# ---- operand_loader ----
$ cat src/rtl/operand_loader.sv
`default_nettype none
// +--------------------------------------------------------------------------+
// | Module   : operand_loader                                                |
// | Purpose  : Collects two W-bit operands (A then B) serially over one      |
// |            valid/ready input bus and holds them with a select bit. It     |
// |            presents them as a stable (i1, i2, sel) triple behind an      |
// |            output valid/ready handshake. It also counts how many pairs   |
// |            the consumer has taken.                                       |
// | Ports    : clk, rst_b (async, active low), abort (sync discard)          |
// |            in_valid/in_ready/in_data/in_sel   - serial operand input     |
// |            out_valid/out_ready                - pair handshake           |
// |            out_i1/out_i2/out_sel              - held operand triple      |
// |            xfer_cnt                           - consumed pairs mod 2^N   |
// | Revision : 1.0  initial release                                          |
// +--------------------------------------------------------------------------+
module operand_loader #(
  parameter int W     = 8,
  parameter int CNT_W = 8
) (
  input  logic             clk,
  input  logic             rst_b,
  input  logic             abort,
  input  logic             in_valid,
  output logic             in_ready,
  input  logic [W-1:0]     in_data,
  input  logic             in_sel,
  output logic             out_valid,
  input  logic             out_ready,
  output logic [W-1:0]     out_i1,
  output logic [W-1:0]     out_i2,
  output logic             out_sel,
  output logic [CNT_W-1:0] xfer_cnt
);

  typedef enum logic [1:0] {
    WAIT_A = 2'd0,
    WAIT_B = 2'd1,
    HOLD   = 2'd2
  } state_t;

  state_t           state_q, state_d;
  logic [W-1:0]     i1_q, i1_d;
  logic [W-1:0]     i2_q, i2_d;
  logic             sel_q, sel_d;
  logic [CNT_W-1:0] cnt_q, cnt_d;

  // Abort outranks every handshake in its cycle: nothing is captured or counted.
  always_comb begin
    state_d = state_q;
    i1_d    = i1_q;
    i2_d    = i2_q;
    sel_d   = sel_q;
    cnt_d   = cnt_q;
    if (abort) begin
      state_d = WAIT_A;
      i1_d    = '0;
      i2_d    = '0;
      sel_d   = 1'b0;
    end else begin
      unique case (state_q)
        WAIT_A: begin
          if (in_valid) begin
            i1_d    = in_data;
            state_d = WAIT_B;
          end
        end
        WAIT_B: begin
          if (in_valid) begin
            i2_d    = in_data;
            sel_d   = in_sel;
            state_d = HOLD;
          end
        end
        HOLD: begin
          // The operand registers keep their values after consumption; only
          // out_valid qualifies them for the consumer.
          if (out_ready) begin
            cnt_d   = cnt_q + 1'b1;
            state_d = WAIT_A;
          end
        end
        default: state_d = WAIT_A;
      endcase
    end
  end

  always_ff @(posedge clk or negedge rst_b) begin
    if (!rst_b) begin
      state_q <= WAIT_A;
      i1_q    <= '0;
      i2_q    <= '0;
      sel_q   <= 1'b0;
      cnt_q   <= '0;
    end else begin
      state_q <= state_d;
      i1_q    <= i1_d;
      i2_q    <= i2_d;
      sel_q   <= sel_d;
      cnt_q   <= cnt_d;
    end
  end

  // Handshake flags come from state alone, so the inputs have no
  // combinational path to any output.
  assign in_ready  = (state_q != HOLD);
  assign out_valid = (state_q == HOLD);
  assign out_i1    = i1_q;
  assign out_i2    = i2_q;
  assign out_sel   = sel_q;
  assign xfer_cnt  = cnt_q;

endmodule
`default_nettype wire
$ cat config.mk
export PLATFORM = sky130hd
export DESIGN_NAME = operand_loader
export DESIGN_NICKNAME = d
export VERILOG_FILES = /design/src/rtl/operand_loader.sv
export SDC_FILE = /design/constraint.sdc
export NUM_CORES = 1
export LEC_CHECK = 0
export ABC_AREA = 1
export CAP_MARGIN = 25
export CORE_UTILIZATION = 41
export DETAILED_ROUTE_END_ITERATION = 10
export PLACE_DENSITY = 0.75
export SLEW_MARGIN = 30
export SYNTH_ARGS = -nofsm -noshare
export SYNTH_HDL_FRONTEND = slang
export SYNTH_SLANG_ARGS = --single-unit
$ cat constraint.sdc
create_clock -name clk -period 1.1 [get_ports clk]
set_clock_uncertainty 0.15 [all_clocks]
set_input_delay 0.22 -clock clk [delete_from_list [all_inputs] [get_ports clk]]
set_output_delay 0.22 -clock clk [all_outputs]
set_load 0.1 [all_outputs]
# ---- audiodac_fifo_feeder ----
File: src/rtl/audiodac_fifo_feeder.sv
// rtl/audiodac_fifo_feeder.sv - buffered four-phase request/acknowledge sample transmitter for the audiodac FIFO port
//
// Buffers DW-bit samples from a valid/ready source in a small circular buffer and hands them
// to the DAC one at a time using fifo_rdy_o / fifo_ack_i. The DAC status inputs are synchronized
// locally, so the DAC may run on an unrelated clock.
//
// Ports:
//   clk_i, rst_i          block clock, synchronous active-high reset
//   enable_i              allows new transfers to start (a running transfer always completes)
//   s_dat_i/s_valid_i     sample source; s_ready_o is high while the buffer has room
//   fifo_o/fifo_rdy_o     sample and request towards the DAC
//   fifo_ack_i            DAC acknowledge (asynchronous)
//   fifo_full_i           DAC FIFO full (asynchronous)
//   fifo_empty_i          DAC FIFO empty (asynchronous)
//   level_o               local buffer occupancy
//   busy_o                handshake state machine is not idle
//   underrun_cnt_o        saturating count of DAC underruns

module audiodac_fifo_feeder #(
  parameter int DW          = 16,
  parameter int DEPTH       = 8,
  parameter int SYNC_STAGES = 2
) (
  input  logic                     clk_i,
  input  logic                     rst_i,
  input  logic                     enable_i,
  input  logic [DW-1:0]            s_dat_i,
  input  logic                     s_valid_i,
  output logic                     s_ready_o,
  output logic [DW-1:0]            fifo_o,
  output logic                     fifo_rdy_o,
  input  logic                     fifo_ack_i,
  input  logic                     fifo_full_i,
  input  logic                     fifo_empty_i,
  output logic [$clog2(DEPTH):0]   level_o,
  output logic                     busy_o,
  output logic [7:0]               underrun_cnt_o
);

  localparam int PW = $clog2(DEPTH);
  localparam int LW = PW + 1;

  // ---------------------------------------------------------------------------
  // Synchronizers for the DAC status pins
  // ---------------------------------------------------------------------------
  logic [SYNC_STAGES-1:0] ack_sr;
  logic [SYNC_STAGES-1:0] full_sr;
  logic [SYNC_STAGES-1:0] empty_sr;
  logic                   ack_s;
  logic                   full_s;
  logic                   empty_s;

  always_ff @(posedge clk_i) begin
    if (rst_i) begin
      ack_sr   <= '0;
      full_sr  <= '0;
      empty_sr <= '0;
    end else begin
      ack_sr[0]   <= fifo_ack_i;
      full_sr[0]  <= fifo_full_i;
      empty_sr[0] <= fifo_empty_i;
      for (int i = 1; i < SYNC_STAGES; i++) begin
        ack_sr[i]   <= ack_sr[i-1];
        full_sr[i]  <= full_sr[i-1];
        empty_sr[i] <= empty_sr[i-1];
      end
    end
  end

  assign ack_s   = ack_sr[SYNC_STAGES-1];
  assign full_s  = full_sr[SYNC_STAGES-1];
  assign empty_s = empty_sr[SYNC_STAGES-1];

  // ---------------------------------------------------------------------------
  // Local circular buffer
  // ---------------------------------------------------------------------------
  logic [DW-1:0] mem [DEPTH];
  logic [PW-1:0] wr_ptr;
  logic [PW-1:0] rd_ptr;
  logic          push;
  logic          pop;

  // Readiness depends only on the current level, so a pop in the same cycle
  // never opens a slot for a push into a full buffer.
  assign s_ready_o = (level_o != LW'(DEPTH)) && !rst_i;
  assign push      = s_valid_i && s_ready_o;

  // Storage needs no reset: push is forced low while rst_i is high.
  always_ff @(posedge clk_i) begin
    if (push) begin
      mem[wr_ptr] <= s_dat_i;
    end
  end

  // DEPTH is a power of two, so the pointers wrap naturally.
  always_ff @(posedge clk_i) begin
    if (rst_i) begin
      wr_ptr  <= '0;
      rd_ptr  <= '0;
      level_o <= '0;
    end else begin
      if (push) begin
        wr_ptr <= wr_ptr + PW'(1);
      end
      if (pop) begin
        rd_ptr <= rd_ptr + PW'(1);
      end
      case ({push, pop})
        2'b10:   level_o <= level_o + LW'(1);
        2'b01:   level_o <= level_o - LW'(1);
        default: level_o <= level_o;
      endcase
    end
  end

  // ---------------------------------------------------------------------------
  // Handshake state machine
  // ---------------------------------------------------------------------------
  typedef enum logic [1:0] {
    IDLE,
    SETUP,
    REQ,
    WAIT_LOW
  } state_t;

  state_t        state;
  state_t        state_nxt;
  logic [DW-1:0] fifo_nxt;
  logic          rdy_nxt;

  always_ff @(posedge clk_i) begin
    if (rst_i) begin
      state      <= IDLE;
      fifo_o     <= '0;
      fifo_rdy_o <= 1'b0;
      busy_o     <= 1'b0;
    end else begin
      state      <= state_nxt;
      fifo_o     <= fifo_nxt;
      fifo_rdy_o <= rdy_nxt;
      busy_o     <= (state_nxt != IDLE);
    end
  end

  always_comb begin
    state_nxt = state;
    fifo_nxt  = fifo_o;
    rdy_nxt   = fifo_rdy_o;
    pop       = 1'b0;
    case (state)
      IDLE: begin
        // A still-high acknowledge (e.g. left over across a reset) must drop
        // before a new request may begin.
        if (enable_i && (level_o != '0) && !full_s && !ack_s) begin
          fifo_nxt  = mem[rd_ptr];
          state_nxt = SETUP;
        end
      end
      SETUP: begin
        // fifo_o was loaded one cycle ago; raise the request now.
        rdy_nxt   = 1'b1;
        state_nxt = REQ;
      end
      REQ: begin
        if (ack_s) begin
          pop       = 1'b1;
          rdy_nxt   = 1'b0;
          state_nxt = WAIT_LOW;
        end
      end
      WAIT_LOW: begin
        if (!ack_s) begin
          state_nxt = IDLE;
        end
      end
      default: begin
        state_nxt = IDLE;
      end
    endcase
  end

  // ---------------------------------------------------------------------------
  // Underrun counter: rising edges of the synchronized empty flag
  // ---------------------------------------------------------------------------
  logic empty_q;

  always_ff @(posedge clk_i) begin
    if (rst_i) begin
      empty_q        <= 1'b0;
      underrun_cnt_o <= '0;
    end else begin
      empty_q <= empty_s;
      if (empty_s && !empty_q && enable_i && (underrun_cnt_o != 8'hFF)) begin
        underrun_cnt_o <= underrun_cnt_o + 8'd1;
      end
    end
  end

endmodule
File: config.mk
export PLATFORM = sky130hd
export DESIGN_NAME = audiodac_fifo_feeder
export DESIGN_NICKNAME = d
export VERILOG_FILES = /design/src/rtl/audiodac_fifo_feeder.sv
export SDC_FILE = /design/constraint.sdc
export NUM_CORES = 1
export LEC_CHECK = 0
export CAP_MARGIN = 10
export CORE_MARGIN = 2
export CORE_UTILIZATION = 25
export CTS_BUF_LIST = sky130_fd_sc_hd__clkbuf_8
export CTS_CLUSTER_SIZE = 8
export DETAILED_ROUTE_END_ITERATION = 7
export RECOVER_POWER = 50
export SYNTH_ARGS = -nofsm -noshare
export SYNTH_HDL_FRONTEND = slang
export SYNTH_SLANG_ARGS = --single-unit
File: constraint.sdc
create_clock -name clk_i -period 4.1 [get_ports clk_i]
set_input_delay 1.23 -clock clk_i [delete_from_list [all_inputs] [get_ports clk_i]]
set_output_delay 1.23 -clock clk_i [all_outputs]
set_load 0.03 [all_outputs]
### M3 wires, operand_loader

The bar under the picture is 20 um long.
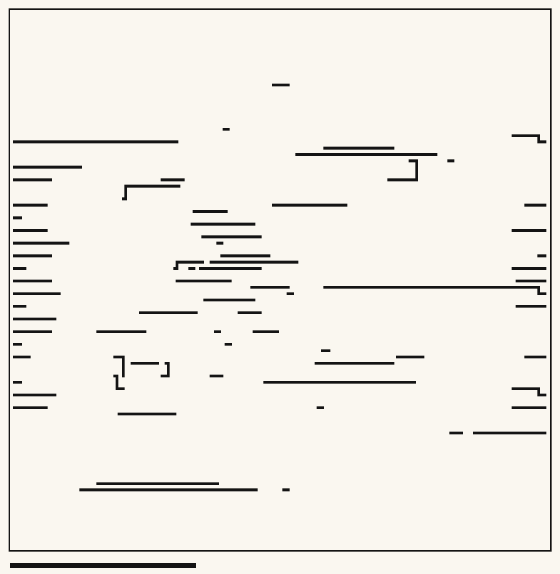
share of all routed wire = 7.1%
wire length on this layer = 336 um
main direction = horizontal
nets with wire on the layer = 60

==> Slide: Implementation Results, operand_loader <==
Synthesis and Place & Route Summary

Yosys
  – Post-synthesis area per instance: 8.05 um2
  – Area leader, netlist: dfrtp_1
  – Top comb family, area: simple AND/OR/NAND/NOR gates
  – Mapped cell area: between 1000 and 1500 um2
  – FA/HA/MAJ Cells, Area Fraction: 0.00972
  – Synth mux share: 0
  – Ys Warns: 0
  – Most frequent cells after synthesis: nand2_1 (69), dfrtp_1 (27), nand3_1 (16)

Run status
  – Outcome: finished, violations left
  – Failing checks: DRC, setup timing

Detailed routing
  – Routed wl met3: 336 um
  – Pre-antenna DRT Iters: 7
  – Post-detailed-routing wire length: 4740 um
  – DRC: 3

Cells and area
  – Combinational share of cell area: 0.272
  – Commonest Layout Cell: nand2_1
  – Post-layout util: 0.889
  – Flip-flops: 27
  – Comb gates: about 120
  – Final #Nets: 255
  – Area delta synth->final: 97.1%

Critical path
  – Crit. path cell count: 4
  – Setup crit end kind: primary output

Final timing
  – Setup TNS: -16.25 ns
  – Worst setup margin: -0.484 ns
  – Min Clock Period, post-route: 1.58 ns
  – F_max: 631 MHz
  – Final setup violation count: 54

Placement
  – Buffers on Ports: around 40
  – HPWL Detailed: 2500 um
  – Worst slack, placed: -0.540 ns

Power and ir drop
  – Seq group: around 1.3 mW
  – Comb pwr: 2.37 mW

Global routing
  – First-pass GRT wire length: 6350 um
  – Initial antenna violation count: 0

Run
  – Tool warnings: 29

Floorplanning
  – Die height: 58.0 um
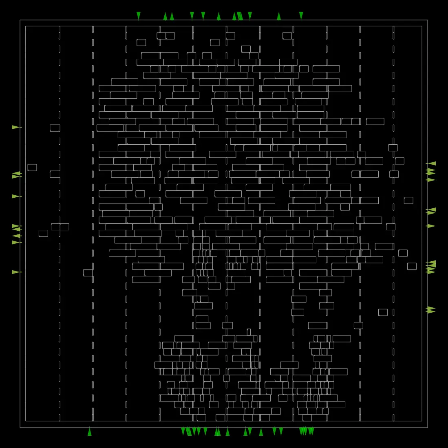
*Placed standard cells, audiodac_fifo_feeder*
post-layout util: 0.302
fraction of area in registers: 0.589

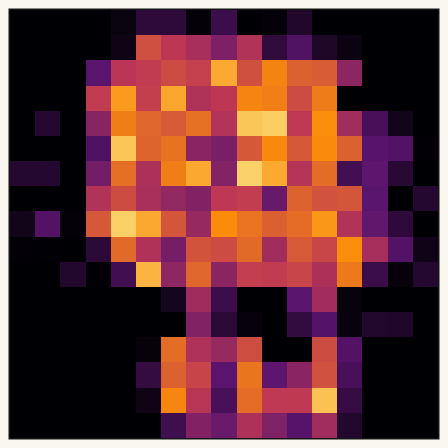
*Local utilization, audiodac_fifo_feeder*
17 x 17 tiles, from black (low) to pale yellow (high), 0 to 100% covered.
tiles over 75% full = 5.5%
mean over tiles = 27%
emptiest ninth of the die = south-west
fullest tile = 90%
nearly empty tiles = 38%

==> Slide: Implementation Results, audiodac_fifo_feeder <==
Synthesis and Place & Route Summary

Detailed routing
  – Max Used Layer: met5
  – Vias: 3441
  – 1st-iter DRT viols: 173
  – Metal2 WL: 6860 um
  – Routed wl met3: 499 um
  – M1 WL: 5760 um
  – Antenna viol nets, final: 0

Yosys
  – Basic Gates by Area: 0.0580
  – EDFF count, synth: approximately 130
  – Top comb family, area: multiplexers
  – Post-synthesis area per instance: around 18 um2
  – Most frequent cells after synthesis: edfxtp_1 (128), dfxtp_1 (45), mux4_1 (26), nor2_1 (26), mux2_2 (18)

Clock tree
  – Root buffer cell: clkbuf_8
  – Worst-path clk slew: 0.09 ns

Final timing
  – Worst setup margin: around 0.75 ns
  – F_max: 298 MHz
  – Min Hold Slack: 0.449 ns
  – Worst slew margin: 0.0305

Cells and area
  – Ant. Diodes: 0
  – Inverters, non-clock: 4
  – Fin area: 8060 um2
  – Final Instance Count excl. Fillers: 790
  – Nonclk buf count: around 65

Power and ir drop
  – Seq group: 1.92 mW
  – Sw Pwr: 0.802 mW
  – Worst IR Drop VDD: 0.000180 V
  – Seq pwr share: 0.594

Critical path
  – R2r endpoint: level_o[2]
  – Register-to-Register Setup Slack: 1.48 ns
  – Startpoint Class: primary input
  – CP Class: in2reg
  – CP Buf/Inv Count: 3
  – Critical Path End: fifo_o[3]
  – Reg2reg path depth: 11

Placement
  – Dpl cells: roughly 760
  – Buffers on Ports: 53

Floorplanning
  – Placement row count: 60
  – Starting Density: 0.253
  – Core area: 26700 um2

Global routing
  – Top Usage Layer GRT: met2

Run
  – Max cap viols: 0

Run status
  – Outcome: finished, final reports clean

# ---- rh_multi_wc_flat ----
### Port wiring, rh_multi_wc_flat

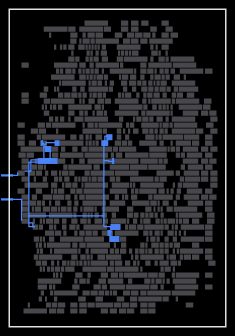

$ cat config.mk
export PLATFORM = sky130hd
export DESIGN_NAME = rh_multi_wc_flat
export DESIGN_NICKNAME = d
export VERILOG_FILES = /design/src/rtl/rh_multi_wc_if.sv /design/src/rtl/rh_multi_wc.sv /design/src/flat_wrapper.sv
export SDC_FILE = /design/constraint.sdc
export NUM_CORES = 1
export LEC_CHECK = 0
export CAP_MARGIN = 10
export CORE_ASPECT_RATIO = 1.5
export CORE_MARGIN = 3
export CORE_UTILIZATION = 50
export DETAILED_ROUTE_END_ITERATION = 7
export PLACE_DENSITY = 0.8
export SKIP_LAST_GASP = 1
export SLEW_MARGIN = 20
export SYNTH_ARGS = -nofsm -noshare
export SYNTH_HDL_FRONTEND = slang
export SYNTH_SLANG_ARGS = --single-unit
$ cat constraint.sdc
create_clock -name clk -period 3.1 [get_ports clk]
set_input_delay 0.62 -clock clk [delete_from_list [all_inputs] [get_ports clk]]
set_output_delay 0.62 -clock clk [all_outputs]
set_load 0.01 [all_outputs]
$ cat src/rtl/rh_multi_wc_if.sv
// rh_multi_wc_if: register-decode side bus of the multi-channel RH11 word-count block.
// The master side is the register decode / DMA sequencer environment; the
// slave side is rh_multi_wc. devDATAI keeps the device's big-endian numbering.
interface rh_multi_wc_if #(
   parameter int NCH   = 4,
   parameter int WIDTH = 16,
   parameter int SELW  = 2
);
   logic                    devRESET;
   logic [WIDTH/8-1:0]      devBYTE;
   logic [0:35]             devDATAI;
   logic [SELW-1:0]         wcSEL;
   logic                    wcWRITE;
   logic [NCH-1:0]          wcCLR;
   logic [NCH-1:0]          rhINC;
   logic [SELW-1:0]         rdSEL;
   logic [WIDTH+1:0]        rdDATA;
   logic [NCH*WIDTH-1:0]    wcOUT;
   logic [NCH-1:0]          wcZERO;
   logic [NCH-1:0]          wcOVF;
   logic [NCH-1:0]          wcDONE;

   modport master (
      output devRESET, devBYTE, devDATAI, wcSEL, wcWRITE, wcCLR, rhINC, rdSEL,
      input  rdDATA, wcOUT, wcZERO, wcOVF, wcDONE
   );

   modport slave (
      input  devRESET, devBYTE, devDATAI, wcSEL, wcWRITE, wcCLR, rhINC, rdSEL,
      output rdDATA, wcOUT, wcZERO, wcOVF, wcDONE
   );
endinterface

$ cat src/rtl/rh_multi_wc.sv
// rh_multi_wc: NCH independent RH11 transfer word-count counters.
// Each channel counts up by STEP from a software-loaded negative count, with
// sticky ZERO (terminal count) and OVF flags and a one-cycle done pulse.
// Optional build macro RH_WC_SATURATE_EN: an increment on a channel that has
// already reached terminal count holds the counter at 0 instead of wrapping
// to STEP. Without the macro the counter wraps to STEP.
module rh_multi_wc #(
   parameter int NCH   = 4,
   parameter int WIDTH = 16,
   parameter int STEP  = 2,
   parameter int SELW  = 2
) (
   input  logic             clk,
   input  logic             rst,
   rh_multi_wc_if.slave     bus
);
   localparam int              NB    = WIDTH / 8;
   localparam logic [WIDTH:0]  STEPV = (WIDTH + 1)'(STEP);
   localparam logic [SELW:0]   NCHV  = (SELW + 1)'(NCH);

   // Per-channel state
   logic [WIDTH-1:0] wcReg   [NCH];
   logic             zeroReg [NCH];
   logic             ovfReg  [NCH];
   logic             doneReg [NCH];
   logic [WIDTH+1:0] rdReg;

   // Little-endian view of the device data (device bit 35 is the LSB)
   logic [WIDTH-1:0] dataLe;
   logic             unusedData;

   // Bit-swap the big-endian device word into counter bit order
   always_comb begin
      dataLe = '0;
      for (int i = 0; i < WIDTH; i++) begin
         dataLe[i] = bus.devDATAI[35 - i];
      end
   end

   // Device bits above the counter width never reach a counter
   assign unusedData = ^bus.devDATAI[0:35-WIDTH];

   for (genvar gi = 0; gi < NCH; gi++) begin : gChan
      logic             hitWrite;
      logic [WIDTH-1:0] writeVal;
      logic [WIDTH:0]   sumInc;

      // wcSEL values at or above NCH never match any channel
      assign hitWrite = bus.wcWRITE && (bus.wcSEL == SELW'(gi));
      assign sumInc   = {1'b0, wcReg[gi]} + STEPV;

      // Merge enabled byte lanes of the write data into the current count
      always_comb begin
         writeVal = wcReg[gi];
         for (int b = 0; b < NB; b++) begin
            if (bus.devBYTE[b]) begin
               writeVal[8*b +: 8] = dataLe[8*b +: 8];
            end
         end
      end

      // Channel update: reset > devRESET > clear > write > increment
      always_ff @(posedge clk) begin
         if (rst || bus.devRESET || bus.wcCLR[gi]) begin
            wcReg[gi]   <= '0;
            zeroReg[gi] <= 1'b0;
            ovfReg[gi]  <= 1'b0;
            doneReg[gi] <= 1'b0;
         end else if (hitWrite) begin
            wcReg[gi]   <= writeVal;
            zeroReg[gi] <= 1'b0;
            ovfReg[gi]  <= 1'b0;
            doneReg[gi] <= 1'b0;
         end else if (bus.rhINC[gi]) begin
            doneReg[gi] <= 1'b0;
            if (zeroReg[gi]) begin
               // Counting past terminal count is an overrun
               ovfReg[gi] <= 1'b1;
`ifdef RH_WC_SATURATE_EN
               wcReg[gi]  <= '0;
`else
               wcReg[gi]  <= STEPV[WIDTH-1:0];
`endif
            end else begin
               wcReg[gi] <= sumInc[WIDTH-1:0];
               if (sumInc[WIDTH-1:0] == '0) begin
                  zeroReg[gi] <= 1'b1;
                  doneReg[gi] <= 1'b1;
               end else if (sumInc[WIDTH]) begin
                  // Step jumped over zero without landing on it
                  ovfReg[gi] <= 1'b1;
               end
            end
         end else begin
            doneReg[gi] <= 1'b0;
         end
      end
   end

   // Registered readback of the selected channel; out-of-range selects read 0
   always_ff @(posedge clk) begin
      if (rst || bus.devRESET) begin
         rdReg <= '0;
      end else if ({1'b0, bus.rdSEL} < NCHV) begin
         rdReg <= {ovfReg[bus.rdSEL], zeroReg[bus.rdSEL], wcReg[bus.rdSEL]};
      end else begin
         rdReg <= '0;
      end
   end

   // Flatten per-channel registers onto the output buses
   always_comb begin
      bus.wcOUT  = '0;
      bus.wcZERO = '0;
      bus.wcOVF  = '0;
      bus.wcDONE = '0;
      for (int n = 0; n < NCH; n++) begin
         bus.wcOUT[n*WIDTH +: WIDTH] = wcReg[n];
         bus.wcZERO[n]               = zeroReg[n];
         bus.wcOVF[n]                = ovfReg[n];
         bus.wcDONE[n]               = doneReg[n];
      end
   end

   assign bus.rdDATA = rdReg;
endmodule

$ cat src/flat_wrapper.sv
// flat-port wrapper written by rule: the top's interface ports become plain ports
module rh_multi_wc_flat 
#(
   parameter int NCH   = 4,
   parameter int WIDTH = 16,
   parameter int STEP  = 2,
   parameter int SELW  = 2
)
  (clk, rst, bus_devRESET, bus_devBYTE, bus_devDATAI, bus_wcSEL, bus_wcWRITE, bus_wcCLR, bus_rhINC, bus_rdSEL, bus_rdDATA, bus_wcOUT, bus_wcZERO, bus_wcOVF, bus_wcDONE);
  rh_multi_wc_if #(.NCH(NCH), .WIDTH(WIDTH), .SELW(SELW)) bus_i ();
  input  logic clk;
  input  logic rst;
  input wire logic [$bits(bus_i.devRESET)-1:0] bus_devRESET;
  input wire logic [$bits(bus_i.devBYTE)-1:0] bus_devBYTE;
  input wire logic [$bits(bus_i.devDATAI)-1:0] bus_devDATAI;
  input wire logic [$bits(bus_i.wcSEL)-1:0] bus_wcSEL;
  input wire logic [$bits(bus_i.wcWRITE)-1:0] bus_wcWRITE;
  input wire logic [$bits(bus_i.wcCLR)-1:0] bus_wcCLR;
  input wire logic [$bits(bus_i.rhINC)-1:0] bus_rhINC;
  input wire logic [$bits(bus_i.rdSEL)-1:0] bus_rdSEL;
  output wire logic [$bits(bus_i.rdDATA)-1:0] bus_rdDATA;
  output wire logic [$bits(bus_i.wcOUT)-1:0] bus_wcOUT;
  output wire logic [$bits(bus_i.wcZERO)-1:0] bus_wcZERO;
  output wire logic [$bits(bus_i.wcOVF)-1:0] bus_wcOVF;
  output wire logic [$bits(bus_i.wcDONE)-1:0] bus_wcDONE;
  assign bus_i.devRESET = bus_devRESET;
  assign bus_i.devBYTE = bus_devBYTE;
  assign bus_i.devDATAI = bus_devDATAI;
  assign bus_i.wcSEL = bus_wcSEL;
  assign bus_i.wcWRITE = bus_wcWRITE;
  assign bus_i.wcCLR = bus_wcCLR;
  assign bus_i.rhINC = bus_rhINC;
  assign bus_i.rdSEL = bus_rdSEL;
  assign bus_rdDATA = bus_i.rdDATA;
  assign bus_wcOUT = bus_i.wcOUT;
  assign bus_wcZERO = bus_i.wcZERO;
  assign bus_wcOVF = bus_i.wcOVF;
  assign bus_wcDONE = bus_i.wcDONE;
  rh_multi_wc #(.NCH(NCH), .WIDTH(WIDTH), .STEP(STEP), .SELW(SELW)) u_core (.clk(clk), .rst(rst), .bus(bus_i));
endmodule
# ---- rr_arb16 ----
<file path="config.mk">
export PLATFORM = sky130hd
export DESIGN_NAME = rr_arb16
export DESIGN_NICKNAME = d
export VERILOG_FILES = /design/src/rtl/rr_arb16.sv
export SDC_FILE = /design/constraint.sdc
export NUM_CORES = 1
export LEC_CHECK = 0
export CORE_MARGIN = 2
export CORE_UTILIZATION = 42
export CTS_BUF_LIST = sky130_fd_sc_hd__clkbuf_2 sky130_fd_sc_hd__clkbuf_4 sky130_fd_sc_hd__clkbuf_8
export CTS_CLUSTER_DIAMETER = 100
export DETAILED_ROUTE_END_ITERATION = 16
export HOLD_SLACK_MARGIN = 0.15
export SLEW_MARGIN = 20
export SYNTH_ARGS = -nofsm -noshare
export SYNTH_HDL_FRONTEND = slang
export SYNTH_SLANG_ARGS = --single-unit
</file>
<file path="constraint.sdc">
create_clock -name clk -period 6.2 [get_ports clk]
set_input_delay 1.86 -clock clk [delete_from_list [all_inputs] [get_ports clk]]
set_output_delay 1.86 -clock clk [all_outputs]
set_load 0.02 [all_outputs]
</file>
<file path="src/rtl/rr_arb16.sv">
`default_nettype none
// ============================================================================
// Module   : rr_arb16
// Brief    : 16-way round-robin arbiter, registered index + one-hot grant.
// Revision : 1.0  initial release
// ============================================================================
module rr_arb16 #(
    parameter int HOLD_MAX = 8
) (
    input  logic        clk,
    input  logic        rst,
    input  logic        en,
    input  logic [15:0] req,
    input  logic        done,
    output logic        gnt_valid,
    output logic [3:0]  gnt_idx,
    output logic [15:0] gnt,
    output logic        timeout,
    output logic        busy
);

    typedef enum logic [0:0] {
        S_IDLE  = 1'b0,
        S_GRANT = 1'b1
    } state_t;

    localparam logic [7:0] c_hold    = 8'(HOLD_MAX);
    localparam logic [7:0] c_cnt_max = 8'hFF;

    state_t      r_state, w_state_n;
    logic [3:0]  r_ptr, w_ptr_n;
    logic [3:0]  r_idx, w_idx_n;
    logic [7:0]  r_cnt, w_cnt_n;
    logic        r_timeout, w_timeout_n;

    logic        w_hold_hit;
    logic        w_release;
    logic [3:0]  w_next_ptr;
    logic [15:0] w_masked;

    // First set bit of v at or after position p, wrapping modulo 16.
    function automatic logic [3:0] rr_pick(input logic [15:0] v, input logic [3:0] p);
        logic [31:0] dbl;
        logic [3:0]  k;
        dbl = {v, v} >> p;
        k   = 4'd0;
        for (int i = 15; i >= 0; i--) begin
            if (dbl[i]) k = 4'(i);
        end
        return p + k;
    endfunction

    assign w_hold_hit = (HOLD_MAX != 0) && (r_cnt == c_hold);
    assign w_release  = done || !req[r_idx] || w_hold_hit;
    assign w_next_ptr = r_idx + 4'd1;
    assign w_masked   = req & ~(16'd1 << r_idx);

    always_comb begin
        w_state_n   = r_state;
        w_ptr_n     = r_ptr;
        w_idx_n     = r_idx;
        w_cnt_n     = r_cnt;
        w_timeout_n = 1'b0;
        case (r_state)
            S_IDLE: begin
                if (en && (req != 16'd0)) begin
                    w_idx_n   = rr_pick(req, r_ptr);
                    w_cnt_n   = 8'd1;
                    w_state_n = S_GRANT;
                end
            end
            S_GRANT: begin
                if (w_release) begin
                    w_ptr_n     = w_next_ptr;
                    // Pulse only when the hold limit alone forced the release.
                    w_timeout_n = w_hold_hit && !done && req[r_idx];
                    if (en && (w_masked != 16'd0)) begin
                        w_idx_n = rr_pick(w_masked, w_next_ptr);
                        w_cnt_n = 8'd1;
                    end else if (en && req[r_idx]) begin
                        w_cnt_n = 8'd1;
                    end else begin
                        w_state_n = S_IDLE;
                    end
                end else if (r_cnt != c_cnt_max) begin
                    w_cnt_n = r_cnt + 8'd1;
                end
            end
            default: w_state_n = S_IDLE;
        endcase
    end

    always_ff @(posedge clk) begin
        if (rst) begin
            r_state   <= S_IDLE;
            r_ptr     <= 4'd0;
            r_idx     <= 4'd0;
            r_cnt     <= 8'd0;
            r_timeout <= 1'b0;
        end else begin
            r_state   <= w_state_n;
            r_ptr     <= w_ptr_n;
            r_idx     <= w_idx_n;
            r_cnt     <= w_cnt_n;
            r_timeout <= w_timeout_n;
        end
    end

    assign gnt_valid = (r_state == S_GRANT);
    assign busy      = gnt_valid;
    assign gnt_idx   = r_idx;
    assign gnt       = gnt_valid ? (16'd1 << r_idx) : 16'd0;
    assign timeout   = r_timeout;

endmodule
`default_nettype wire

</file>

## Gallery

Local utilization.
Plate I
10 x 14 tiles, from black (low) to pale yellow (high), 0 to 100% covered.
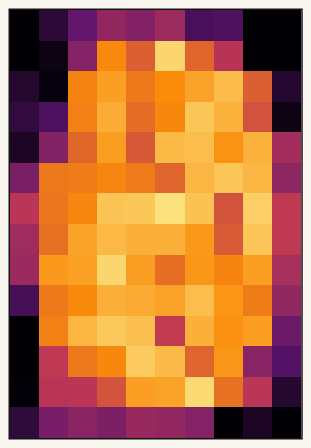
Plate II
10 x 10 tiles, from black (low) to pale yellow (high), 0 to 100% covered.
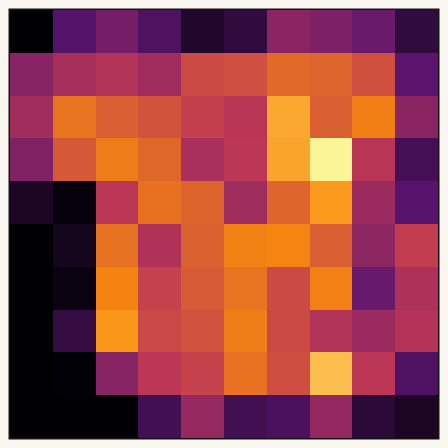
For rr_arb16, see Plate II.
For rh_multi_wc_flat, see Plate I.
- highest utilization: Plate I

### Placed standard cells, rh_multi_wc_flat

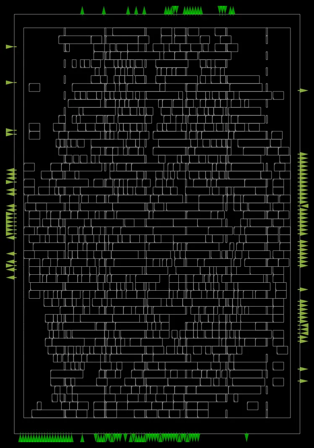
placement row count: 49
flip-flops: 94
fraction of area in registers: 0.331

## Picture notes: 'Port wiring' of rh_multi_wc_flat
blue -> bus_wcSEL  # bits 2, direction input, edge west, end cells 13, buffers 3, wire 204 um
Buffers on Ports: 127
I/O pin cnt: 148

==> Slide: Implementation Results, rh_multi_wc_flat <==
Synthesis and Place & Route Summary

Global routing
  – GR Util met1: 0.351
  – Initial antenna violation count: 0

Cells and area
  – Combinational share of cell area: 0.425
  – Comb area: between 3000 and 4000 um2
  – Layout non-clock buf frac: 0.181
  – Clk tree area frac: 0.0360
  – Biggest Area Class: combinational gates

Critical path
  – Startpoint Class: flip-flop
  – R2r endpoint: u_core.zeroReg[0]
  – Setup crit end kind: flip-flop
  – Worst path cell trace: ha_1 > nand4_2 > nor3_1 > mux2i_1 > nand3_1 > nor4_1 > nand2b_1
  – Critical Path End: u_core.zeroReg[0]
  – Slowest CP cell: edfxtp_1
  – CP Class: reg2reg
  – Critical Path Source: u_core.wcReg[0][1]

Final timing
  – Final Skew: 0.0104 ns
  – Setup TNS: 0 ns
  – Min Clock Period, post-route: 2.84 ns
  – Worst slew pin tran: 0.612 ns

Clock tree
  – Post_cts resized: 0
  – Max Root-Sink Buffers: 2
  – Root buffer cell: clkbuf_16

Yosys
  – Mapped cell area: 6290 um2
  – Yosys top cell by instances: nand2_1
  – Top cell type's share of synthesized area: 0.363
  – Post-synth cell types: roughly 65
  – Mapped Cells: between 600 and 700
  – Synth mux share: 0.0770
  – Yosys Chip Area: between 6000 and 7000 um2
  – FA/HA/MAJ Cells, Area Fraction: 0.00796

Power and ir drop
  – Seq pwr share: 0.490
  – Seq group: roughly 1.5 mW

Run status
  – Outcome: finished, final reports clean

Floorplanning
  – Die x size: 97.6 um
  – Die height: 143 um

Detailed routing
  – 1st-iter DRT viols: around 560
  – Pre-antenna DRT Iters: 7
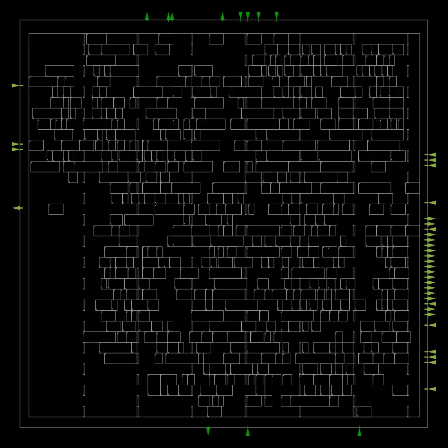
*Placed standard cells, rr_arb16*
core area: 9770 um2
placement row count: 36
Final Instance Count excl. Fillers: 671

==> Slide: Implementation Results, rr_arb16 <==
Synthesis and Place & Route Summary

Power and ir drop
  – Clock power share: 0.066
  – Part of the power in combinational logic: 0.799
  – Comb pwr: 0.986 mW
  – Seq pwr share: 0.135
  – Sw Pwr: between 0.6 and 0.7 mW

Cells and area
  – Reg area: 362 um2
  – Comb gates: 434

Final timing
  – Setup TNS: 0 ns
  – Min Clock Period, post-route: around 5.7 ns

Detailed routing
  – Max Used Layer: met4

Critical path
  – Crit-path max cell delay: 0.69 ns
  – Most used cell, CP: nand2_1

Clock tree
  – Root buffer cell: clkbuf_8

Yosys
  – Area leader, netlist: mux4_2

Floorplanning
  – Die height: ~100 um

Run status
  – Outcome: finished, final reports clean

# ---- mux4_reg_flat ----
### M3 wires, mux4_reg_flat

The bar under the picture is 10 um long.
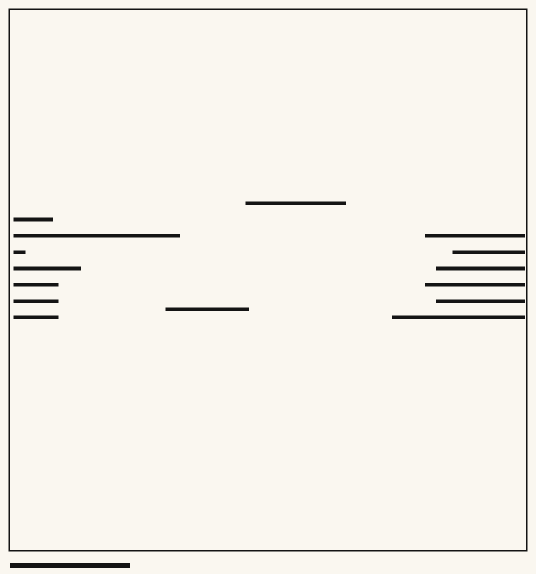

--- config.mk ---
export PLATFORM = sky130hd
export DESIGN_NAME = mux4_reg_flat
export DESIGN_NICKNAME = d
export VERILOG_FILES = /design/src/rtl/mux4_pkg.sv /design/src/rtl/mux4_reg_if.sv /design/src/rtl/mux4_sel_decode.sv /design/src/rtl/mux4_reg.sv /design/src/flat_wrapper.sv
export SDC_FILE = /design/constraint.sdc
export NUM_CORES = 1
export LEC_CHECK = 0
export CAP_MARGIN = 20
export CORE_AREA = 3 3 40 42
export CTS_CLUSTER_SIZE = 16
export DETAILED_ROUTE_END_ITERATION = 8
export DIE_AREA = 0 0 43 45
export HOLD_SLACK_MARGIN = 0.15
export SLEW_MARGIN = 20
export SYNTH_ARGS = -nofsm -noshare
export SYNTH_HDL_FRONTEND = slang
export SYNTH_SLANG_ARGS = --single-unit
--- constraint.sdc ---
create_clock -name clk -period 1.1 [get_ports clk]
set_clock_uncertainty 0.2 [all_clocks]
set_input_delay 0.165 -clock clk [delete_from_list [all_inputs] [get_ports clk]]
set_output_delay 0.165 -clock clk [all_outputs]
set_load 0.02 [all_outputs]
--- src/rtl/mux4_pkg.sv ---
// Shared types and helpers for the registered 4-to-1 selector.
package mux4_pkg;

  typedef enum logic [1:0] {
    SEL_A = 2'd0,
    SEL_B = 2'd1,
    SEL_C = 2'd2,
    SEL_D = 2'd3
  } sel_t;

  localparam int NUM_INPUTS = 4;

  function automatic logic [NUM_INPUTS-1:0] sel_onehot(input sel_t sel);
    logic [NUM_INPUTS-1:0] code;
    case (sel)
      SEL_A:   code = 4'b0001;
      SEL_B:   code = 4'b0010;
      SEL_C:   code = 4'b0100;
      SEL_D:   code = 4'b1000;
      default: code = 4'b0000;
    endcase
    return code;
  endfunction

  // Even-parity bit of a zero-extended word; zero padding does not change it.
  function automatic logic parity64(input logic [63:0] value);
    return ^value;
  endfunction

endpackage

--- src/rtl/mux4_reg_if.sv ---
// Data/select/result bundle of mux4_reg; out_parity exists only with MUX4_REG_PARITY_EN.
interface mux4_reg_if #(
  parameter int WIDTH = 1
);

  logic             en;
  logic [WIDTH-1:0] a;
  logic [WIDTH-1:0] b;
  logic [WIDTH-1:0] c;
  logic [WIDTH-1:0] d;
  logic             s0;
  logic             s1;
  logic [WIDTH-1:0] out;
  logic             out_valid;
  logic [1:0]       sel_q;
`ifdef MUX4_REG_PARITY_EN
  logic             out_parity;
`else
`endif

  modport master (
    output en, a, b, c, d, s0, s1,
    input  out, out_valid, sel_q
`ifdef MUX4_REG_PARITY_EN
    , input out_parity
`else
`endif
  );

  modport slave (
    input  en, a, b, c, d, s0, s1,
    output out, out_valid, sel_q
`ifdef MUX4_REG_PARITY_EN
    , output out_parity
`else
`endif
  );

endinterface

--- src/rtl/mux4_sel_decode.sv ---
// Combinational 2-to-4 one-hot decode driving an AND-OR data selector.
module mux4_sel_decode
  import mux4_pkg::*;
#(
  parameter int WIDTH = 1
) (
  input  sel_t             sel,
  input  logic [WIDTH-1:0] a,
  input  logic [WIDTH-1:0] b,
  input  logic [WIDTH-1:0] c,
  input  logic [WIDTH-1:0] d,
  output logic [WIDTH-1:0] data
);

  logic [NUM_INPUTS-1:0] onehot_s;

  // Each one-hot bit gates its input; exactly one term survives the OR.
  always_comb begin
    onehot_s = sel_onehot(sel);
    data     = ({WIDTH{onehot_s[0]}} & a)
             | ({WIDTH{onehot_s[1]}} & b)
             | ({WIDTH{onehot_s[2]}} & c)
             | ({WIDTH{onehot_s[3]}} & d);
  end

endmodule

--- src/rtl/mux4_reg.sv ---
// Registered 4-to-1 selector with load enable and one-cycle valid flag.
// Optional registered out_parity under macro MUX4_REG_PARITY_EN.
module mux4_reg
  import mux4_pkg::*;
#(
  parameter int          WIDTH     = 1,
  parameter logic [63:0] RESET_VAL = 64'd0
) (
  input logic        clk,
  input logic        rst,
  mux4_reg_if.slave  bus
);

  localparam logic [WIDTH-1:0] RESET_W = RESET_VAL[WIDTH-1:0];

  sel_t             sel_s;
  logic [WIDTH-1:0] sel_data_s;
  logic [WIDTH-1:0] out_r;
  logic             valid_r;
  sel_t             sel_q_r;

  assign sel_s = sel_t'({bus.s1, bus.s0});

  mux4_sel_decode #(
    .WIDTH (WIDTH)
  ) u_sel_decode (
    .sel  (sel_s),
    .a    (bus.a),
    .b    (bus.b),
    .c    (bus.c),
    .d    (bus.d),
    .data (sel_data_s)
  );

  // Capture the selected word and its select on enable; valid marks each load.
  always_ff @(posedge clk) begin
    if (rst) begin
      out_r   <= RESET_W;
      valid_r <= 1'b0;
      sel_q_r <= SEL_A;
    end else begin
      valid_r <= bus.en;
      if (bus.en) begin
        out_r   <= sel_data_s;
        sel_q_r <= sel_s;
      end else begin
        out_r   <= out_r;
        sel_q_r <= sel_q_r;
      end
    end
  end

  assign bus.out       = out_r;
  assign bus.out_valid = valid_r;
  assign bus.sel_q     = 2'(sel_q_r);

`ifdef MUX4_REG_PARITY_EN
  logic parity_r;

  // Parity tracks out exactly, including its reset value.
  always_ff @(posedge clk) begin
    if (rst) begin
      parity_r <= parity64(64'(RESET_W));
    end else if (bus.en) begin
      parity_r <= parity64(64'(sel_data_s));
    end else begin
      parity_r <= parity_r;
    end
  end

  assign bus.out_parity = parity_r;
`else
`endif

endmodule

--- src/flat_wrapper.sv ---
// flat-port wrapper written by rule: the top's interface ports become plain ports
module mux4_reg_flat import mux4_pkg::*;
#(
  parameter int          WIDTH     = 1,
  parameter logic [63:0] RESET_VAL = 64'd0
)
  (clk, rst, bus_en, bus_a, bus_b, bus_c, bus_d, bus_s0, bus_s1, bus_out, bus_out_valid, bus_sel_q);
  mux4_reg_if #(.WIDTH(WIDTH)) bus_i ();
  input logic clk;
  input logic rst;
  input wire logic [$bits(bus_i.en)-1:0] bus_en;
  input wire logic [$bits(bus_i.a)-1:0] bus_a;
  input wire logic [$bits(bus_i.b)-1:0] bus_b;
  input wire logic [$bits(bus_i.c)-1:0] bus_c;
  input wire logic [$bits(bus_i.d)-1:0] bus_d;
  input wire logic [$bits(bus_i.s0)-1:0] bus_s0;
  input wire logic [$bits(bus_i.s1)-1:0] bus_s1;
  output wire logic [$bits(bus_i.out)-1:0] bus_out;
  output wire logic [$bits(bus_i.out_valid)-1:0] bus_out_valid;
  output wire logic [$bits(bus_i.sel_q)-1:0] bus_sel_q;
  assign bus_i.en = bus_en;
  assign bus_i.a = bus_a;
  assign bus_i.b = bus_b;
  assign bus_i.c = bus_c;
  assign bus_i.d = bus_d;
  assign bus_i.s0 = bus_s0;
  assign bus_i.s1 = bus_s1;
  assign bus_out = bus_i.out;
  assign bus_out_valid = bus_i.out_valid;
  assign bus_sel_q = bus_i.sel_q;
  mux4_reg #(.WIDTH(WIDTH), .RESET_VAL(RESET_VAL)) u_core (.clk(clk), .rst(rst), .bus(bus_i));
endmodule
# ---- adaptive_binarizer_flat ----
[src/rtl/adaptive_thr_pkg.sv]
// Shared widths, frame-size defaults, the S1 stage record and the threshold clamp
// used when ADAPTIVE_BINARIZER_OFFSET_EN is defined.
package adaptive_thr_pkg;
    localparam int PIX_W    = 8;
    localparam int ADDR_W   = 8;
    localparam int DEF_COLS = 256;
    localparam int DEF_ROWS = 256;

    typedef struct packed {
        logic              valid;
        logic [PIX_W-1:0]  pixel;
        logic [ADDR_W-1:0] col;
        logic [ADDR_W-1:0] row;
        logic              eol;
        logic              eof;
    } s1_rec_t;

    // Ten bits hold both 255 - (-128) and 0 - 127 without wrapping.
    function automatic logic [PIX_W-1:0] clamp_thr(input logic [PIX_W-1:0] thr,
                                                   input logic [PIX_W-1:0] offset);
        logic signed [9:0] diff;
        diff = $signed({2'b00, thr}) - $signed({{2{offset[PIX_W-1]}}, offset});
        if (diff < 10'sd0) return '0;
        if (diff > 10'sd255) return '1;
        return diff[PIX_W-1:0];
    endfunction
endpackage

[src/rtl/adaptive_binarizer_if.sv]
// Pixel input stream and binarized output stream of the adaptive binarizer.
interface adaptive_binarizer_if;
    import adaptive_thr_pkg::*;

    logic             iValid;
    logic [PIX_W-1:0] iPixel;
    logic             iSof;
    logic             oReady;
    logic             oValid;
    logic             oBin;
    logic             oEol;
    logic             oEof;
    logic             iReady;

    modport slave (
        input  iValid, iPixel, iSof, iReady,
        output oReady, oValid, oBin, oEol, oEof
    );

    modport master (
        output iValid, iPixel, iSof, iReady,
        input  oReady, oValid, oBin, oEol, oEof
    );
endinterface

[src/rtl/binarizer_raster_counter.sv]
// Raster column/row counters; reports the address and line/frame flags of the
// pixel transferred this cycle, with start-of-frame forcing (0,0).
module binarizer_raster_counter
    import adaptive_thr_pkg::*;
#(
    parameter int COLS = DEF_COLS,
    parameter int ROWS = DEF_ROWS
) (
    input  logic              clock,
    input  logic              reset,
    input  logic              xfer,
    input  logic              sof,
    output logic [ADDR_W-1:0] col,
    output logic [ADDR_W-1:0] row,
    output logic              eol,
    output logic              eof
);
    localparam logic [ADDR_W-1:0] COL_LAST = ADDR_W'(COLS - 1);
    localparam logic [ADDR_W-1:0] ROW_LAST = ADDR_W'(ROWS - 1);

    logic [ADDR_W-1:0] col_q, col_d;
    logic [ADDR_W-1:0] row_q, row_d;

    always_comb begin
        col   = sof ? '0 : col_q;
        row   = sof ? '0 : row_q;
        eol   = (col == COL_LAST);
        eof   = eol && (row == ROW_LAST);
        col_d = col_q;
        row_d = row_q;
        if (xfer) begin
            if (eol) begin
                col_d = '0;
                row_d = (row == ROW_LAST) ? '0 : row + ADDR_W'(1);
            end else begin
                col_d = col + ADDR_W'(1);
                row_d = row;
            end
        end
    end

    always_ff @(posedge clock) begin
        if (reset) begin
            col_q <= '0;
            row_q <= '0;
        end else begin
            col_q <= col_d;
            row_q <= row_d;
        end
    end
endmodule

[src/rtl/adaptive_binarizer.sv]
// Two-stage pixel binarizer against a per-pixel threshold ROM read one cycle ahead.
// Optional feature: ADAPTIVE_BINARIZER_OFFSET_EN adds a signed threshold offset port.
module adaptive_binarizer
    import adaptive_thr_pkg::*;
#(
    parameter int COLS = DEF_COLS,
    parameter int ROWS = DEF_ROWS
) (
    input  logic                 clock,
    input  logic                 reset,
    adaptive_binarizer_if.slave  bus,
    output logic [ADDR_W-1:0]    oCol,
    output logic [ADDR_W-1:0]    oRow,
    input  logic [PIX_W-1:0]     iThreshold
`ifdef ADAPTIVE_BINARIZER_OFFSET_EN
    ,
    input  logic [PIX_W-1:0]     iOffset
`endif
);
    s1_rec_t           s1_q, s1_d;
    logic              ovalid_q, ovalid_d;
    logic              obin_q, obin_d;
    logic              oeol_q, oeol_d;
    logic              oeof_q, oeof_d;
    logic              advance, xfer, sof;
    logic [ADDR_W-1:0] cnt_col, cnt_row;
    logic              cnt_eol, cnt_eof;
    logic [PIX_W-1:0]  eff_thr;

    assign advance = !ovalid_q || bus.iReady;
    assign xfer    = bus.iValid && advance && !reset;
    assign sof     = bus.iValid && bus.iSof;

    binarizer_raster_counter #(.COLS(COLS), .ROWS(ROWS)) u_raster_counter (
        .clock (clock),
        .reset (reset),
        .xfer  (xfer),
        .sof   (sof),
        .col   (cnt_col),
        .row   (cnt_row),
        .eol   (cnt_eol),
        .eof   (cnt_eof)
    );

`ifdef ADAPTIVE_BINARIZER_OFFSET_EN
    assign eff_thr = clamp_thr(iThreshold, iOffset);
`else
    assign eff_thr = iThreshold;
`endif

    // While stalled the ROM keeps being addressed with S1's pixel so that
    // iThreshold still belongs to it when the pipeline moves again.
    always_comb begin
        if (reset) begin
            oCol = '0;
            oRow = '0;
        end else if (advance) begin
            oCol = cnt_col;
            oRow = cnt_row;
        end else begin
            oCol = s1_q.col;
            oRow = s1_q.row;
        end
    end

    always_comb begin
        s1_d     = s1_q;
        ovalid_d = ovalid_q;
        obin_d   = obin_q;
        oeol_d   = oeol_q;
        oeof_d   = oeof_q;
        if (advance) begin
            s1_d.valid = xfer;
            s1_d.pixel = bus.iPixel;
            s1_d.col   = cnt_col;
            s1_d.row   = cnt_row;
            s1_d.eol   = cnt_eol;
            s1_d.eof   = cnt_eof;
            ovalid_d   = s1_q.valid;
            obin_d     = s1_q.valid && (s1_q.pixel > eff_thr);
            oeol_d     = s1_q.valid && s1_q.eol;
            oeof_d     = s1_q.valid && s1_q.eof;
        end
    end

    always_ff @(posedge clock) begin
        if (reset) begin
            s1_q     <= '0;
            ovalid_q <= 1'b0;
            obin_q   <= 1'b0;
            oeol_q   <= 1'b0;
            oeof_q   <= 1'b0;
        end else begin
            s1_q     <= s1_d;
            ovalid_q <= ovalid_d;
            obin_q   <= obin_d;
            oeol_q   <= oeol_d;
            oeof_q   <= oeof_d;
        end
    end

    assign bus.oReady = advance && !reset;
    assign bus.oValid = ovalid_q;
    assign bus.oBin   = obin_q;
    assign bus.oEol   = oeol_q;
    assign bus.oEof   = oeof_q;
endmodule

[src/flat_wrapper.sv]
// flat-port wrapper written by rule: the top's interface ports become plain ports
module adaptive_binarizer_flat import adaptive_thr_pkg::*;
#(
    parameter int COLS = DEF_COLS,
    parameter int ROWS = DEF_ROWS
)
  (clock, reset, oCol, oRow, iThreshold, bus_iValid, bus_iPixel, bus_iSof, bus_iReady, bus_oReady, bus_oValid, bus_oBin, bus_oEol, bus_oEof);
  adaptive_binarizer_if bus_i ();
  input  logic clock;
  input  logic reset;
  output logic [ADDR_W-1:0] oCol;
  output logic [ADDR_W-1:0] oRow;
  input  logic [PIX_W-1:0] iThreshold;
  input wire logic [$bits(bus_i.iValid)-1:0] bus_iValid;
  input wire logic [$bits(bus_i.iPixel)-1:0] bus_iPixel;
  input wire logic [$bits(bus_i.iSof)-1:0] bus_iSof;
  input wire logic [$bits(bus_i.iReady)-1:0] bus_iReady;
  output wire logic [$bits(bus_i.oReady)-1:0] bus_oReady;
  output wire logic [$bits(bus_i.oValid)-1:0] bus_oValid;
  output wire logic [$bits(bus_i.oBin)-1:0] bus_oBin;
  output wire logic [$bits(bus_i.oEol)-1:0] bus_oEol;
  output wire logic [$bits(bus_i.oEof)-1:0] bus_oEof;
  assign bus_i.iValid = bus_iValid;
  assign bus_i.iPixel = bus_iPixel;
  assign bus_i.iSof = bus_iSof;
  assign bus_i.iReady = bus_iReady;
  assign bus_oReady = bus_i.oReady;
  assign bus_oValid = bus_i.oValid;
  assign bus_oBin = bus_i.oBin;
  assign bus_oEol = bus_i.oEol;
  assign bus_oEof = bus_i.oEof;
  adaptive_binarizer #(.COLS(COLS), .ROWS(ROWS)) u_core (.clock(clock), .reset(reset), .bus(bus_i), .oCol(oCol), .oRow(oRow), .iThreshold(iThreshold));
endmodule
[config.mk]
export PLATFORM = sky130hd
export DESIGN_NAME = adaptive_binarizer_flat
export DESIGN_NICKNAME = d
export VERILOG_FILES = /design/src/rtl/adaptive_thr_pkg.sv /design/src/rtl/adaptive_binarizer_if.sv /design/src/rtl/binarizer_raster_counter.sv /design/src/rtl/adaptive_binarizer.sv /design/src/flat_wrapper.sv
export SDC_FILE = /design/constraint.sdc
export NUM_CORES = 1
export LEC_CHECK = 0
export CAP_MARGIN = 20
export CORE_UTILIZATION = 57
export DETAILED_ROUTE_END_ITERATION = 10
export PLACE_DENSITY = 0.85
export SKIP_LAST_GASP = 1
export SLEW_MARGIN = 20
export SYNTH_ARGS = -nofsm -noshare
export SYNTH_HDL_FRONTEND = slang
export SYNTH_SLANG_ARGS = --single-unit
[constraint.sdc]
create_clock -name clock -period 5.56 [get_ports clock]
set_input_delay 1.668 -clock clock [delete_from_list [all_inputs] [get_ports clock]]
set_output_delay 1.668 -clock clock [all_outputs]
set_load 0.01 [all_outputs]

==> gallery <==
Local utilization.
shot_01.png
9 x 9 tiles, from black (low) to pale yellow (high), 0 to 100% covered.
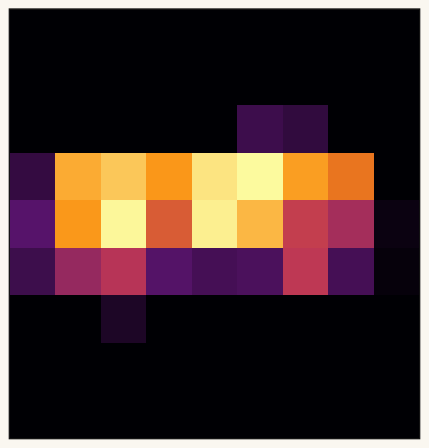
shot_02.png
7 x 7 tiles, from black (low) to pale yellow (high), 0 to 100% covered.
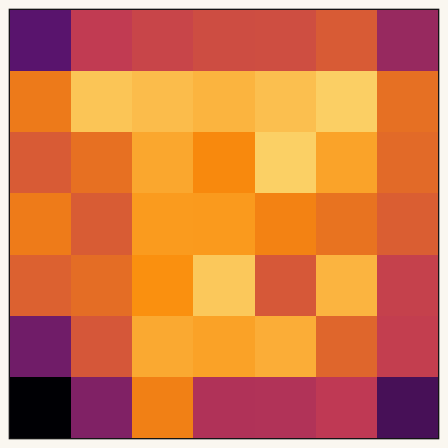
The one with the highest utilization is shot_02.png.
- mux4_reg_flat = shot_01.png
- adaptive_binarizer_flat = shot_02.png

### Gate families picked out, mux4_reg_flat

The bar under the picture is 10 um long.
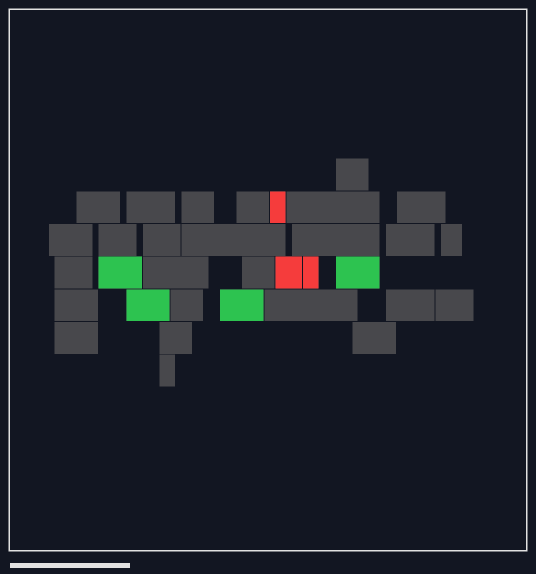
green -> mux cells  # cells 4
red -> nor cells  # cells 3
combinational share of cell area: 0.269
Final Instance Count excl. Fillers: 48

## Picture notes: 'M3 wires' of mux4_reg_flat
wire length on this layer = 94.5 um
main direction = horizontal
longest straight run = 13.6 um

==> Slide: Implementation Results, mux4_reg_flat <==
Synthesis and Place & Route Summary

Run status
  – Outcome: finished, final reports clean

Global routing
  – Vias in the first global route: 223

Detailed routing
  – Vias: around 190
  – DRC: 0
  – Antenna viol nets, final: 0

Yosys
  – Top comb family, area: multiplexers
  – Mapped cell area: between 150 and 200 um2
  – Mapped Cells: 15
  – Post-synth cell types: 8

Critical path
  – Setup crit end kind: primary output
  – Startpoint Class: flip-flop
  – Critical R2R Launch: u_core.bus.out

Final timing
  – Min Clock Period, post-route: about 1.1 ns
  – Tcrit/Tclk final: 0.973
  – Final Hold Fails: 0

Placement
  – Global placer's final weighted congestion: 0.744
  – HPWL Detailed: roughly 360 um

Cells and area
  – Final #Nets: 43

Power and ir drop
  – Internal power: between 0.3 and 0.4 mW

Min path
  – Cells on Worst Hold Path: 3
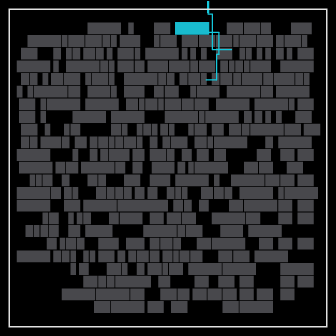
*Port wiring, adaptive_binarizer_flat*
cyan -> bus_oBin  # bits 1, direction output, edge north, end cells 1, buffers 1, wire 29.1 um
I/O pin cnt: 42
Buffers on Ports: 41

==> Slide: Implementation Results, adaptive_binarizer_flat <==
Synthesis and Place & Route Summary

Run status
  – Outcome: finished, final reports clean

Yosys
  – Post-synth cell types: 47
  – Seq/Total Area, Yosys: 0.381
  – Most frequent cells after synthesis: dfxtp_1 (47), nand2_1 (42), a21oi_1 (30)

Floorplanning
  – Placement row count: 23

Cells and area
  – Area delta synth->final: 21.3%
  – Reg area: about 940 um2

Clock tree
  – Worst-skew pair later-pin latency: 0.30 ns

Critical path
  – Crit-path leading delay family: buffers and inverters
  – Critical R2R Launch: u_core.u_raster_counter.col_q[1]
  – Worst EP arrival: 3.53 ns
  – Setup crit end kind: primary output
  – CP Class: in2out

Power and ir drop
  – Part of the power in combinational logic: 0.115
  – Switching Share: 0.234
  – Seq pwr share: 0.525

Run
  – Tool warnings: 26

# ---- mem_stage ----
<file path="src/rtl/mem_stage_pkg.sv">
// Shared op codes, FSM states and request record for the memory-access stage.
package mem_stage_pkg;

  localparam logic [3:0] MEM_OP_NONE = 4'd0;
  localparam logic [3:0] MEM_OP_LB   = 4'd1;
  localparam logic [3:0] MEM_OP_LBU  = 4'd2;
  localparam logic [3:0] MEM_OP_LH   = 4'd3;
  localparam logic [3:0] MEM_OP_LHU  = 4'd4;
  localparam logic [3:0] MEM_OP_LW   = 4'd5;
  localparam logic [3:0] MEM_OP_SB   = 4'd6;
  localparam logic [3:0] MEM_OP_SH   = 4'd7;
  localparam logic [3:0] MEM_OP_SW   = 4'd8;

  typedef enum logic [1:0] {ST_IDLE, ST_WAIT, ST_DONE} state_e;

  typedef struct packed {
    logic [29:0] waddr;
    logic [1:0]  lane;
    logic [3:0]  be;
    logic [31:0] wdata;
    logic [3:0]  op;
    logic [4:0]  rd;
  } mem_req_t;

  function automatic logic is_mem(input logic [3:0] op);
    return (op >= MEM_OP_LB) && (op <= MEM_OP_SW);
  endfunction

  function automatic logic is_load(input logic [3:0] op);
    return (op >= MEM_OP_LB) && (op <= MEM_OP_LW);
  endfunction

  function automatic logic is_store(input logic [3:0] op);
    return (op >= MEM_OP_SB) && (op <= MEM_OP_SW);
  endfunction

  function automatic logic misaligned(input logic [3:0] op, input logic [1:0] a);
    case (op)
      MEM_OP_LH, MEM_OP_LHU, MEM_OP_SH: return a[0];
      MEM_OP_LW, MEM_OP_SW:             return a != 2'b00;
      default:                          return 1'b0;
    endcase
  endfunction

  // Byte enables and lane-replicated data so memory can write any lane directly.
  function automatic mem_req_t build_req(input logic [3:0] op, input logic [31:0] a,
                                         input logic [31:0] sd, input logic [4:0] rd);
    mem_req_t r;
    r.waddr = a[31:2];
    r.lane  = a[1:0];
    r.op    = op;
    r.rd    = rd;
    case (op)
      MEM_OP_SB: begin r.be = 4'b0001 << a[1:0]; r.wdata = {4{sd[7:0]}};  end
      MEM_OP_SH: begin r.be = 4'b0011 << a[1:0]; r.wdata = {2{sd[15:0]}}; end
      MEM_OP_SW: begin r.be = 4'b1111;           r.wdata = sd;            end
      default:   begin r.be = 4'b1111;           r.wdata = '0;            end
    endcase
    return r;
  endfunction

endpackage

</file>
<file path="src/rtl/mem_stage_load_align.sv">
// Selects the addressed byte/half lane of read data and sign/zero-extends it.
module mem_load_align
  import mem_stage_pkg::*;
(
  input  logic [31:0] rdata,
  input  logic [1:0]  a,
  input  logic [3:0]  op,
  output logic [31:0] data
);

  logic [7:0]  b;
  logic [15:0] h;

  always_comb begin
    case (a)
      2'd0:    b = rdata[7:0];
      2'd1:    b = rdata[15:8];
      2'd2:    b = rdata[23:16];
      default: b = rdata[31:24];
    endcase
    h = a[1] ? rdata[31:16] : rdata[15:0];
    case (op)
      MEM_OP_LB:  data = {{24{b[7]}}, b};
      MEM_OP_LBU: data = {24'd0, b};
      MEM_OP_LH:  data = {{16{h[15]}}, h};
      MEM_OP_LHU: data = {16'd0, h};
      default:    data = rdata;
    endcase
  end

endmodule

</file>
<file path="src/rtl/mem_stage.sv">
// Memory-access pipeline stage: ALU pass-through plus a req/ack load/store FSM
// that stalls upstream stages until the access completes.
module mem_stage
  import mem_stage_pkg::*;
#(
  parameter int DMEM_AW = 32
) (
  input  logic               clk,
  input  logic               rst,
  input  logic [31:0]        ans_i,
  input  logic               write_enable_i,
  input  logic [4:0]         write_addr_i,
  input  logic [3:0]         mem_op_i,
  input  logic [31:0]        store_data_i,
  output logic [31:0]        ans_o,
  output logic               write_enable_o,
  output logic [4:0]         write_addr_o,
  output logic               stall_req_o,
  output logic               addr_error_o,
  output logic               dmem_req_o,
  output logic               dmem_we_o,
  output logic [DMEM_AW-1:0] dmem_addr_o,
  output logic [3:0]         dmem_be_o,
  output logic [31:0]        dmem_wdata_o,
  input  logic [31:0]        dmem_rdata_i,
  input  logic               dmem_ack_i
);

  state_e      state;
  mem_req_t    req_q;
  logic [31:0] load_q;
  logic [31:0] load_val;
  logic        op_mem;
  logic        op_mis;

  // Widen first so the word address zero-extends or truncates for any DMEM_AW.
  logic [DMEM_AW+29:0] addr_ext;
  assign addr_ext = {{DMEM_AW{1'b0}}, req_q.waddr};

  assign op_mem = is_mem(mem_op_i);
  assign op_mis = misaligned(mem_op_i, ans_i[1:0]);

  mem_load_align u_align (
    .rdata (dmem_rdata_i),
    .a     (req_q.lane),
    .op    (req_q.op),
    .data  (load_val)
  );

  always_ff @(posedge clk) begin
    if (rst) begin
      state  <= ST_IDLE;
      req_q  <= '0;
      load_q <= '0;
    end else begin
      case (state)
        ST_IDLE: if (op_mem && !op_mis) begin
          req_q <= build_req(mem_op_i, ans_i, store_data_i, write_addr_i);
          state <= ST_WAIT;
        end
        ST_WAIT: if (dmem_ack_i) begin
          if (is_load(req_q.op)) load_q <= load_val;
          state <= ST_DONE;
        end
        default: state <= ST_IDLE;
      endcase
    end
  end

  always_comb begin
    ans_o          = '0;
    write_enable_o = 1'b0;
    write_addr_o   = '0;
    stall_req_o    = 1'b0;
    addr_error_o   = 1'b0;
    dmem_req_o     = 1'b0;
    dmem_we_o      = 1'b0;
    dmem_addr_o    = '0;
    dmem_be_o      = '0;
    dmem_wdata_o   = '0;
    if (!rst) begin
      case (state)
        ST_IDLE: begin
          ans_o        = ans_i;
          write_addr_o = write_addr_i;
          if (!op_mem)     write_enable_o = write_enable_i;
          else if (op_mis) addr_error_o   = 1'b1;
          else             stall_req_o    = 1'b1;
        end
        ST_WAIT: begin
          stall_req_o  = 1'b1;
          dmem_req_o   = 1'b1;
          dmem_we_o    = is_store(req_q.op);
          dmem_addr_o  = addr_ext[DMEM_AW-1:0];
          dmem_be_o    = req_q.be;
          dmem_wdata_o = req_q.wdata;
        end
        ST_DONE: begin
          ans_o        = load_q;
          write_addr_o = req_q.rd;
          write_enable_o = is_load(req_q.op);
        end
        default: ;
      endcase
    end
  end

endmodule

</file>
<file path="config.mk">
export PLATFORM = sky130hd
export DESIGN_NAME = mem_stage
export DESIGN_NICKNAME = d
export VERILOG_FILES = /design/src/rtl/mem_stage_pkg.sv /design/src/rtl/mem_stage_load_align.sv /design/src/rtl/mem_stage.sv
export SDC_FILE = /design/constraint.sdc
export NUM_CORES = 1
export LEC_CHECK = 0
export CELL_PAD_IN_SITES_DETAIL_PLACEMENT = 1
export CELL_PAD_IN_SITES_GLOBAL_PLACEMENT = 1
export CORE_MARGIN = 3
export CORE_UTILIZATION = 25
export CTS_CLUSTER_SIZE = 28
export DETAILED_ROUTE_END_ITERATION = 12
export PLACE_DENSITY = 0.7
export SLEW_MARGIN = 10
export SYNTH_ARGS = -nofsm -noshare
export SYNTH_HDL_FRONTEND = slang
export SYNTH_SLANG_ARGS = --single-unit
</file>
<file path="constraint.sdc">
create_clock -name clk -period 4.2 [get_ports clk]
set_clock_uncertainty 0.05 [all_clocks]
set_input_delay 1.26 -clock clk [delete_from_list [all_inputs] [get_ports clk]]
set_output_delay 1.26 -clock clk [all_outputs]
set_load 0.05 [all_outputs]
</file>
# ---- udp_packer_rgb24 ----
--- src/rtl/udp_rgb24_pkg.sv ---
// -----------------------------------------------------------------------------
// udp_rgb24_pkg
// Shared definitions for the UDP RGB24 transmit packer and the receive parser.
//   state_t                 : serializer FSM states (idle, then one per byte lane)
//   BYTE_B/BYTE_G/BYTE_R    : byte-lane index of each channel inside the 24-bit
//                             pixel word {B,G,R}; blue occupies bits [23:16]
//   DEFAULT_PIXELS_PER_PKT  : default pixels per UDP payload (1440 bytes)
// -----------------------------------------------------------------------------
package udp_rgb24_pkg;

   typedef enum logic [1:0] {
      S_IDLE = 2'd0,
      S_B    = 2'd1,
      S_G    = 2'd2,
      S_R    = 2'd3
   } state_t;

   localparam int BYTE_B = 2;
   localparam int BYTE_G = 1;
   localparam int BYTE_R = 0;

   localparam int DEFAULT_PIXELS_PER_PKT = 480;

endpackage

--- src/rtl/udp_packer_rgb24.sv ---
// -----------------------------------------------------------------------------
// udp_packer_rgb24
// Serializes 24-bit pixels into a UDP payload byte stream (B, G, R per pixel)
// and closes a payload every PIXELS_PER_PKT pixels or on a frame-end pixel.
//
// Ports
//   i_clk, i_rst_n        : clock, asynchronous active-low reset
//   i_valid / o_ready     : pixel handshake
//   i_channel_B/G/R       : pixel channels
//   i_last                : last pixel of the frame, closes the payload early
//   o_udp_tx_valid/_last/_data, i_udp_tx_ready : byte stream to the UDP core
//   o_pkt_count           : payloads completed (wraps), debug only
//   o_busy                : a pixel is being serialized
// -----------------------------------------------------------------------------
module udp_packer_rgb24
   import udp_rgb24_pkg::*;
#(
   parameter int PIXELS_PER_PKT = DEFAULT_PIXELS_PER_PKT,
   parameter int PKT_CNT_W      = 16
) (
   input  logic                 i_clk,
   input  logic                 i_rst_n,
   input  logic                 i_valid,
   output logic                 o_ready,
   input  logic [7:0]           i_channel_B,
   input  logic [7:0]           i_channel_G,
   input  logic [7:0]           i_channel_R,
   input  logic                 i_last,
   output logic                 o_udp_tx_valid,
   output logic                 o_udp_tx_last,
   output logic [7:0]           o_udp_tx_data,
   input  logic                 i_udp_tx_ready,
   output logic [PKT_CNT_W-1:0] o_pkt_count,
   output logic                 o_busy
);

   localparam int                   PIX_CNT_W = $clog2(PIXELS_PER_PKT + 1);
   localparam logic [PIX_CNT_W-1:0] LAST_IDX  = PIX_CNT_W'(PIXELS_PER_PKT - 1);

   state_t                 state_reg, state_next;
   logic [23:0]            pixel_reg, pixel_next;
   logic                   last_flag_reg, last_flag_next;
   logic [PIX_CNT_W-1:0]   pix_cnt_reg, pix_cnt_next;
   logic [PKT_CNT_W-1:0]   pkt_cnt_reg, pkt_cnt_next;

   logic [7:0]             lane_bytes [3];
   logic                   r_done;
   logic                   accept;

   // Byte lanes of the registered pixel; output data never comes from inputs.
   genvar gi;
   generate
      for (gi = 0; gi < 3; gi++) begin : g_lane
         assign lane_bytes[gi] = pixel_reg[gi*8 +: 8];
      end
   endgenerate

   // The R byte handshake frees the pixel register in the same cycle, so a
   // new pixel can be taken then; this keeps the stream at 3 cycles/pixel.
   assign r_done   = (state_reg == S_R) && i_udp_tx_ready;
   assign o_ready  = (state_reg == S_IDLE) || r_done;
   assign accept   = i_valid && o_ready;

   assign o_busy      = (state_reg != S_IDLE);
   assign o_pkt_count = pkt_cnt_reg;

   always_comb begin
      state_next     = state_reg;
      pixel_next     = pixel_reg;
      last_flag_next = last_flag_reg;
      pix_cnt_next   = pix_cnt_reg;
      pkt_cnt_next   = pkt_cnt_reg;
      o_udp_tx_valid = 1'b0;
      o_udp_tx_last  = 1'b0;
      o_udp_tx_data  = 8'h00;

      case (state_reg)
         S_IDLE: begin
            if (accept) begin
               state_next = S_B;
            end
         end
         S_B: begin
            o_udp_tx_valid = 1'b1;
            o_udp_tx_data  = lane_bytes[BYTE_B];
            if (i_udp_tx_ready) begin
               state_next = S_G;
            end
         end
         S_G: begin
            o_udp_tx_valid = 1'b1;
            o_udp_tx_data  = lane_bytes[BYTE_G];
            if (i_udp_tx_ready) begin
               state_next = S_R;
            end
         end
         S_R: begin
            o_udp_tx_valid = 1'b1;
            o_udp_tx_data  = lane_bytes[BYTE_R];
            o_udp_tx_last  = last_flag_reg;
            if (i_udp_tx_ready) begin
               state_next = accept ? S_B : S_IDLE;
            end
         end
         default: begin
            state_next = S_IDLE;
         end
      endcase

      if (r_done) begin
         if (last_flag_reg) begin
            pix_cnt_next = '0;
            pkt_cnt_next = pkt_cnt_reg + PKT_CNT_W'(1);
         end else begin
            pix_cnt_next = pix_cnt_reg + PIX_CNT_W'(1);
         end
      end

      // The last-of-packet decision uses the count after any concurrent R
      // handshake, so a pixel taken alongside a tlast byte starts at index 0.
      if (accept) begin
         pixel_next     = {i_channel_B, i_channel_G, i_channel_R};
         last_flag_next = i_last || (pix_cnt_next == LAST_IDX);
      end
   end

   always_ff @(posedge i_clk or negedge i_rst_n) begin
      if (!i_rst_n) begin
         state_reg     <= S_IDLE;
         pixel_reg     <= '0;
         last_flag_reg <= 1'b0;
         pix_cnt_reg   <= '0;
         pkt_cnt_reg   <= '0;
      end else begin
         state_reg     <= state_next;
         pixel_reg     <= pixel_next;
         last_flag_reg <= last_flag_next;
         pix_cnt_reg   <= pix_cnt_next;
         pkt_cnt_reg   <= pkt_cnt_next;
      end
   end

endmodule
--- config.mk ---
export PLATFORM = sky130hd
export DESIGN_NAME = udp_packer_rgb24
export DESIGN_NICKNAME = d
export VERILOG_FILES = /design/src/rtl/udp_rgb24_pkg.sv /design/src/rtl/udp_packer_rgb24.sv
export SDC_FILE = /design/constraint.sdc
export NUM_CORES = 1
export LEC_CHECK = 0
export CAP_MARGIN = 20
export CORE_ASPECT_RATIO = 1.2
export CORE_MARGIN = 3
export CORE_UTILIZATION = 54
export DETAILED_ROUTE_END_ITERATION = 8
export GPL_TIMING_DRIVEN = 0
export MAX_ROUTING_LAYER = met4
export PLACE_DENSITY = 0.83
export SYNTH_ARGS = -nofsm -noshare
export SYNTH_HDL_FRONTEND = slang
export SYNTH_SLANG_ARGS = --single-unit
--- constraint.sdc ---
create_clock -name i_clk -period 3.65 [get_ports i_clk]
set_input_delay 0.73 -clock i_clk [delete_from_list [all_inputs] [get_ports i_clk]]
set_output_delay 0.73 -clock i_clk [all_outputs]
set_load 0.01 [all_outputs]
# ---- prog_sequencer ----
File: config.mk
export PLATFORM = sky130hd
export DESIGN_NAME = prog_sequencer
export DESIGN_NICKNAME = d
export VERILOG_FILES = /design/src/rtl/prog_sequencer.sv
export SDC_FILE = /design/constraint.sdc
export NUM_CORES = 1
export LEC_CHECK = 0
export CORE_AREA = 2 2 160 162
export DETAILED_ROUTE_END_ITERATION = 8
export DIE_AREA = 0 0 162 164
export GPL_ROUTABILITY_DRIVEN = 0
export MAX_ROUTING_LAYER = met4
export PLACE_DENSITY = 0.56
export SETUP_SLACK_MARGIN = 0.1
export SLEW_MARGIN = 20
export SYNTH_ARGS = -nofsm -noshare
export SYNTH_HDL_FRONTEND = slang
export SYNTH_SLANG_ARGS = --single-unit
export TNS_END_PERCENT = 1
File: constraint.sdc
create_clock -name clk -period 4.92 [get_ports clk]
set_input_delay 0.738 -clock clk [delete_from_list [all_inputs] [get_ports clk]]
set_output_delay 0.738 -clock clk [all_outputs]
set_load 0.05 [all_outputs]
File: src/rtl/prog_sequencer.sv
// Fetch-path program counter: multi-phase stepping, jump/call/ret with a return-address stack, sticky stack errors.
// All updates land one cycle after the edge; stall freezes every piece of state.
module prog_sequencer #(
    parameter  int ADDR_W      = 16,
    parameter  int PHASES      = 2,
    parameter  int STACK_DEPTH = 8,
    localparam int PHASE_W     = (PHASES > 1) ? $clog2(PHASES) : 1,
    localparam int LVL_W       = $clog2(STACK_DEPTH + 1)
) (
    input  logic              clk,
    input  logic              reset,
    input  logic              stall,
    input  logic              jump_en,
    input  logic              call_en,
    input  logic              ret_en,
    input  logic [ADDR_W-1:0] target,
    input  logic              clear_err,
    output logic [ADDR_W-1:0] addr,
    output logic [PHASE_W-1:0] phase,
    output logic              execute_flag,
    output logic [LVL_W-1:0]  stack_level,
    output logic              stack_full,
    output logic              stack_empty,
    output logic              err_overflow,
    output logic              err_underflow
);

    localparam int IDX_W = (STACK_DEPTH > 1) ? $clog2(STACK_DEPTH) : 1;

    logic [ADDR_W-1:0]  addr_q, addr_d;
    logic [PHASE_W-1:0] phase_q, phase_d;
    logic [LVL_W-1:0]   level_q, level_d;
    logic               ovf_q, ovf_d;
    logic               unf_q, unf_d;
    logic [ADDR_W-1:0]  stack_q [STACK_DEPTH];
    logic [ADDR_W-1:0]  stack_d [STACK_DEPTH];

    logic [ADDR_W-1:0]  seq_addr;
    logic [IDX_W-1:0]   push_idx;
    logic [IDX_W-1:0]   pop_idx;
    logic               full;
    logic               empty;
    logic               exec;

    assign seq_addr = addr_q + ADDR_W'(1);
    assign push_idx = IDX_W'(level_q);
    assign pop_idx  = IDX_W'(level_q - LVL_W'(1));
    assign full     = (level_q == LVL_W'(STACK_DEPTH));
    assign empty    = (level_q == '0);
    assign exec     = (phase_q == PHASE_W'(PHASES - 1));

    always_comb begin
        addr_d  = addr_q;
        phase_d = phase_q;
        level_d = level_q;
        ovf_d   = ovf_q;
        unf_d   = unf_q;
        stack_d = stack_q;
        if (!stall) begin
            if (clear_err) begin
                ovf_d = 1'b0;
                unf_d = 1'b0;
            end
            if (!exec) begin
                phase_d = phase_q + PHASE_W'(1);
            end else begin
                // Execute phase: default is the sequential step; rejected call/ret fall back to it.
                phase_d = '0;
                addr_d  = seq_addr;
                if (ret_en) begin
                    if (!empty) begin
                        addr_d  = stack_q[pop_idx];
                        level_d = level_q - LVL_W'(1);
                    end else begin
                        unf_d = 1'b1;
                    end
                end else if (call_en) begin
                    if (!full) begin
                        stack_d[push_idx] = seq_addr;
                        addr_d            = target;
                        level_d           = level_q + LVL_W'(1);
                    end else begin
                        ovf_d = 1'b1;
                    end
                end else if (jump_en) begin
                    addr_d = target;
                end
            end
        end
    end

    always_ff @(posedge clk or posedge reset) begin
        if (reset) begin
            addr_q  <= '0;
            phase_q <= '0;
            level_q <= '0;
            ovf_q   <= 1'b0;
            unf_q   <= 1'b0;
            for (int i = 0; i < STACK_DEPTH; i++) begin
                stack_q[i] <= '0;
            end
        end else begin
            addr_q  <= addr_d;
            phase_q <= phase_d;
            level_q <= level_d;
            ovf_q   <= ovf_d;
            unf_q   <= unf_d;
            stack_q <= stack_d;
        end
    end

    assign addr          = addr_q;
    assign phase         = phase_q;
    assign execute_flag  = exec;
    assign stack_level   = level_q;
    assign stack_full    = full;
    assign stack_empty   = empty;
    assign err_overflow  = ovf_q;
    assign err_underflow = unf_q;

endmodule

# ---- vend_txn_controller ----
==> config.mk <==
export PLATFORM = sky130hd
export DESIGN_NAME = vend_txn_controller
export DESIGN_NICKNAME = d
export VERILOG_FILES = /design/src/rtl/vend_pkg.sv /design/src/rtl/vend_inventory.sv /design/src/rtl/vend_txn_controller.sv
export SDC_FILE = /design/constraint.sdc
export NUM_CORES = 1
export LEC_CHECK = 0
export CORE_MARGIN = 1.5
export CORE_UTILIZATION = 56
export CTS_BUF_LIST = sky130_fd_sc_hd__clkbuf_4 sky130_fd_sc_hd__clkbuf_8 sky130_fd_sc_hd__clkbuf_16
export CTS_CLUSTER_SIZE = 40
export DETAILED_ROUTE_END_ITERATION = 12
export PLACE_DENSITY = 0.81
export SETUP_SLACK_MARGIN = 0.05
export SLEW_MARGIN = 20
export SYNTH_ARGS = -nofsm -noshare
export SYNTH_HDL_FRONTEND = slang
export SYNTH_SLANG_ARGS = --single-unit
==> constraint.sdc <==
create_clock -name clk -period 4.05 [get_ports clk]
set_clock_uncertainty 0.2 [all_clocks]
set_input_delay 0.6075 -clock clk [delete_from_list [all_inputs] [get_ports clk]]
set_output_delay 0.6075 -clock clk [all_outputs]
set_load 0.02 [all_outputs]
==> src/rtl/vend_pkg.sv <==
// Shared types and default constants for the vending transaction controller.
package vend_pkg;

  localparam int unsigned CreditW     = 8;
  localparam int unsigned StockW      = 4;
  localparam int unsigned NumProducts = 4;

  typedef enum logic [1:0] {
    StIdle,
    StCredit,
    StVend
  } vend_state_e;

  // Product codes
  localparam logic [1:0] Prod0 = 2'b00;
  localparam logic [1:0] Prod1 = 2'b01;
  localparam logic [1:0] Prod2 = 2'b10;
  localparam logic [1:0] Prod3 = 2'b11;

  // Default prices (rupees) and limits
  localparam logic [CreditW-1:0] DefPrice0        = 8'd25;
  localparam logic [CreditW-1:0] DefPrice1        = 8'd50;
  localparam logic [CreditW-1:0] DefPrice2        = 8'd75;
  localparam logic [CreditW-1:0] DefPrice3        = 8'd100;
  localparam logic [CreditW-1:0] DefMaxCredit     = 8'd200;
  localparam logic [StockW-1:0]  DefInitStock     = 4'd5;
  localparam int unsigned        DefTimeoutCycles = 1000;

endpackage

==> src/rtl/vend_inventory.sv <==
// Per-product stock counters with a restock load port, a vend decrement port
// and a combinational read mux for the currently selected product.
module vend_inventory
  import vend_pkg::*;
#(
  parameter logic [StockW-1:0] INIT_STOCK = DefInitStock
) (
  input  logic              clk_i,
  input  logic              rst_i,
  input  logic              load_i,
  input  logic [1:0]        load_id_i,
  input  logic [StockW-1:0] load_count_i,
  input  logic              dec_i,
  input  logic [1:0]        dec_id_i,
  input  logic [1:0]        rd_id_i,
  output logic [StockW-1:0] rd_count_o
);

  logic [NumProducts-1:0][StockW-1:0] stock_q, stock_d;

  // Next stock: load and decrement never coincide (IDLE vs VEND), load wins anyway.
  always_comb begin
    stock_d = stock_q;
    for (int i = 0; i < NumProducts; i++) begin
      if (load_i && (load_id_i == 2'(i))) begin
        stock_d[i] = load_count_i;
      end else if (dec_i && (dec_id_i == 2'(i)) && (stock_q[i] != '0)) begin
        stock_d[i] = stock_q[i] - 1'b1;
      end
    end
  end

  // Stock registers, restored to the initial fill on reset.
  always_ff @(posedge clk_i) begin
    if (rst_i) begin
      for (int i = 0; i < NumProducts; i++) begin
        stock_q[i] <= INIT_STOCK;
      end
    end else begin
      stock_q <= stock_d;
    end
  end

  // Read mux for the product being selected.
  always_comb begin
    rd_count_o = stock_q[rd_id_i];
  end

endmodule

==> src/rtl/vend_txn_controller.sv <==
// Vending transaction sequencer: accumulates credit, validates selections
// against price and stock, issues one req/ack purchase at a time and returns
// change or keeps leftover credit for a follow-on purchase.
module vend_txn_controller
  import vend_pkg::*;
#(
  parameter logic [7:0]  PRICE_0        = DefPrice0,
  parameter logic [7:0]  PRICE_1        = DefPrice1,
  parameter logic [7:0]  PRICE_2        = DefPrice2,
  parameter logic [7:0]  PRICE_3        = DefPrice3,
  parameter logic [7:0]  MAX_CREDIT     = DefMaxCredit,
  parameter logic [3:0]  INIT_STOCK     = DefInitStock,
  parameter int unsigned TIMEOUT_CYCLES = DefTimeoutCycles
) (
  input  logic       clk,
  input  logic       reset,
  input  logic       coin_valid,
  input  logic [7:0] coin_value,
  output logic       coin_reject,
  input  logic       sel_valid,
  input  logic [1:0] sel_product,
  input  logic       buy_more,
  input  logic       cancel,
  output logic       vend_req,
  output logic [1:0] vend_product,
  input  logic       vend_ack,
  output logic [7:0] credit,
  output logic [7:0] change,
  output logic       change_valid,
  output logic       insufficient,
  output logic       sold_out,
  input  logic       stock_load,
  input  logic [1:0] stock_id,
  input  logic [3:0] stock_count,
  output logic       busy
);

  localparam int unsigned     TimerW      = $clog2(TIMEOUT_CYCLES + 1);
  localparam logic [TimerW-1:0] TimeoutLast = TimerW'(TIMEOUT_CYCLES - 1);

  vend_state_e       state_q, state_d;
  logic [7:0]        credit_q, credit_d;
  logic [TimerW-1:0] timer_q, timer_d;
  logic              buy_more_q, buy_more_d;
  logic              vend_req_q, vend_req_d;
  logic [1:0]        vend_product_q, vend_product_d;
  logic              coin_reject_q, coin_reject_d;
  logic [7:0]        change_q, change_d;
  logic              change_valid_q, change_valid_d;
  logic              insufficient_q, insufficient_d;
  logic              sold_out_q, sold_out_d;
  logic              busy_q, busy_d;

  logic              coin_ok;
  logic [8:0]        coin_sum;
  logic [7:0]        price_sel;
  logic [3:0]        stock_sel;
  logic              inv_load;
  logic              inv_dec;

  // A zero-valued coin strobe is treated as no coin at all.
  assign coin_ok  = coin_valid && (coin_value != 8'd0);
  assign coin_sum = {1'b0, credit_q} + {1'b0, coin_value};

  // Price lookup for the product being selected.
  always_comb begin
    price_sel = PRICE_0;
    unique case (sel_product)
      Prod0: price_sel = PRICE_0;
      Prod1: price_sel = PRICE_1;
      Prod2: price_sel = PRICE_2;
      Prod3: price_sel = PRICE_3;
      default: price_sel = PRICE_0;
    endcase
  end

  vend_inventory #(
    .INIT_STOCK(INIT_STOCK)
  ) u_inventory (
    .clk_i       (clk),
    .rst_i       (reset),
    .load_i      (inv_load),
    .load_id_i   (stock_id),
    .load_count_i(stock_count),
    .dec_i       (inv_dec),
    .dec_id_i    (vend_product_q),
    .rd_id_i     (sel_product),
    .rd_count_o  (stock_sel)
  );

  // Transaction next-state and registered-output computation.
  always_comb begin
    state_d        = state_q;
    credit_d       = credit_q;
    timer_d        = timer_q;
    buy_more_d     = buy_more_q;
    vend_req_d     = vend_req_q;
    vend_product_d = vend_product_q;
    coin_reject_d  = 1'b0;
    change_d       = 8'd0;
    change_valid_d = 1'b0;
    insufficient_d = 1'b0;
    sold_out_d     = 1'b0;
    inv_load       = 1'b0;
    inv_dec        = 1'b0;

    unique case (state_q)
      StIdle: begin
        inv_load = stock_load;
        if (coin_ok) begin
          if (coin_value > MAX_CREDIT) begin
            coin_reject_d = 1'b1;
          end else begin
            credit_d = coin_value;
            timer_d  = '0;
            state_d  = StCredit;
          end
        end
        if (sel_valid) begin
          insufficient_d = 1'b1;
        end
      end

      StCredit: begin
        if (cancel) begin
          coin_reject_d  = coin_ok;
          change_d       = credit_q;
          change_valid_d = 1'b1;
          credit_d       = 8'd0;
          timer_d        = '0;
          state_d        = StIdle;
        end else if (sel_valid) begin
          coin_reject_d = coin_ok;
          timer_d       = '0;
          if (stock_sel == 4'd0) begin
            sold_out_d = 1'b1;
          end else if (credit_q < price_sel) begin
            insufficient_d = 1'b1;
          end else begin
            credit_d       = credit_q - price_sel;
            buy_more_d     = buy_more;
            vend_product_d = sel_product;
            vend_req_d     = 1'b1;
            state_d        = StVend;
          end
        end else if (coin_ok) begin
          timer_d = '0;
          if (coin_sum > {1'b0, MAX_CREDIT}) begin
            coin_reject_d = 1'b1;
          end else begin
            credit_d = coin_sum[7:0];
          end
        end else if (timer_q == TimeoutLast) begin
          // Inactivity timeout behaves exactly like cancel.
          change_d       = credit_q;
          change_valid_d = 1'b1;
          credit_d       = 8'd0;
          timer_d        = '0;
          state_d        = StIdle;
        end else begin
          timer_d = timer_q + 1'b1;
        end
      end

      StVend: begin
        coin_reject_d = coin_ok;
        if (vend_ack) begin
          vend_req_d = 1'b0;
          inv_dec    = 1'b1;
          if (buy_more_q && (credit_q != 8'd0)) begin
            timer_d = '0;
            state_d = StCredit;
          end else begin
            change_d       = credit_q;
            change_valid_d = 1'b1;
            credit_d       = 8'd0;
            state_d        = StIdle;
          end
        end
      end

      default: begin
        state_d = StIdle;
      end
    endcase

    busy_d = (state_d == StVend);
  end

  // State and registered outputs; reset abandons any vend without refund.
  always_ff @(posedge clk) begin
    if (reset) begin
      state_q        <= StIdle;
      credit_q       <= 8'd0;
      timer_q        <= '0;
      buy_more_q     <= 1'b0;
      vend_req_q     <= 1'b0;
      vend_product_q <= 2'd0;
      coin_reject_q  <= 1'b0;
      change_q       <= 8'd0;
      change_valid_q <= 1'b0;
      insufficient_q <= 1'b0;
      sold_out_q     <= 1'b0;
      busy_q         <= 1'b0;
    end else begin
      state_q        <= state_d;
      credit_q       <= credit_d;
      timer_q        <= timer_d;
      buy_more_q     <= buy_more_d;
      vend_req_q     <= vend_req_d;
      vend_product_q <= vend_product_d;
      coin_reject_q  <= coin_reject_d;
      change_q       <= change_d;
      change_valid_q <= change_valid_d;
      insufficient_q <= insufficient_d;
      sold_out_q     <= sold_out_d;
      busy_q         <= busy_d;
    end
  end

  assign coin_reject  = coin_reject_q;
  assign vend_req     = vend_req_q;
  assign vend_product = vend_product_q;
  assign credit       = credit_q;
  assign change       = change_q;
  assign change_valid = change_valid_q;
  assign insufficient = insufficient_q;
  assign sold_out     = sold_out_q;
  assign busy         = busy_q;

endmodule


==> screenshots <==
Gate families picked out.
(a)
The bar under the picture is 50 um long.
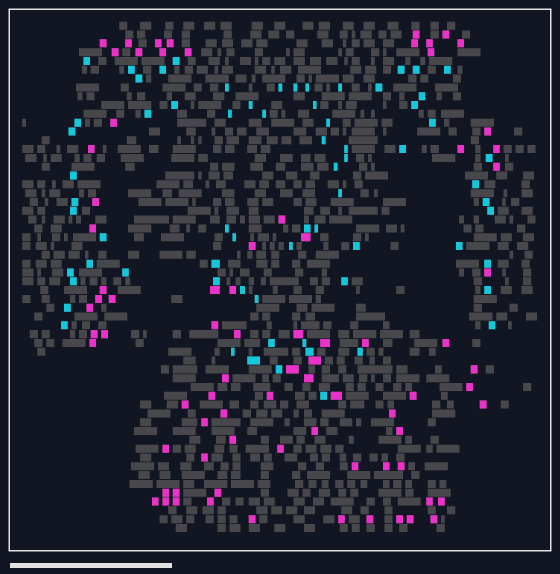
(b)
The bar under the picture is 20 um long.
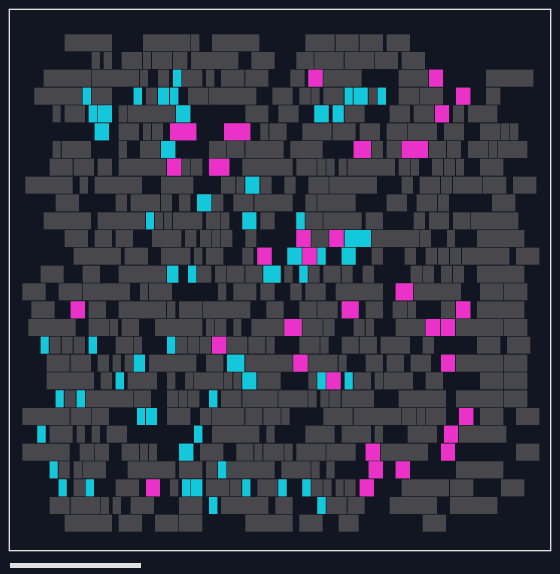
(c)
The bar under the picture is 20 um long.
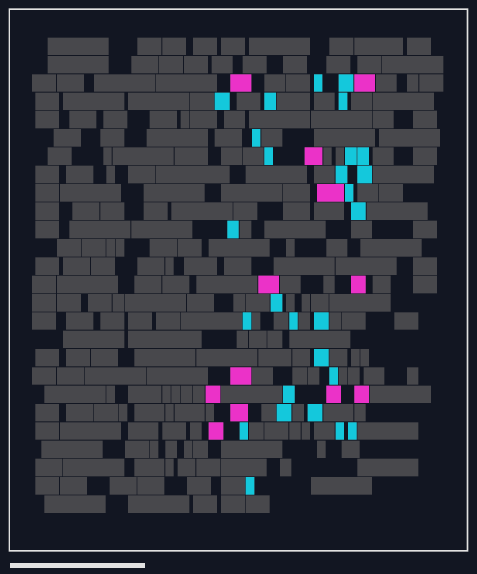
(d)
The bar under the picture is 50 um long.
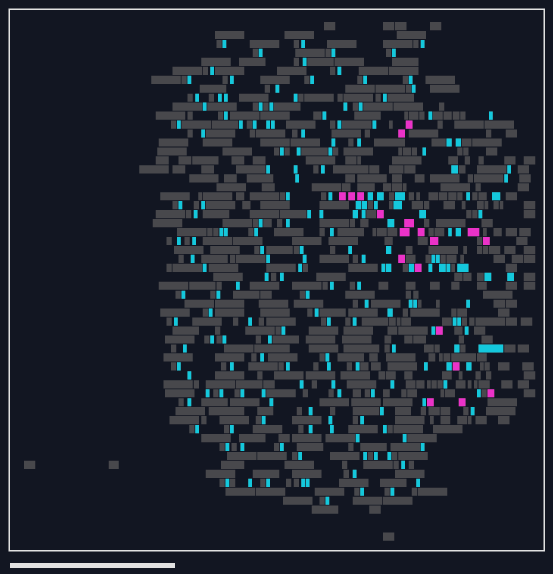
- fewest cells: (c)
For mem_stage, see (a).
For prog_sequencer, see (d).
For udp_packer_rgb24, see (c).
For vend_txn_controller, see (b).

### Port wiring, prog_sequencer

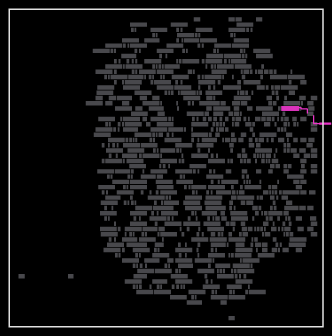
magenta -> err_overflow  # bits 1, direction output, edge east, end cells 1, buffers 1, wire 15.8 um

==> Slide: Implementation Results, prog_sequencer <==
Synthesis and Place & Route Summary

Yosys
  – Basic Gates by Area: 0.154
  – Ao+oa area frac: 0.142
  – Ys Warns: 0
  – Yosys top cell by instances: nand2_1
  – # Cells Yosys: 731
  – Top FF cell, synth: dfrtp_1
  – Top comb family, area: simple AND/OR/NAND/NOR gates

Cells and area
  – Comb gates: 512
  – Final Instance Count excl. Fillers: around 1100
  – Filler instances: 2503
  – Largest register by flop count: stack_q
  – Fraction of area in registers: 0.433

Detailed routing
  – 1st-iter DRT viols: 329
  – M1 WL: 9470 um
  – Vias: 5405
  – Post-detailed-routing wire length: roughly 19000 um
  – Pre-antenna DRT Iters: 5
  – Antenna viol nets, final: 0

Min path
  – Worst Min Path Start: stack_q[119]
  – Hold Crit Endpoint: stack_q[119]

Clock tree
  – Post-CTS Setup Inserts: 0

Power and ir drop
  – Part of the power in combinational logic: 0.401
  – Power per cell area: 659 nW/um2
  – Clock power share: 0.243
  – Worst IR Drop VDD: roughly 0.00029 V

Global routing
  – GR Layer Usage met2: 0.234
  – GR Util met1: 0.222
  – Top Usage Layer GRT: met2
  – First-pass GRT wire length: 31100 um

Critical path
  – Worst EP arrival: 2.80 ns
  – Critical Path End: stack_empty

Floorplanning
  – Die height: ~160 um
  – Core area: 24800 um2
  – Die x size: 162 um

Final timing
  – Final Skew: 0.00849 ns

Run
  – Tool warnings: 29

Run status
  – Outcome: finished, final reports clean
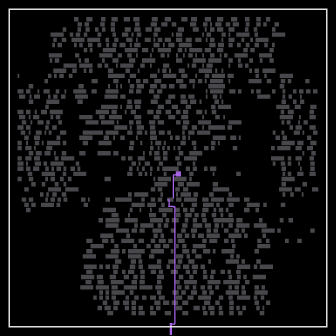
*Port wiring, mem_stage*
purple -> write_enable_i  # bits 1, direction input, edge south, end cells 1, buffers 1, wire 88.4 um
I/O pin cnt: 219
Buffers on Ports: 216

==> Slide: Implementation Results, mem_stage <==
Synthesis and Place & Route Summary

Yosys
  – Top cells, area: dfxtp_1 (34%), mux2i_1 (7.4%), and3_1 (6.6%), o31ai_1 (4.7%), mux2_2 (4.2%)
  – Top cell type's share of synthesized area: 0.344
  – Mapped cell area: 6460 um2
  – Ys flops: around 110

Power and ir drop
  – Worst IR Drop VDD: 0.000140 V
  – Clock power share: 0.319
  – Part of the power in combinational logic: 0.297
  – Seq group: 1.17 mW
  – Power per cell area: around 330 nW/um2
  – Design Power: 3.04 mW

Final timing
  – F_max: 243 MHz
  – Min Clock Period, post-route: 4.12 ns
  – Worst slew pin tran: 1.09 ns
  – Tcrit/Tclk final: 0.980

Cells and area
  – Ant. Diodes: 2
  – Max FFs per register: 47
  – Inverters, non-clock: 12
  – Flip-flops: 111
  – Fraction of area in registers: 0.244

Placement
  – Dpl cells: 1244

Global routing
  – First-pass GRT wire length: 41500 um
  – Top Usage Layer GRT: met2

Clock tree
  – H-tree depth: 3

Critical path
  – CP Buf/Inv Count: 2
  – Critical R2R Launch: req_q[6]

Detailed routing
  – Pre-antenna DRT Iters: 5
  – Post-detailed-routing wire length: 27300 um
  – Routed wl met3: 875 um

Run
  – Tool warnings: 27

Run status
  – Outcome: finished, final reports clean

Min path
  – Hold WC Path Type: reg2reg

Floorplanning
  – Core area: 25300 um2
  – Tap cells: 330
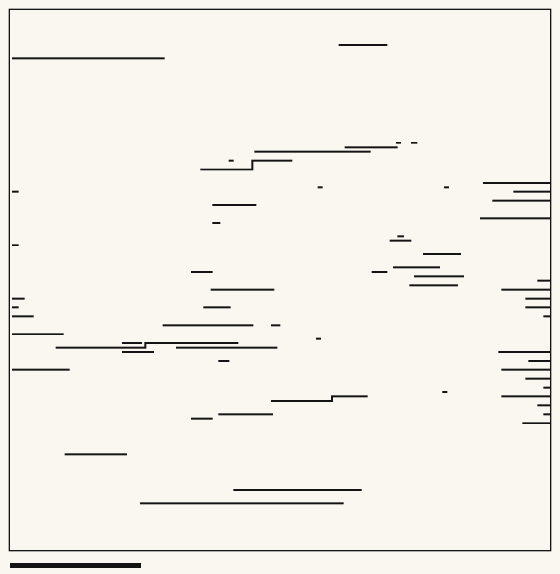
*M3 wires, vend_txn_controller*
The bar under the picture is 20 um long.
wire length on this layer = 390 um
main direction = horizontal
longest straight run = 30.8 um
nets with wire on the layer = 47

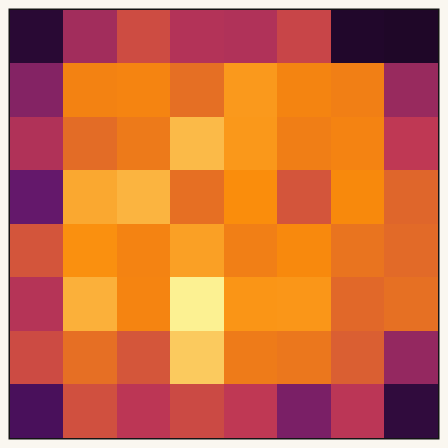
*Local utilization, vend_txn_controller*
8 x 8 tiles, from black (low) to pale yellow (high), 0 to 100% covered.
mean over tiles = 60%
densest ninth of the die = centre
tiles over 75% full = 20%
fullest tile = 97%
core area: 6030 um2
post-layout util: 0.694
Starting Density: 0.588

==> Slide: Implementation Results, vend_txn_controller <==
Synthesis and Place & Route Summary

Min path
  – Hold WC Path Type: reg2reg
  – Worst Min Path Start: timer_q[9]

Final timing
  – Tcrit/Tclk final: 0.876
  – Min Clock Period, post-route: about 3.5 ns
  – Final Max Slew Viols: 0
  – Final Hold Fails: 0
  – Final setup violation count: 0

Critical path
  – R2r endpoint: credit[0]
  – Slowest CP cell: clkdlybuf4s50_1
  – Reg2reg path depth: 9
  – Crit-path max cell delay: ~0.55 ns
  – Worst EP required: 4.07 ns

Detailed routing
  – 1st-iter DRT viols: 203
  – Max Used Layer: met4
  – Pre-antenna DRT Iters: 4
  – Vias: 3283
  – Routed wl met3: 389 um

Power and ir drop
  – Seq group: approximately 0.58 mW
  – Seq pwr share: 0.437
  – Top pwr grp: registers
  – Sw Pwr: 0.456 mW
  – Comb pwr: 0.424 mW
  – Clk power: 0.319 mW
  – Design Power: 1.32 mW

Yosys
  – Most frequent cells after synthesis: dfxtp_1 (53), nor2_1 (45), nand2_1 (34)
  – FA/HA/MAJ Cells, Area Fraction: 0.110
  – Top FF cell, synth: dfxtp_1

Clock tree
  – Worst-skew pair later-pin latency: around 0.31 ns
  – Post-CTS Setup Inserts: 0
  – Max Root-Sink Buffers: 2
  – Post_cts resized: 0

Cells and area
  – Layout non-clock buf frac: 0.120
  – Ant. Diodes: 0
  – Inverters, non-clock: 28
  – Largest regs: u_inventory.stock_q (16), timer_q (10)
  – Comb gates: 338
  – Clock buffer count: 6
  – Layout cell share with drive strength beyond 1: 0.0628
  – Combinational share of cell area: 0.558
  – Nonclk buf count: 51
  – Comb area: ~2300 um2

Run status
  – Outcome: finished, final reports clean

Floorplanning
  – Die Size: 6810 um2
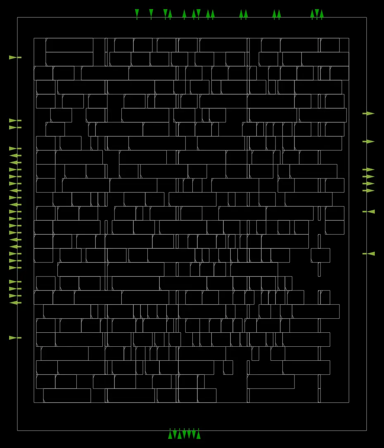
*Placed standard cells, udp_packer_rgb24*
tap cells: 56
Final Instance Count excl. Fillers: 333

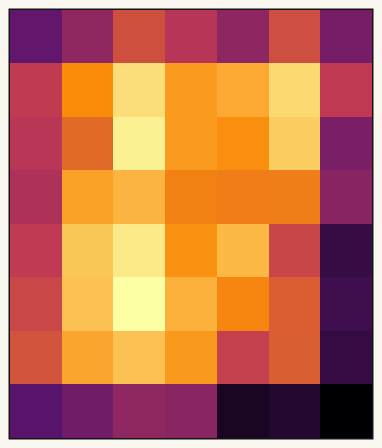
*Local utilization, udp_packer_rgb24*
7 x 8 tiles, from black (low) to pale yellow (high), 0 to 100% covered.
emptiest ninth of the die = south-east
tiles over 75% full = 38%
fullest tile = 100%
nearly empty tiles = 1.8%
mean over tiles = 59%

==> Slide: Implementation Results, udp_packer_rgb24 <==
Synthesis and Place & Route Summary

Run status
  – Outcome: finished, final reports clean

Yosys
  – EDFF count, synth: 0
  – Post-synth cell types: 40
  – Net count after synthesis: 247
  – Yosys top cell by instances: dfrtp_1
  – Basic Gates by Area: 0.126
  – # Cells Yosys: between 200 and 250

Cells and area
  – Max FFs per register: 24
  – Clk tree area frac: 0.0422
  – Flip-flops: around 52
  – Combinational share of cell area: 0.333
  – Area delta synth->final: 31.6%
  – Clock buffer count: 5

Power and ir drop
  – Design Power: 2.38 mW
  – Internal power: 1.60 mW
  – LEAKAGE: 1.43 nW

Floorplanning
  – Die x size: 67.8 um
  – Die height: 80.2 um
  – Core area: 4330 um2

Global routing
  – Pin count of the biggest net entering global routing: 40
  – Initial antenna violation count: 0

Detailed routing
  – Post-detailed-routing wire length: between 5000 and 6000 um
  – M1 WL: about 2300 um
  – Routed wl met3: 215 um

Placement
  – Worst slack, placed: 0.687 ns

Critical path
  – Worst path cell trace: ha_1 > clkbuf_1 > a222oi_1 > nor2_1 > clkdlybuf4s50_1
  – Crit. path cell count: 5

Final timing
  – Min Hold Slack: 0.300 ns
  – Final Max Slew Viols: 0
  – Final Hold Fails: 0
  – Final setup violation count: 0


==> screenshots <==
Local utilization.
panel A
17 x 17 tiles, from black (low) to pale yellow (high), 0 to 100% covered.
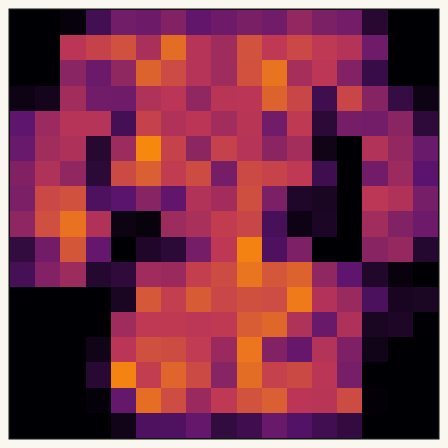
panel B
16 x 16 tiles, from black (low) to pale yellow (high), 0 to 100% covered.
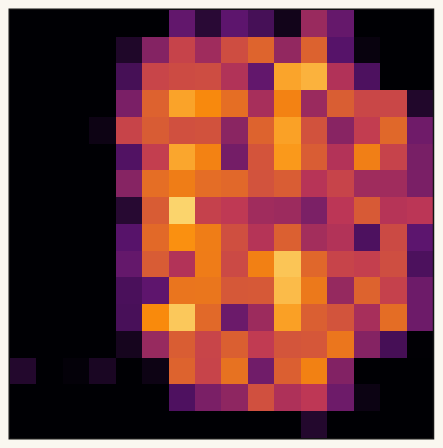
panel C
12 x 12 tiles, from black (low) to pale yellow (high), 0 to 100% covered.
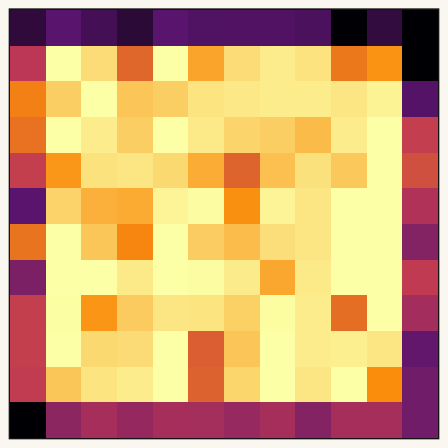
mem_stage is panel A.
operand_loader is panel C.
prog_sequencer is panel B.
Of these, highest utilization: panel C


## Gallery

Gate families picked out.
image #1
The bar under the picture is 20 um long.
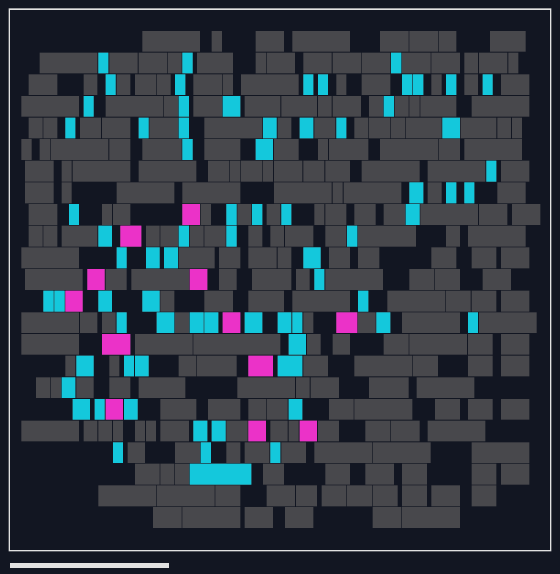
image #2
The bar under the picture is 50 um long.
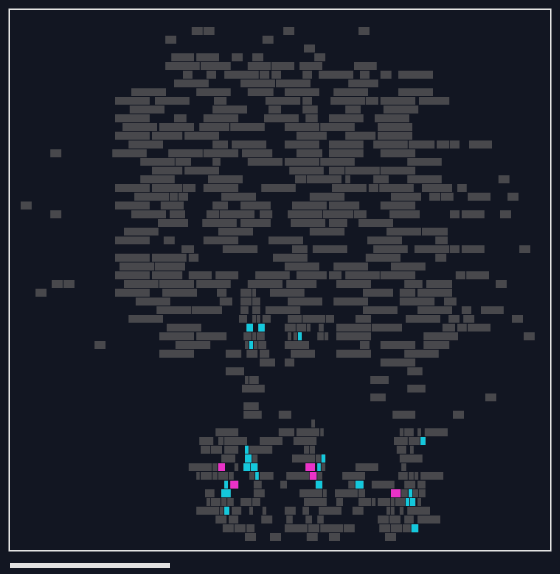
image #3
The bar under the picture is 20 um long.
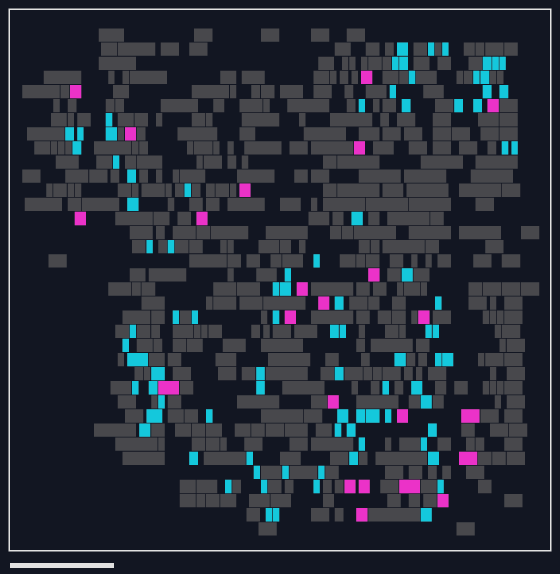
image #4
The bar under the picture is 20 um long.
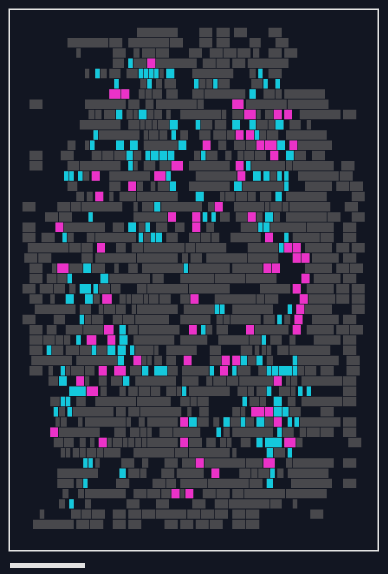
image #5
The bar under the picture is 20 um long.
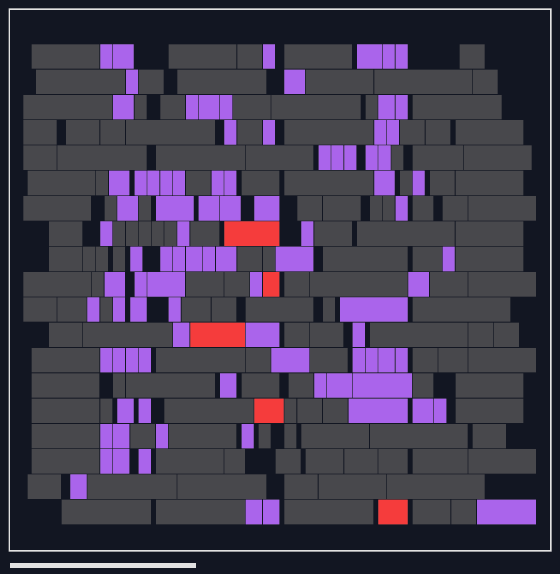
Of these, fewest cells: image #5
Of these, smallest die: image #5
rr_arb16 -> image #3
audiodac_fifo_feeder -> image #2
rh_multi_wc_flat -> image #4
adaptive_binarizer_flat -> image #1
operand_loader -> image #5

Power and IR drop assume default switching activity.
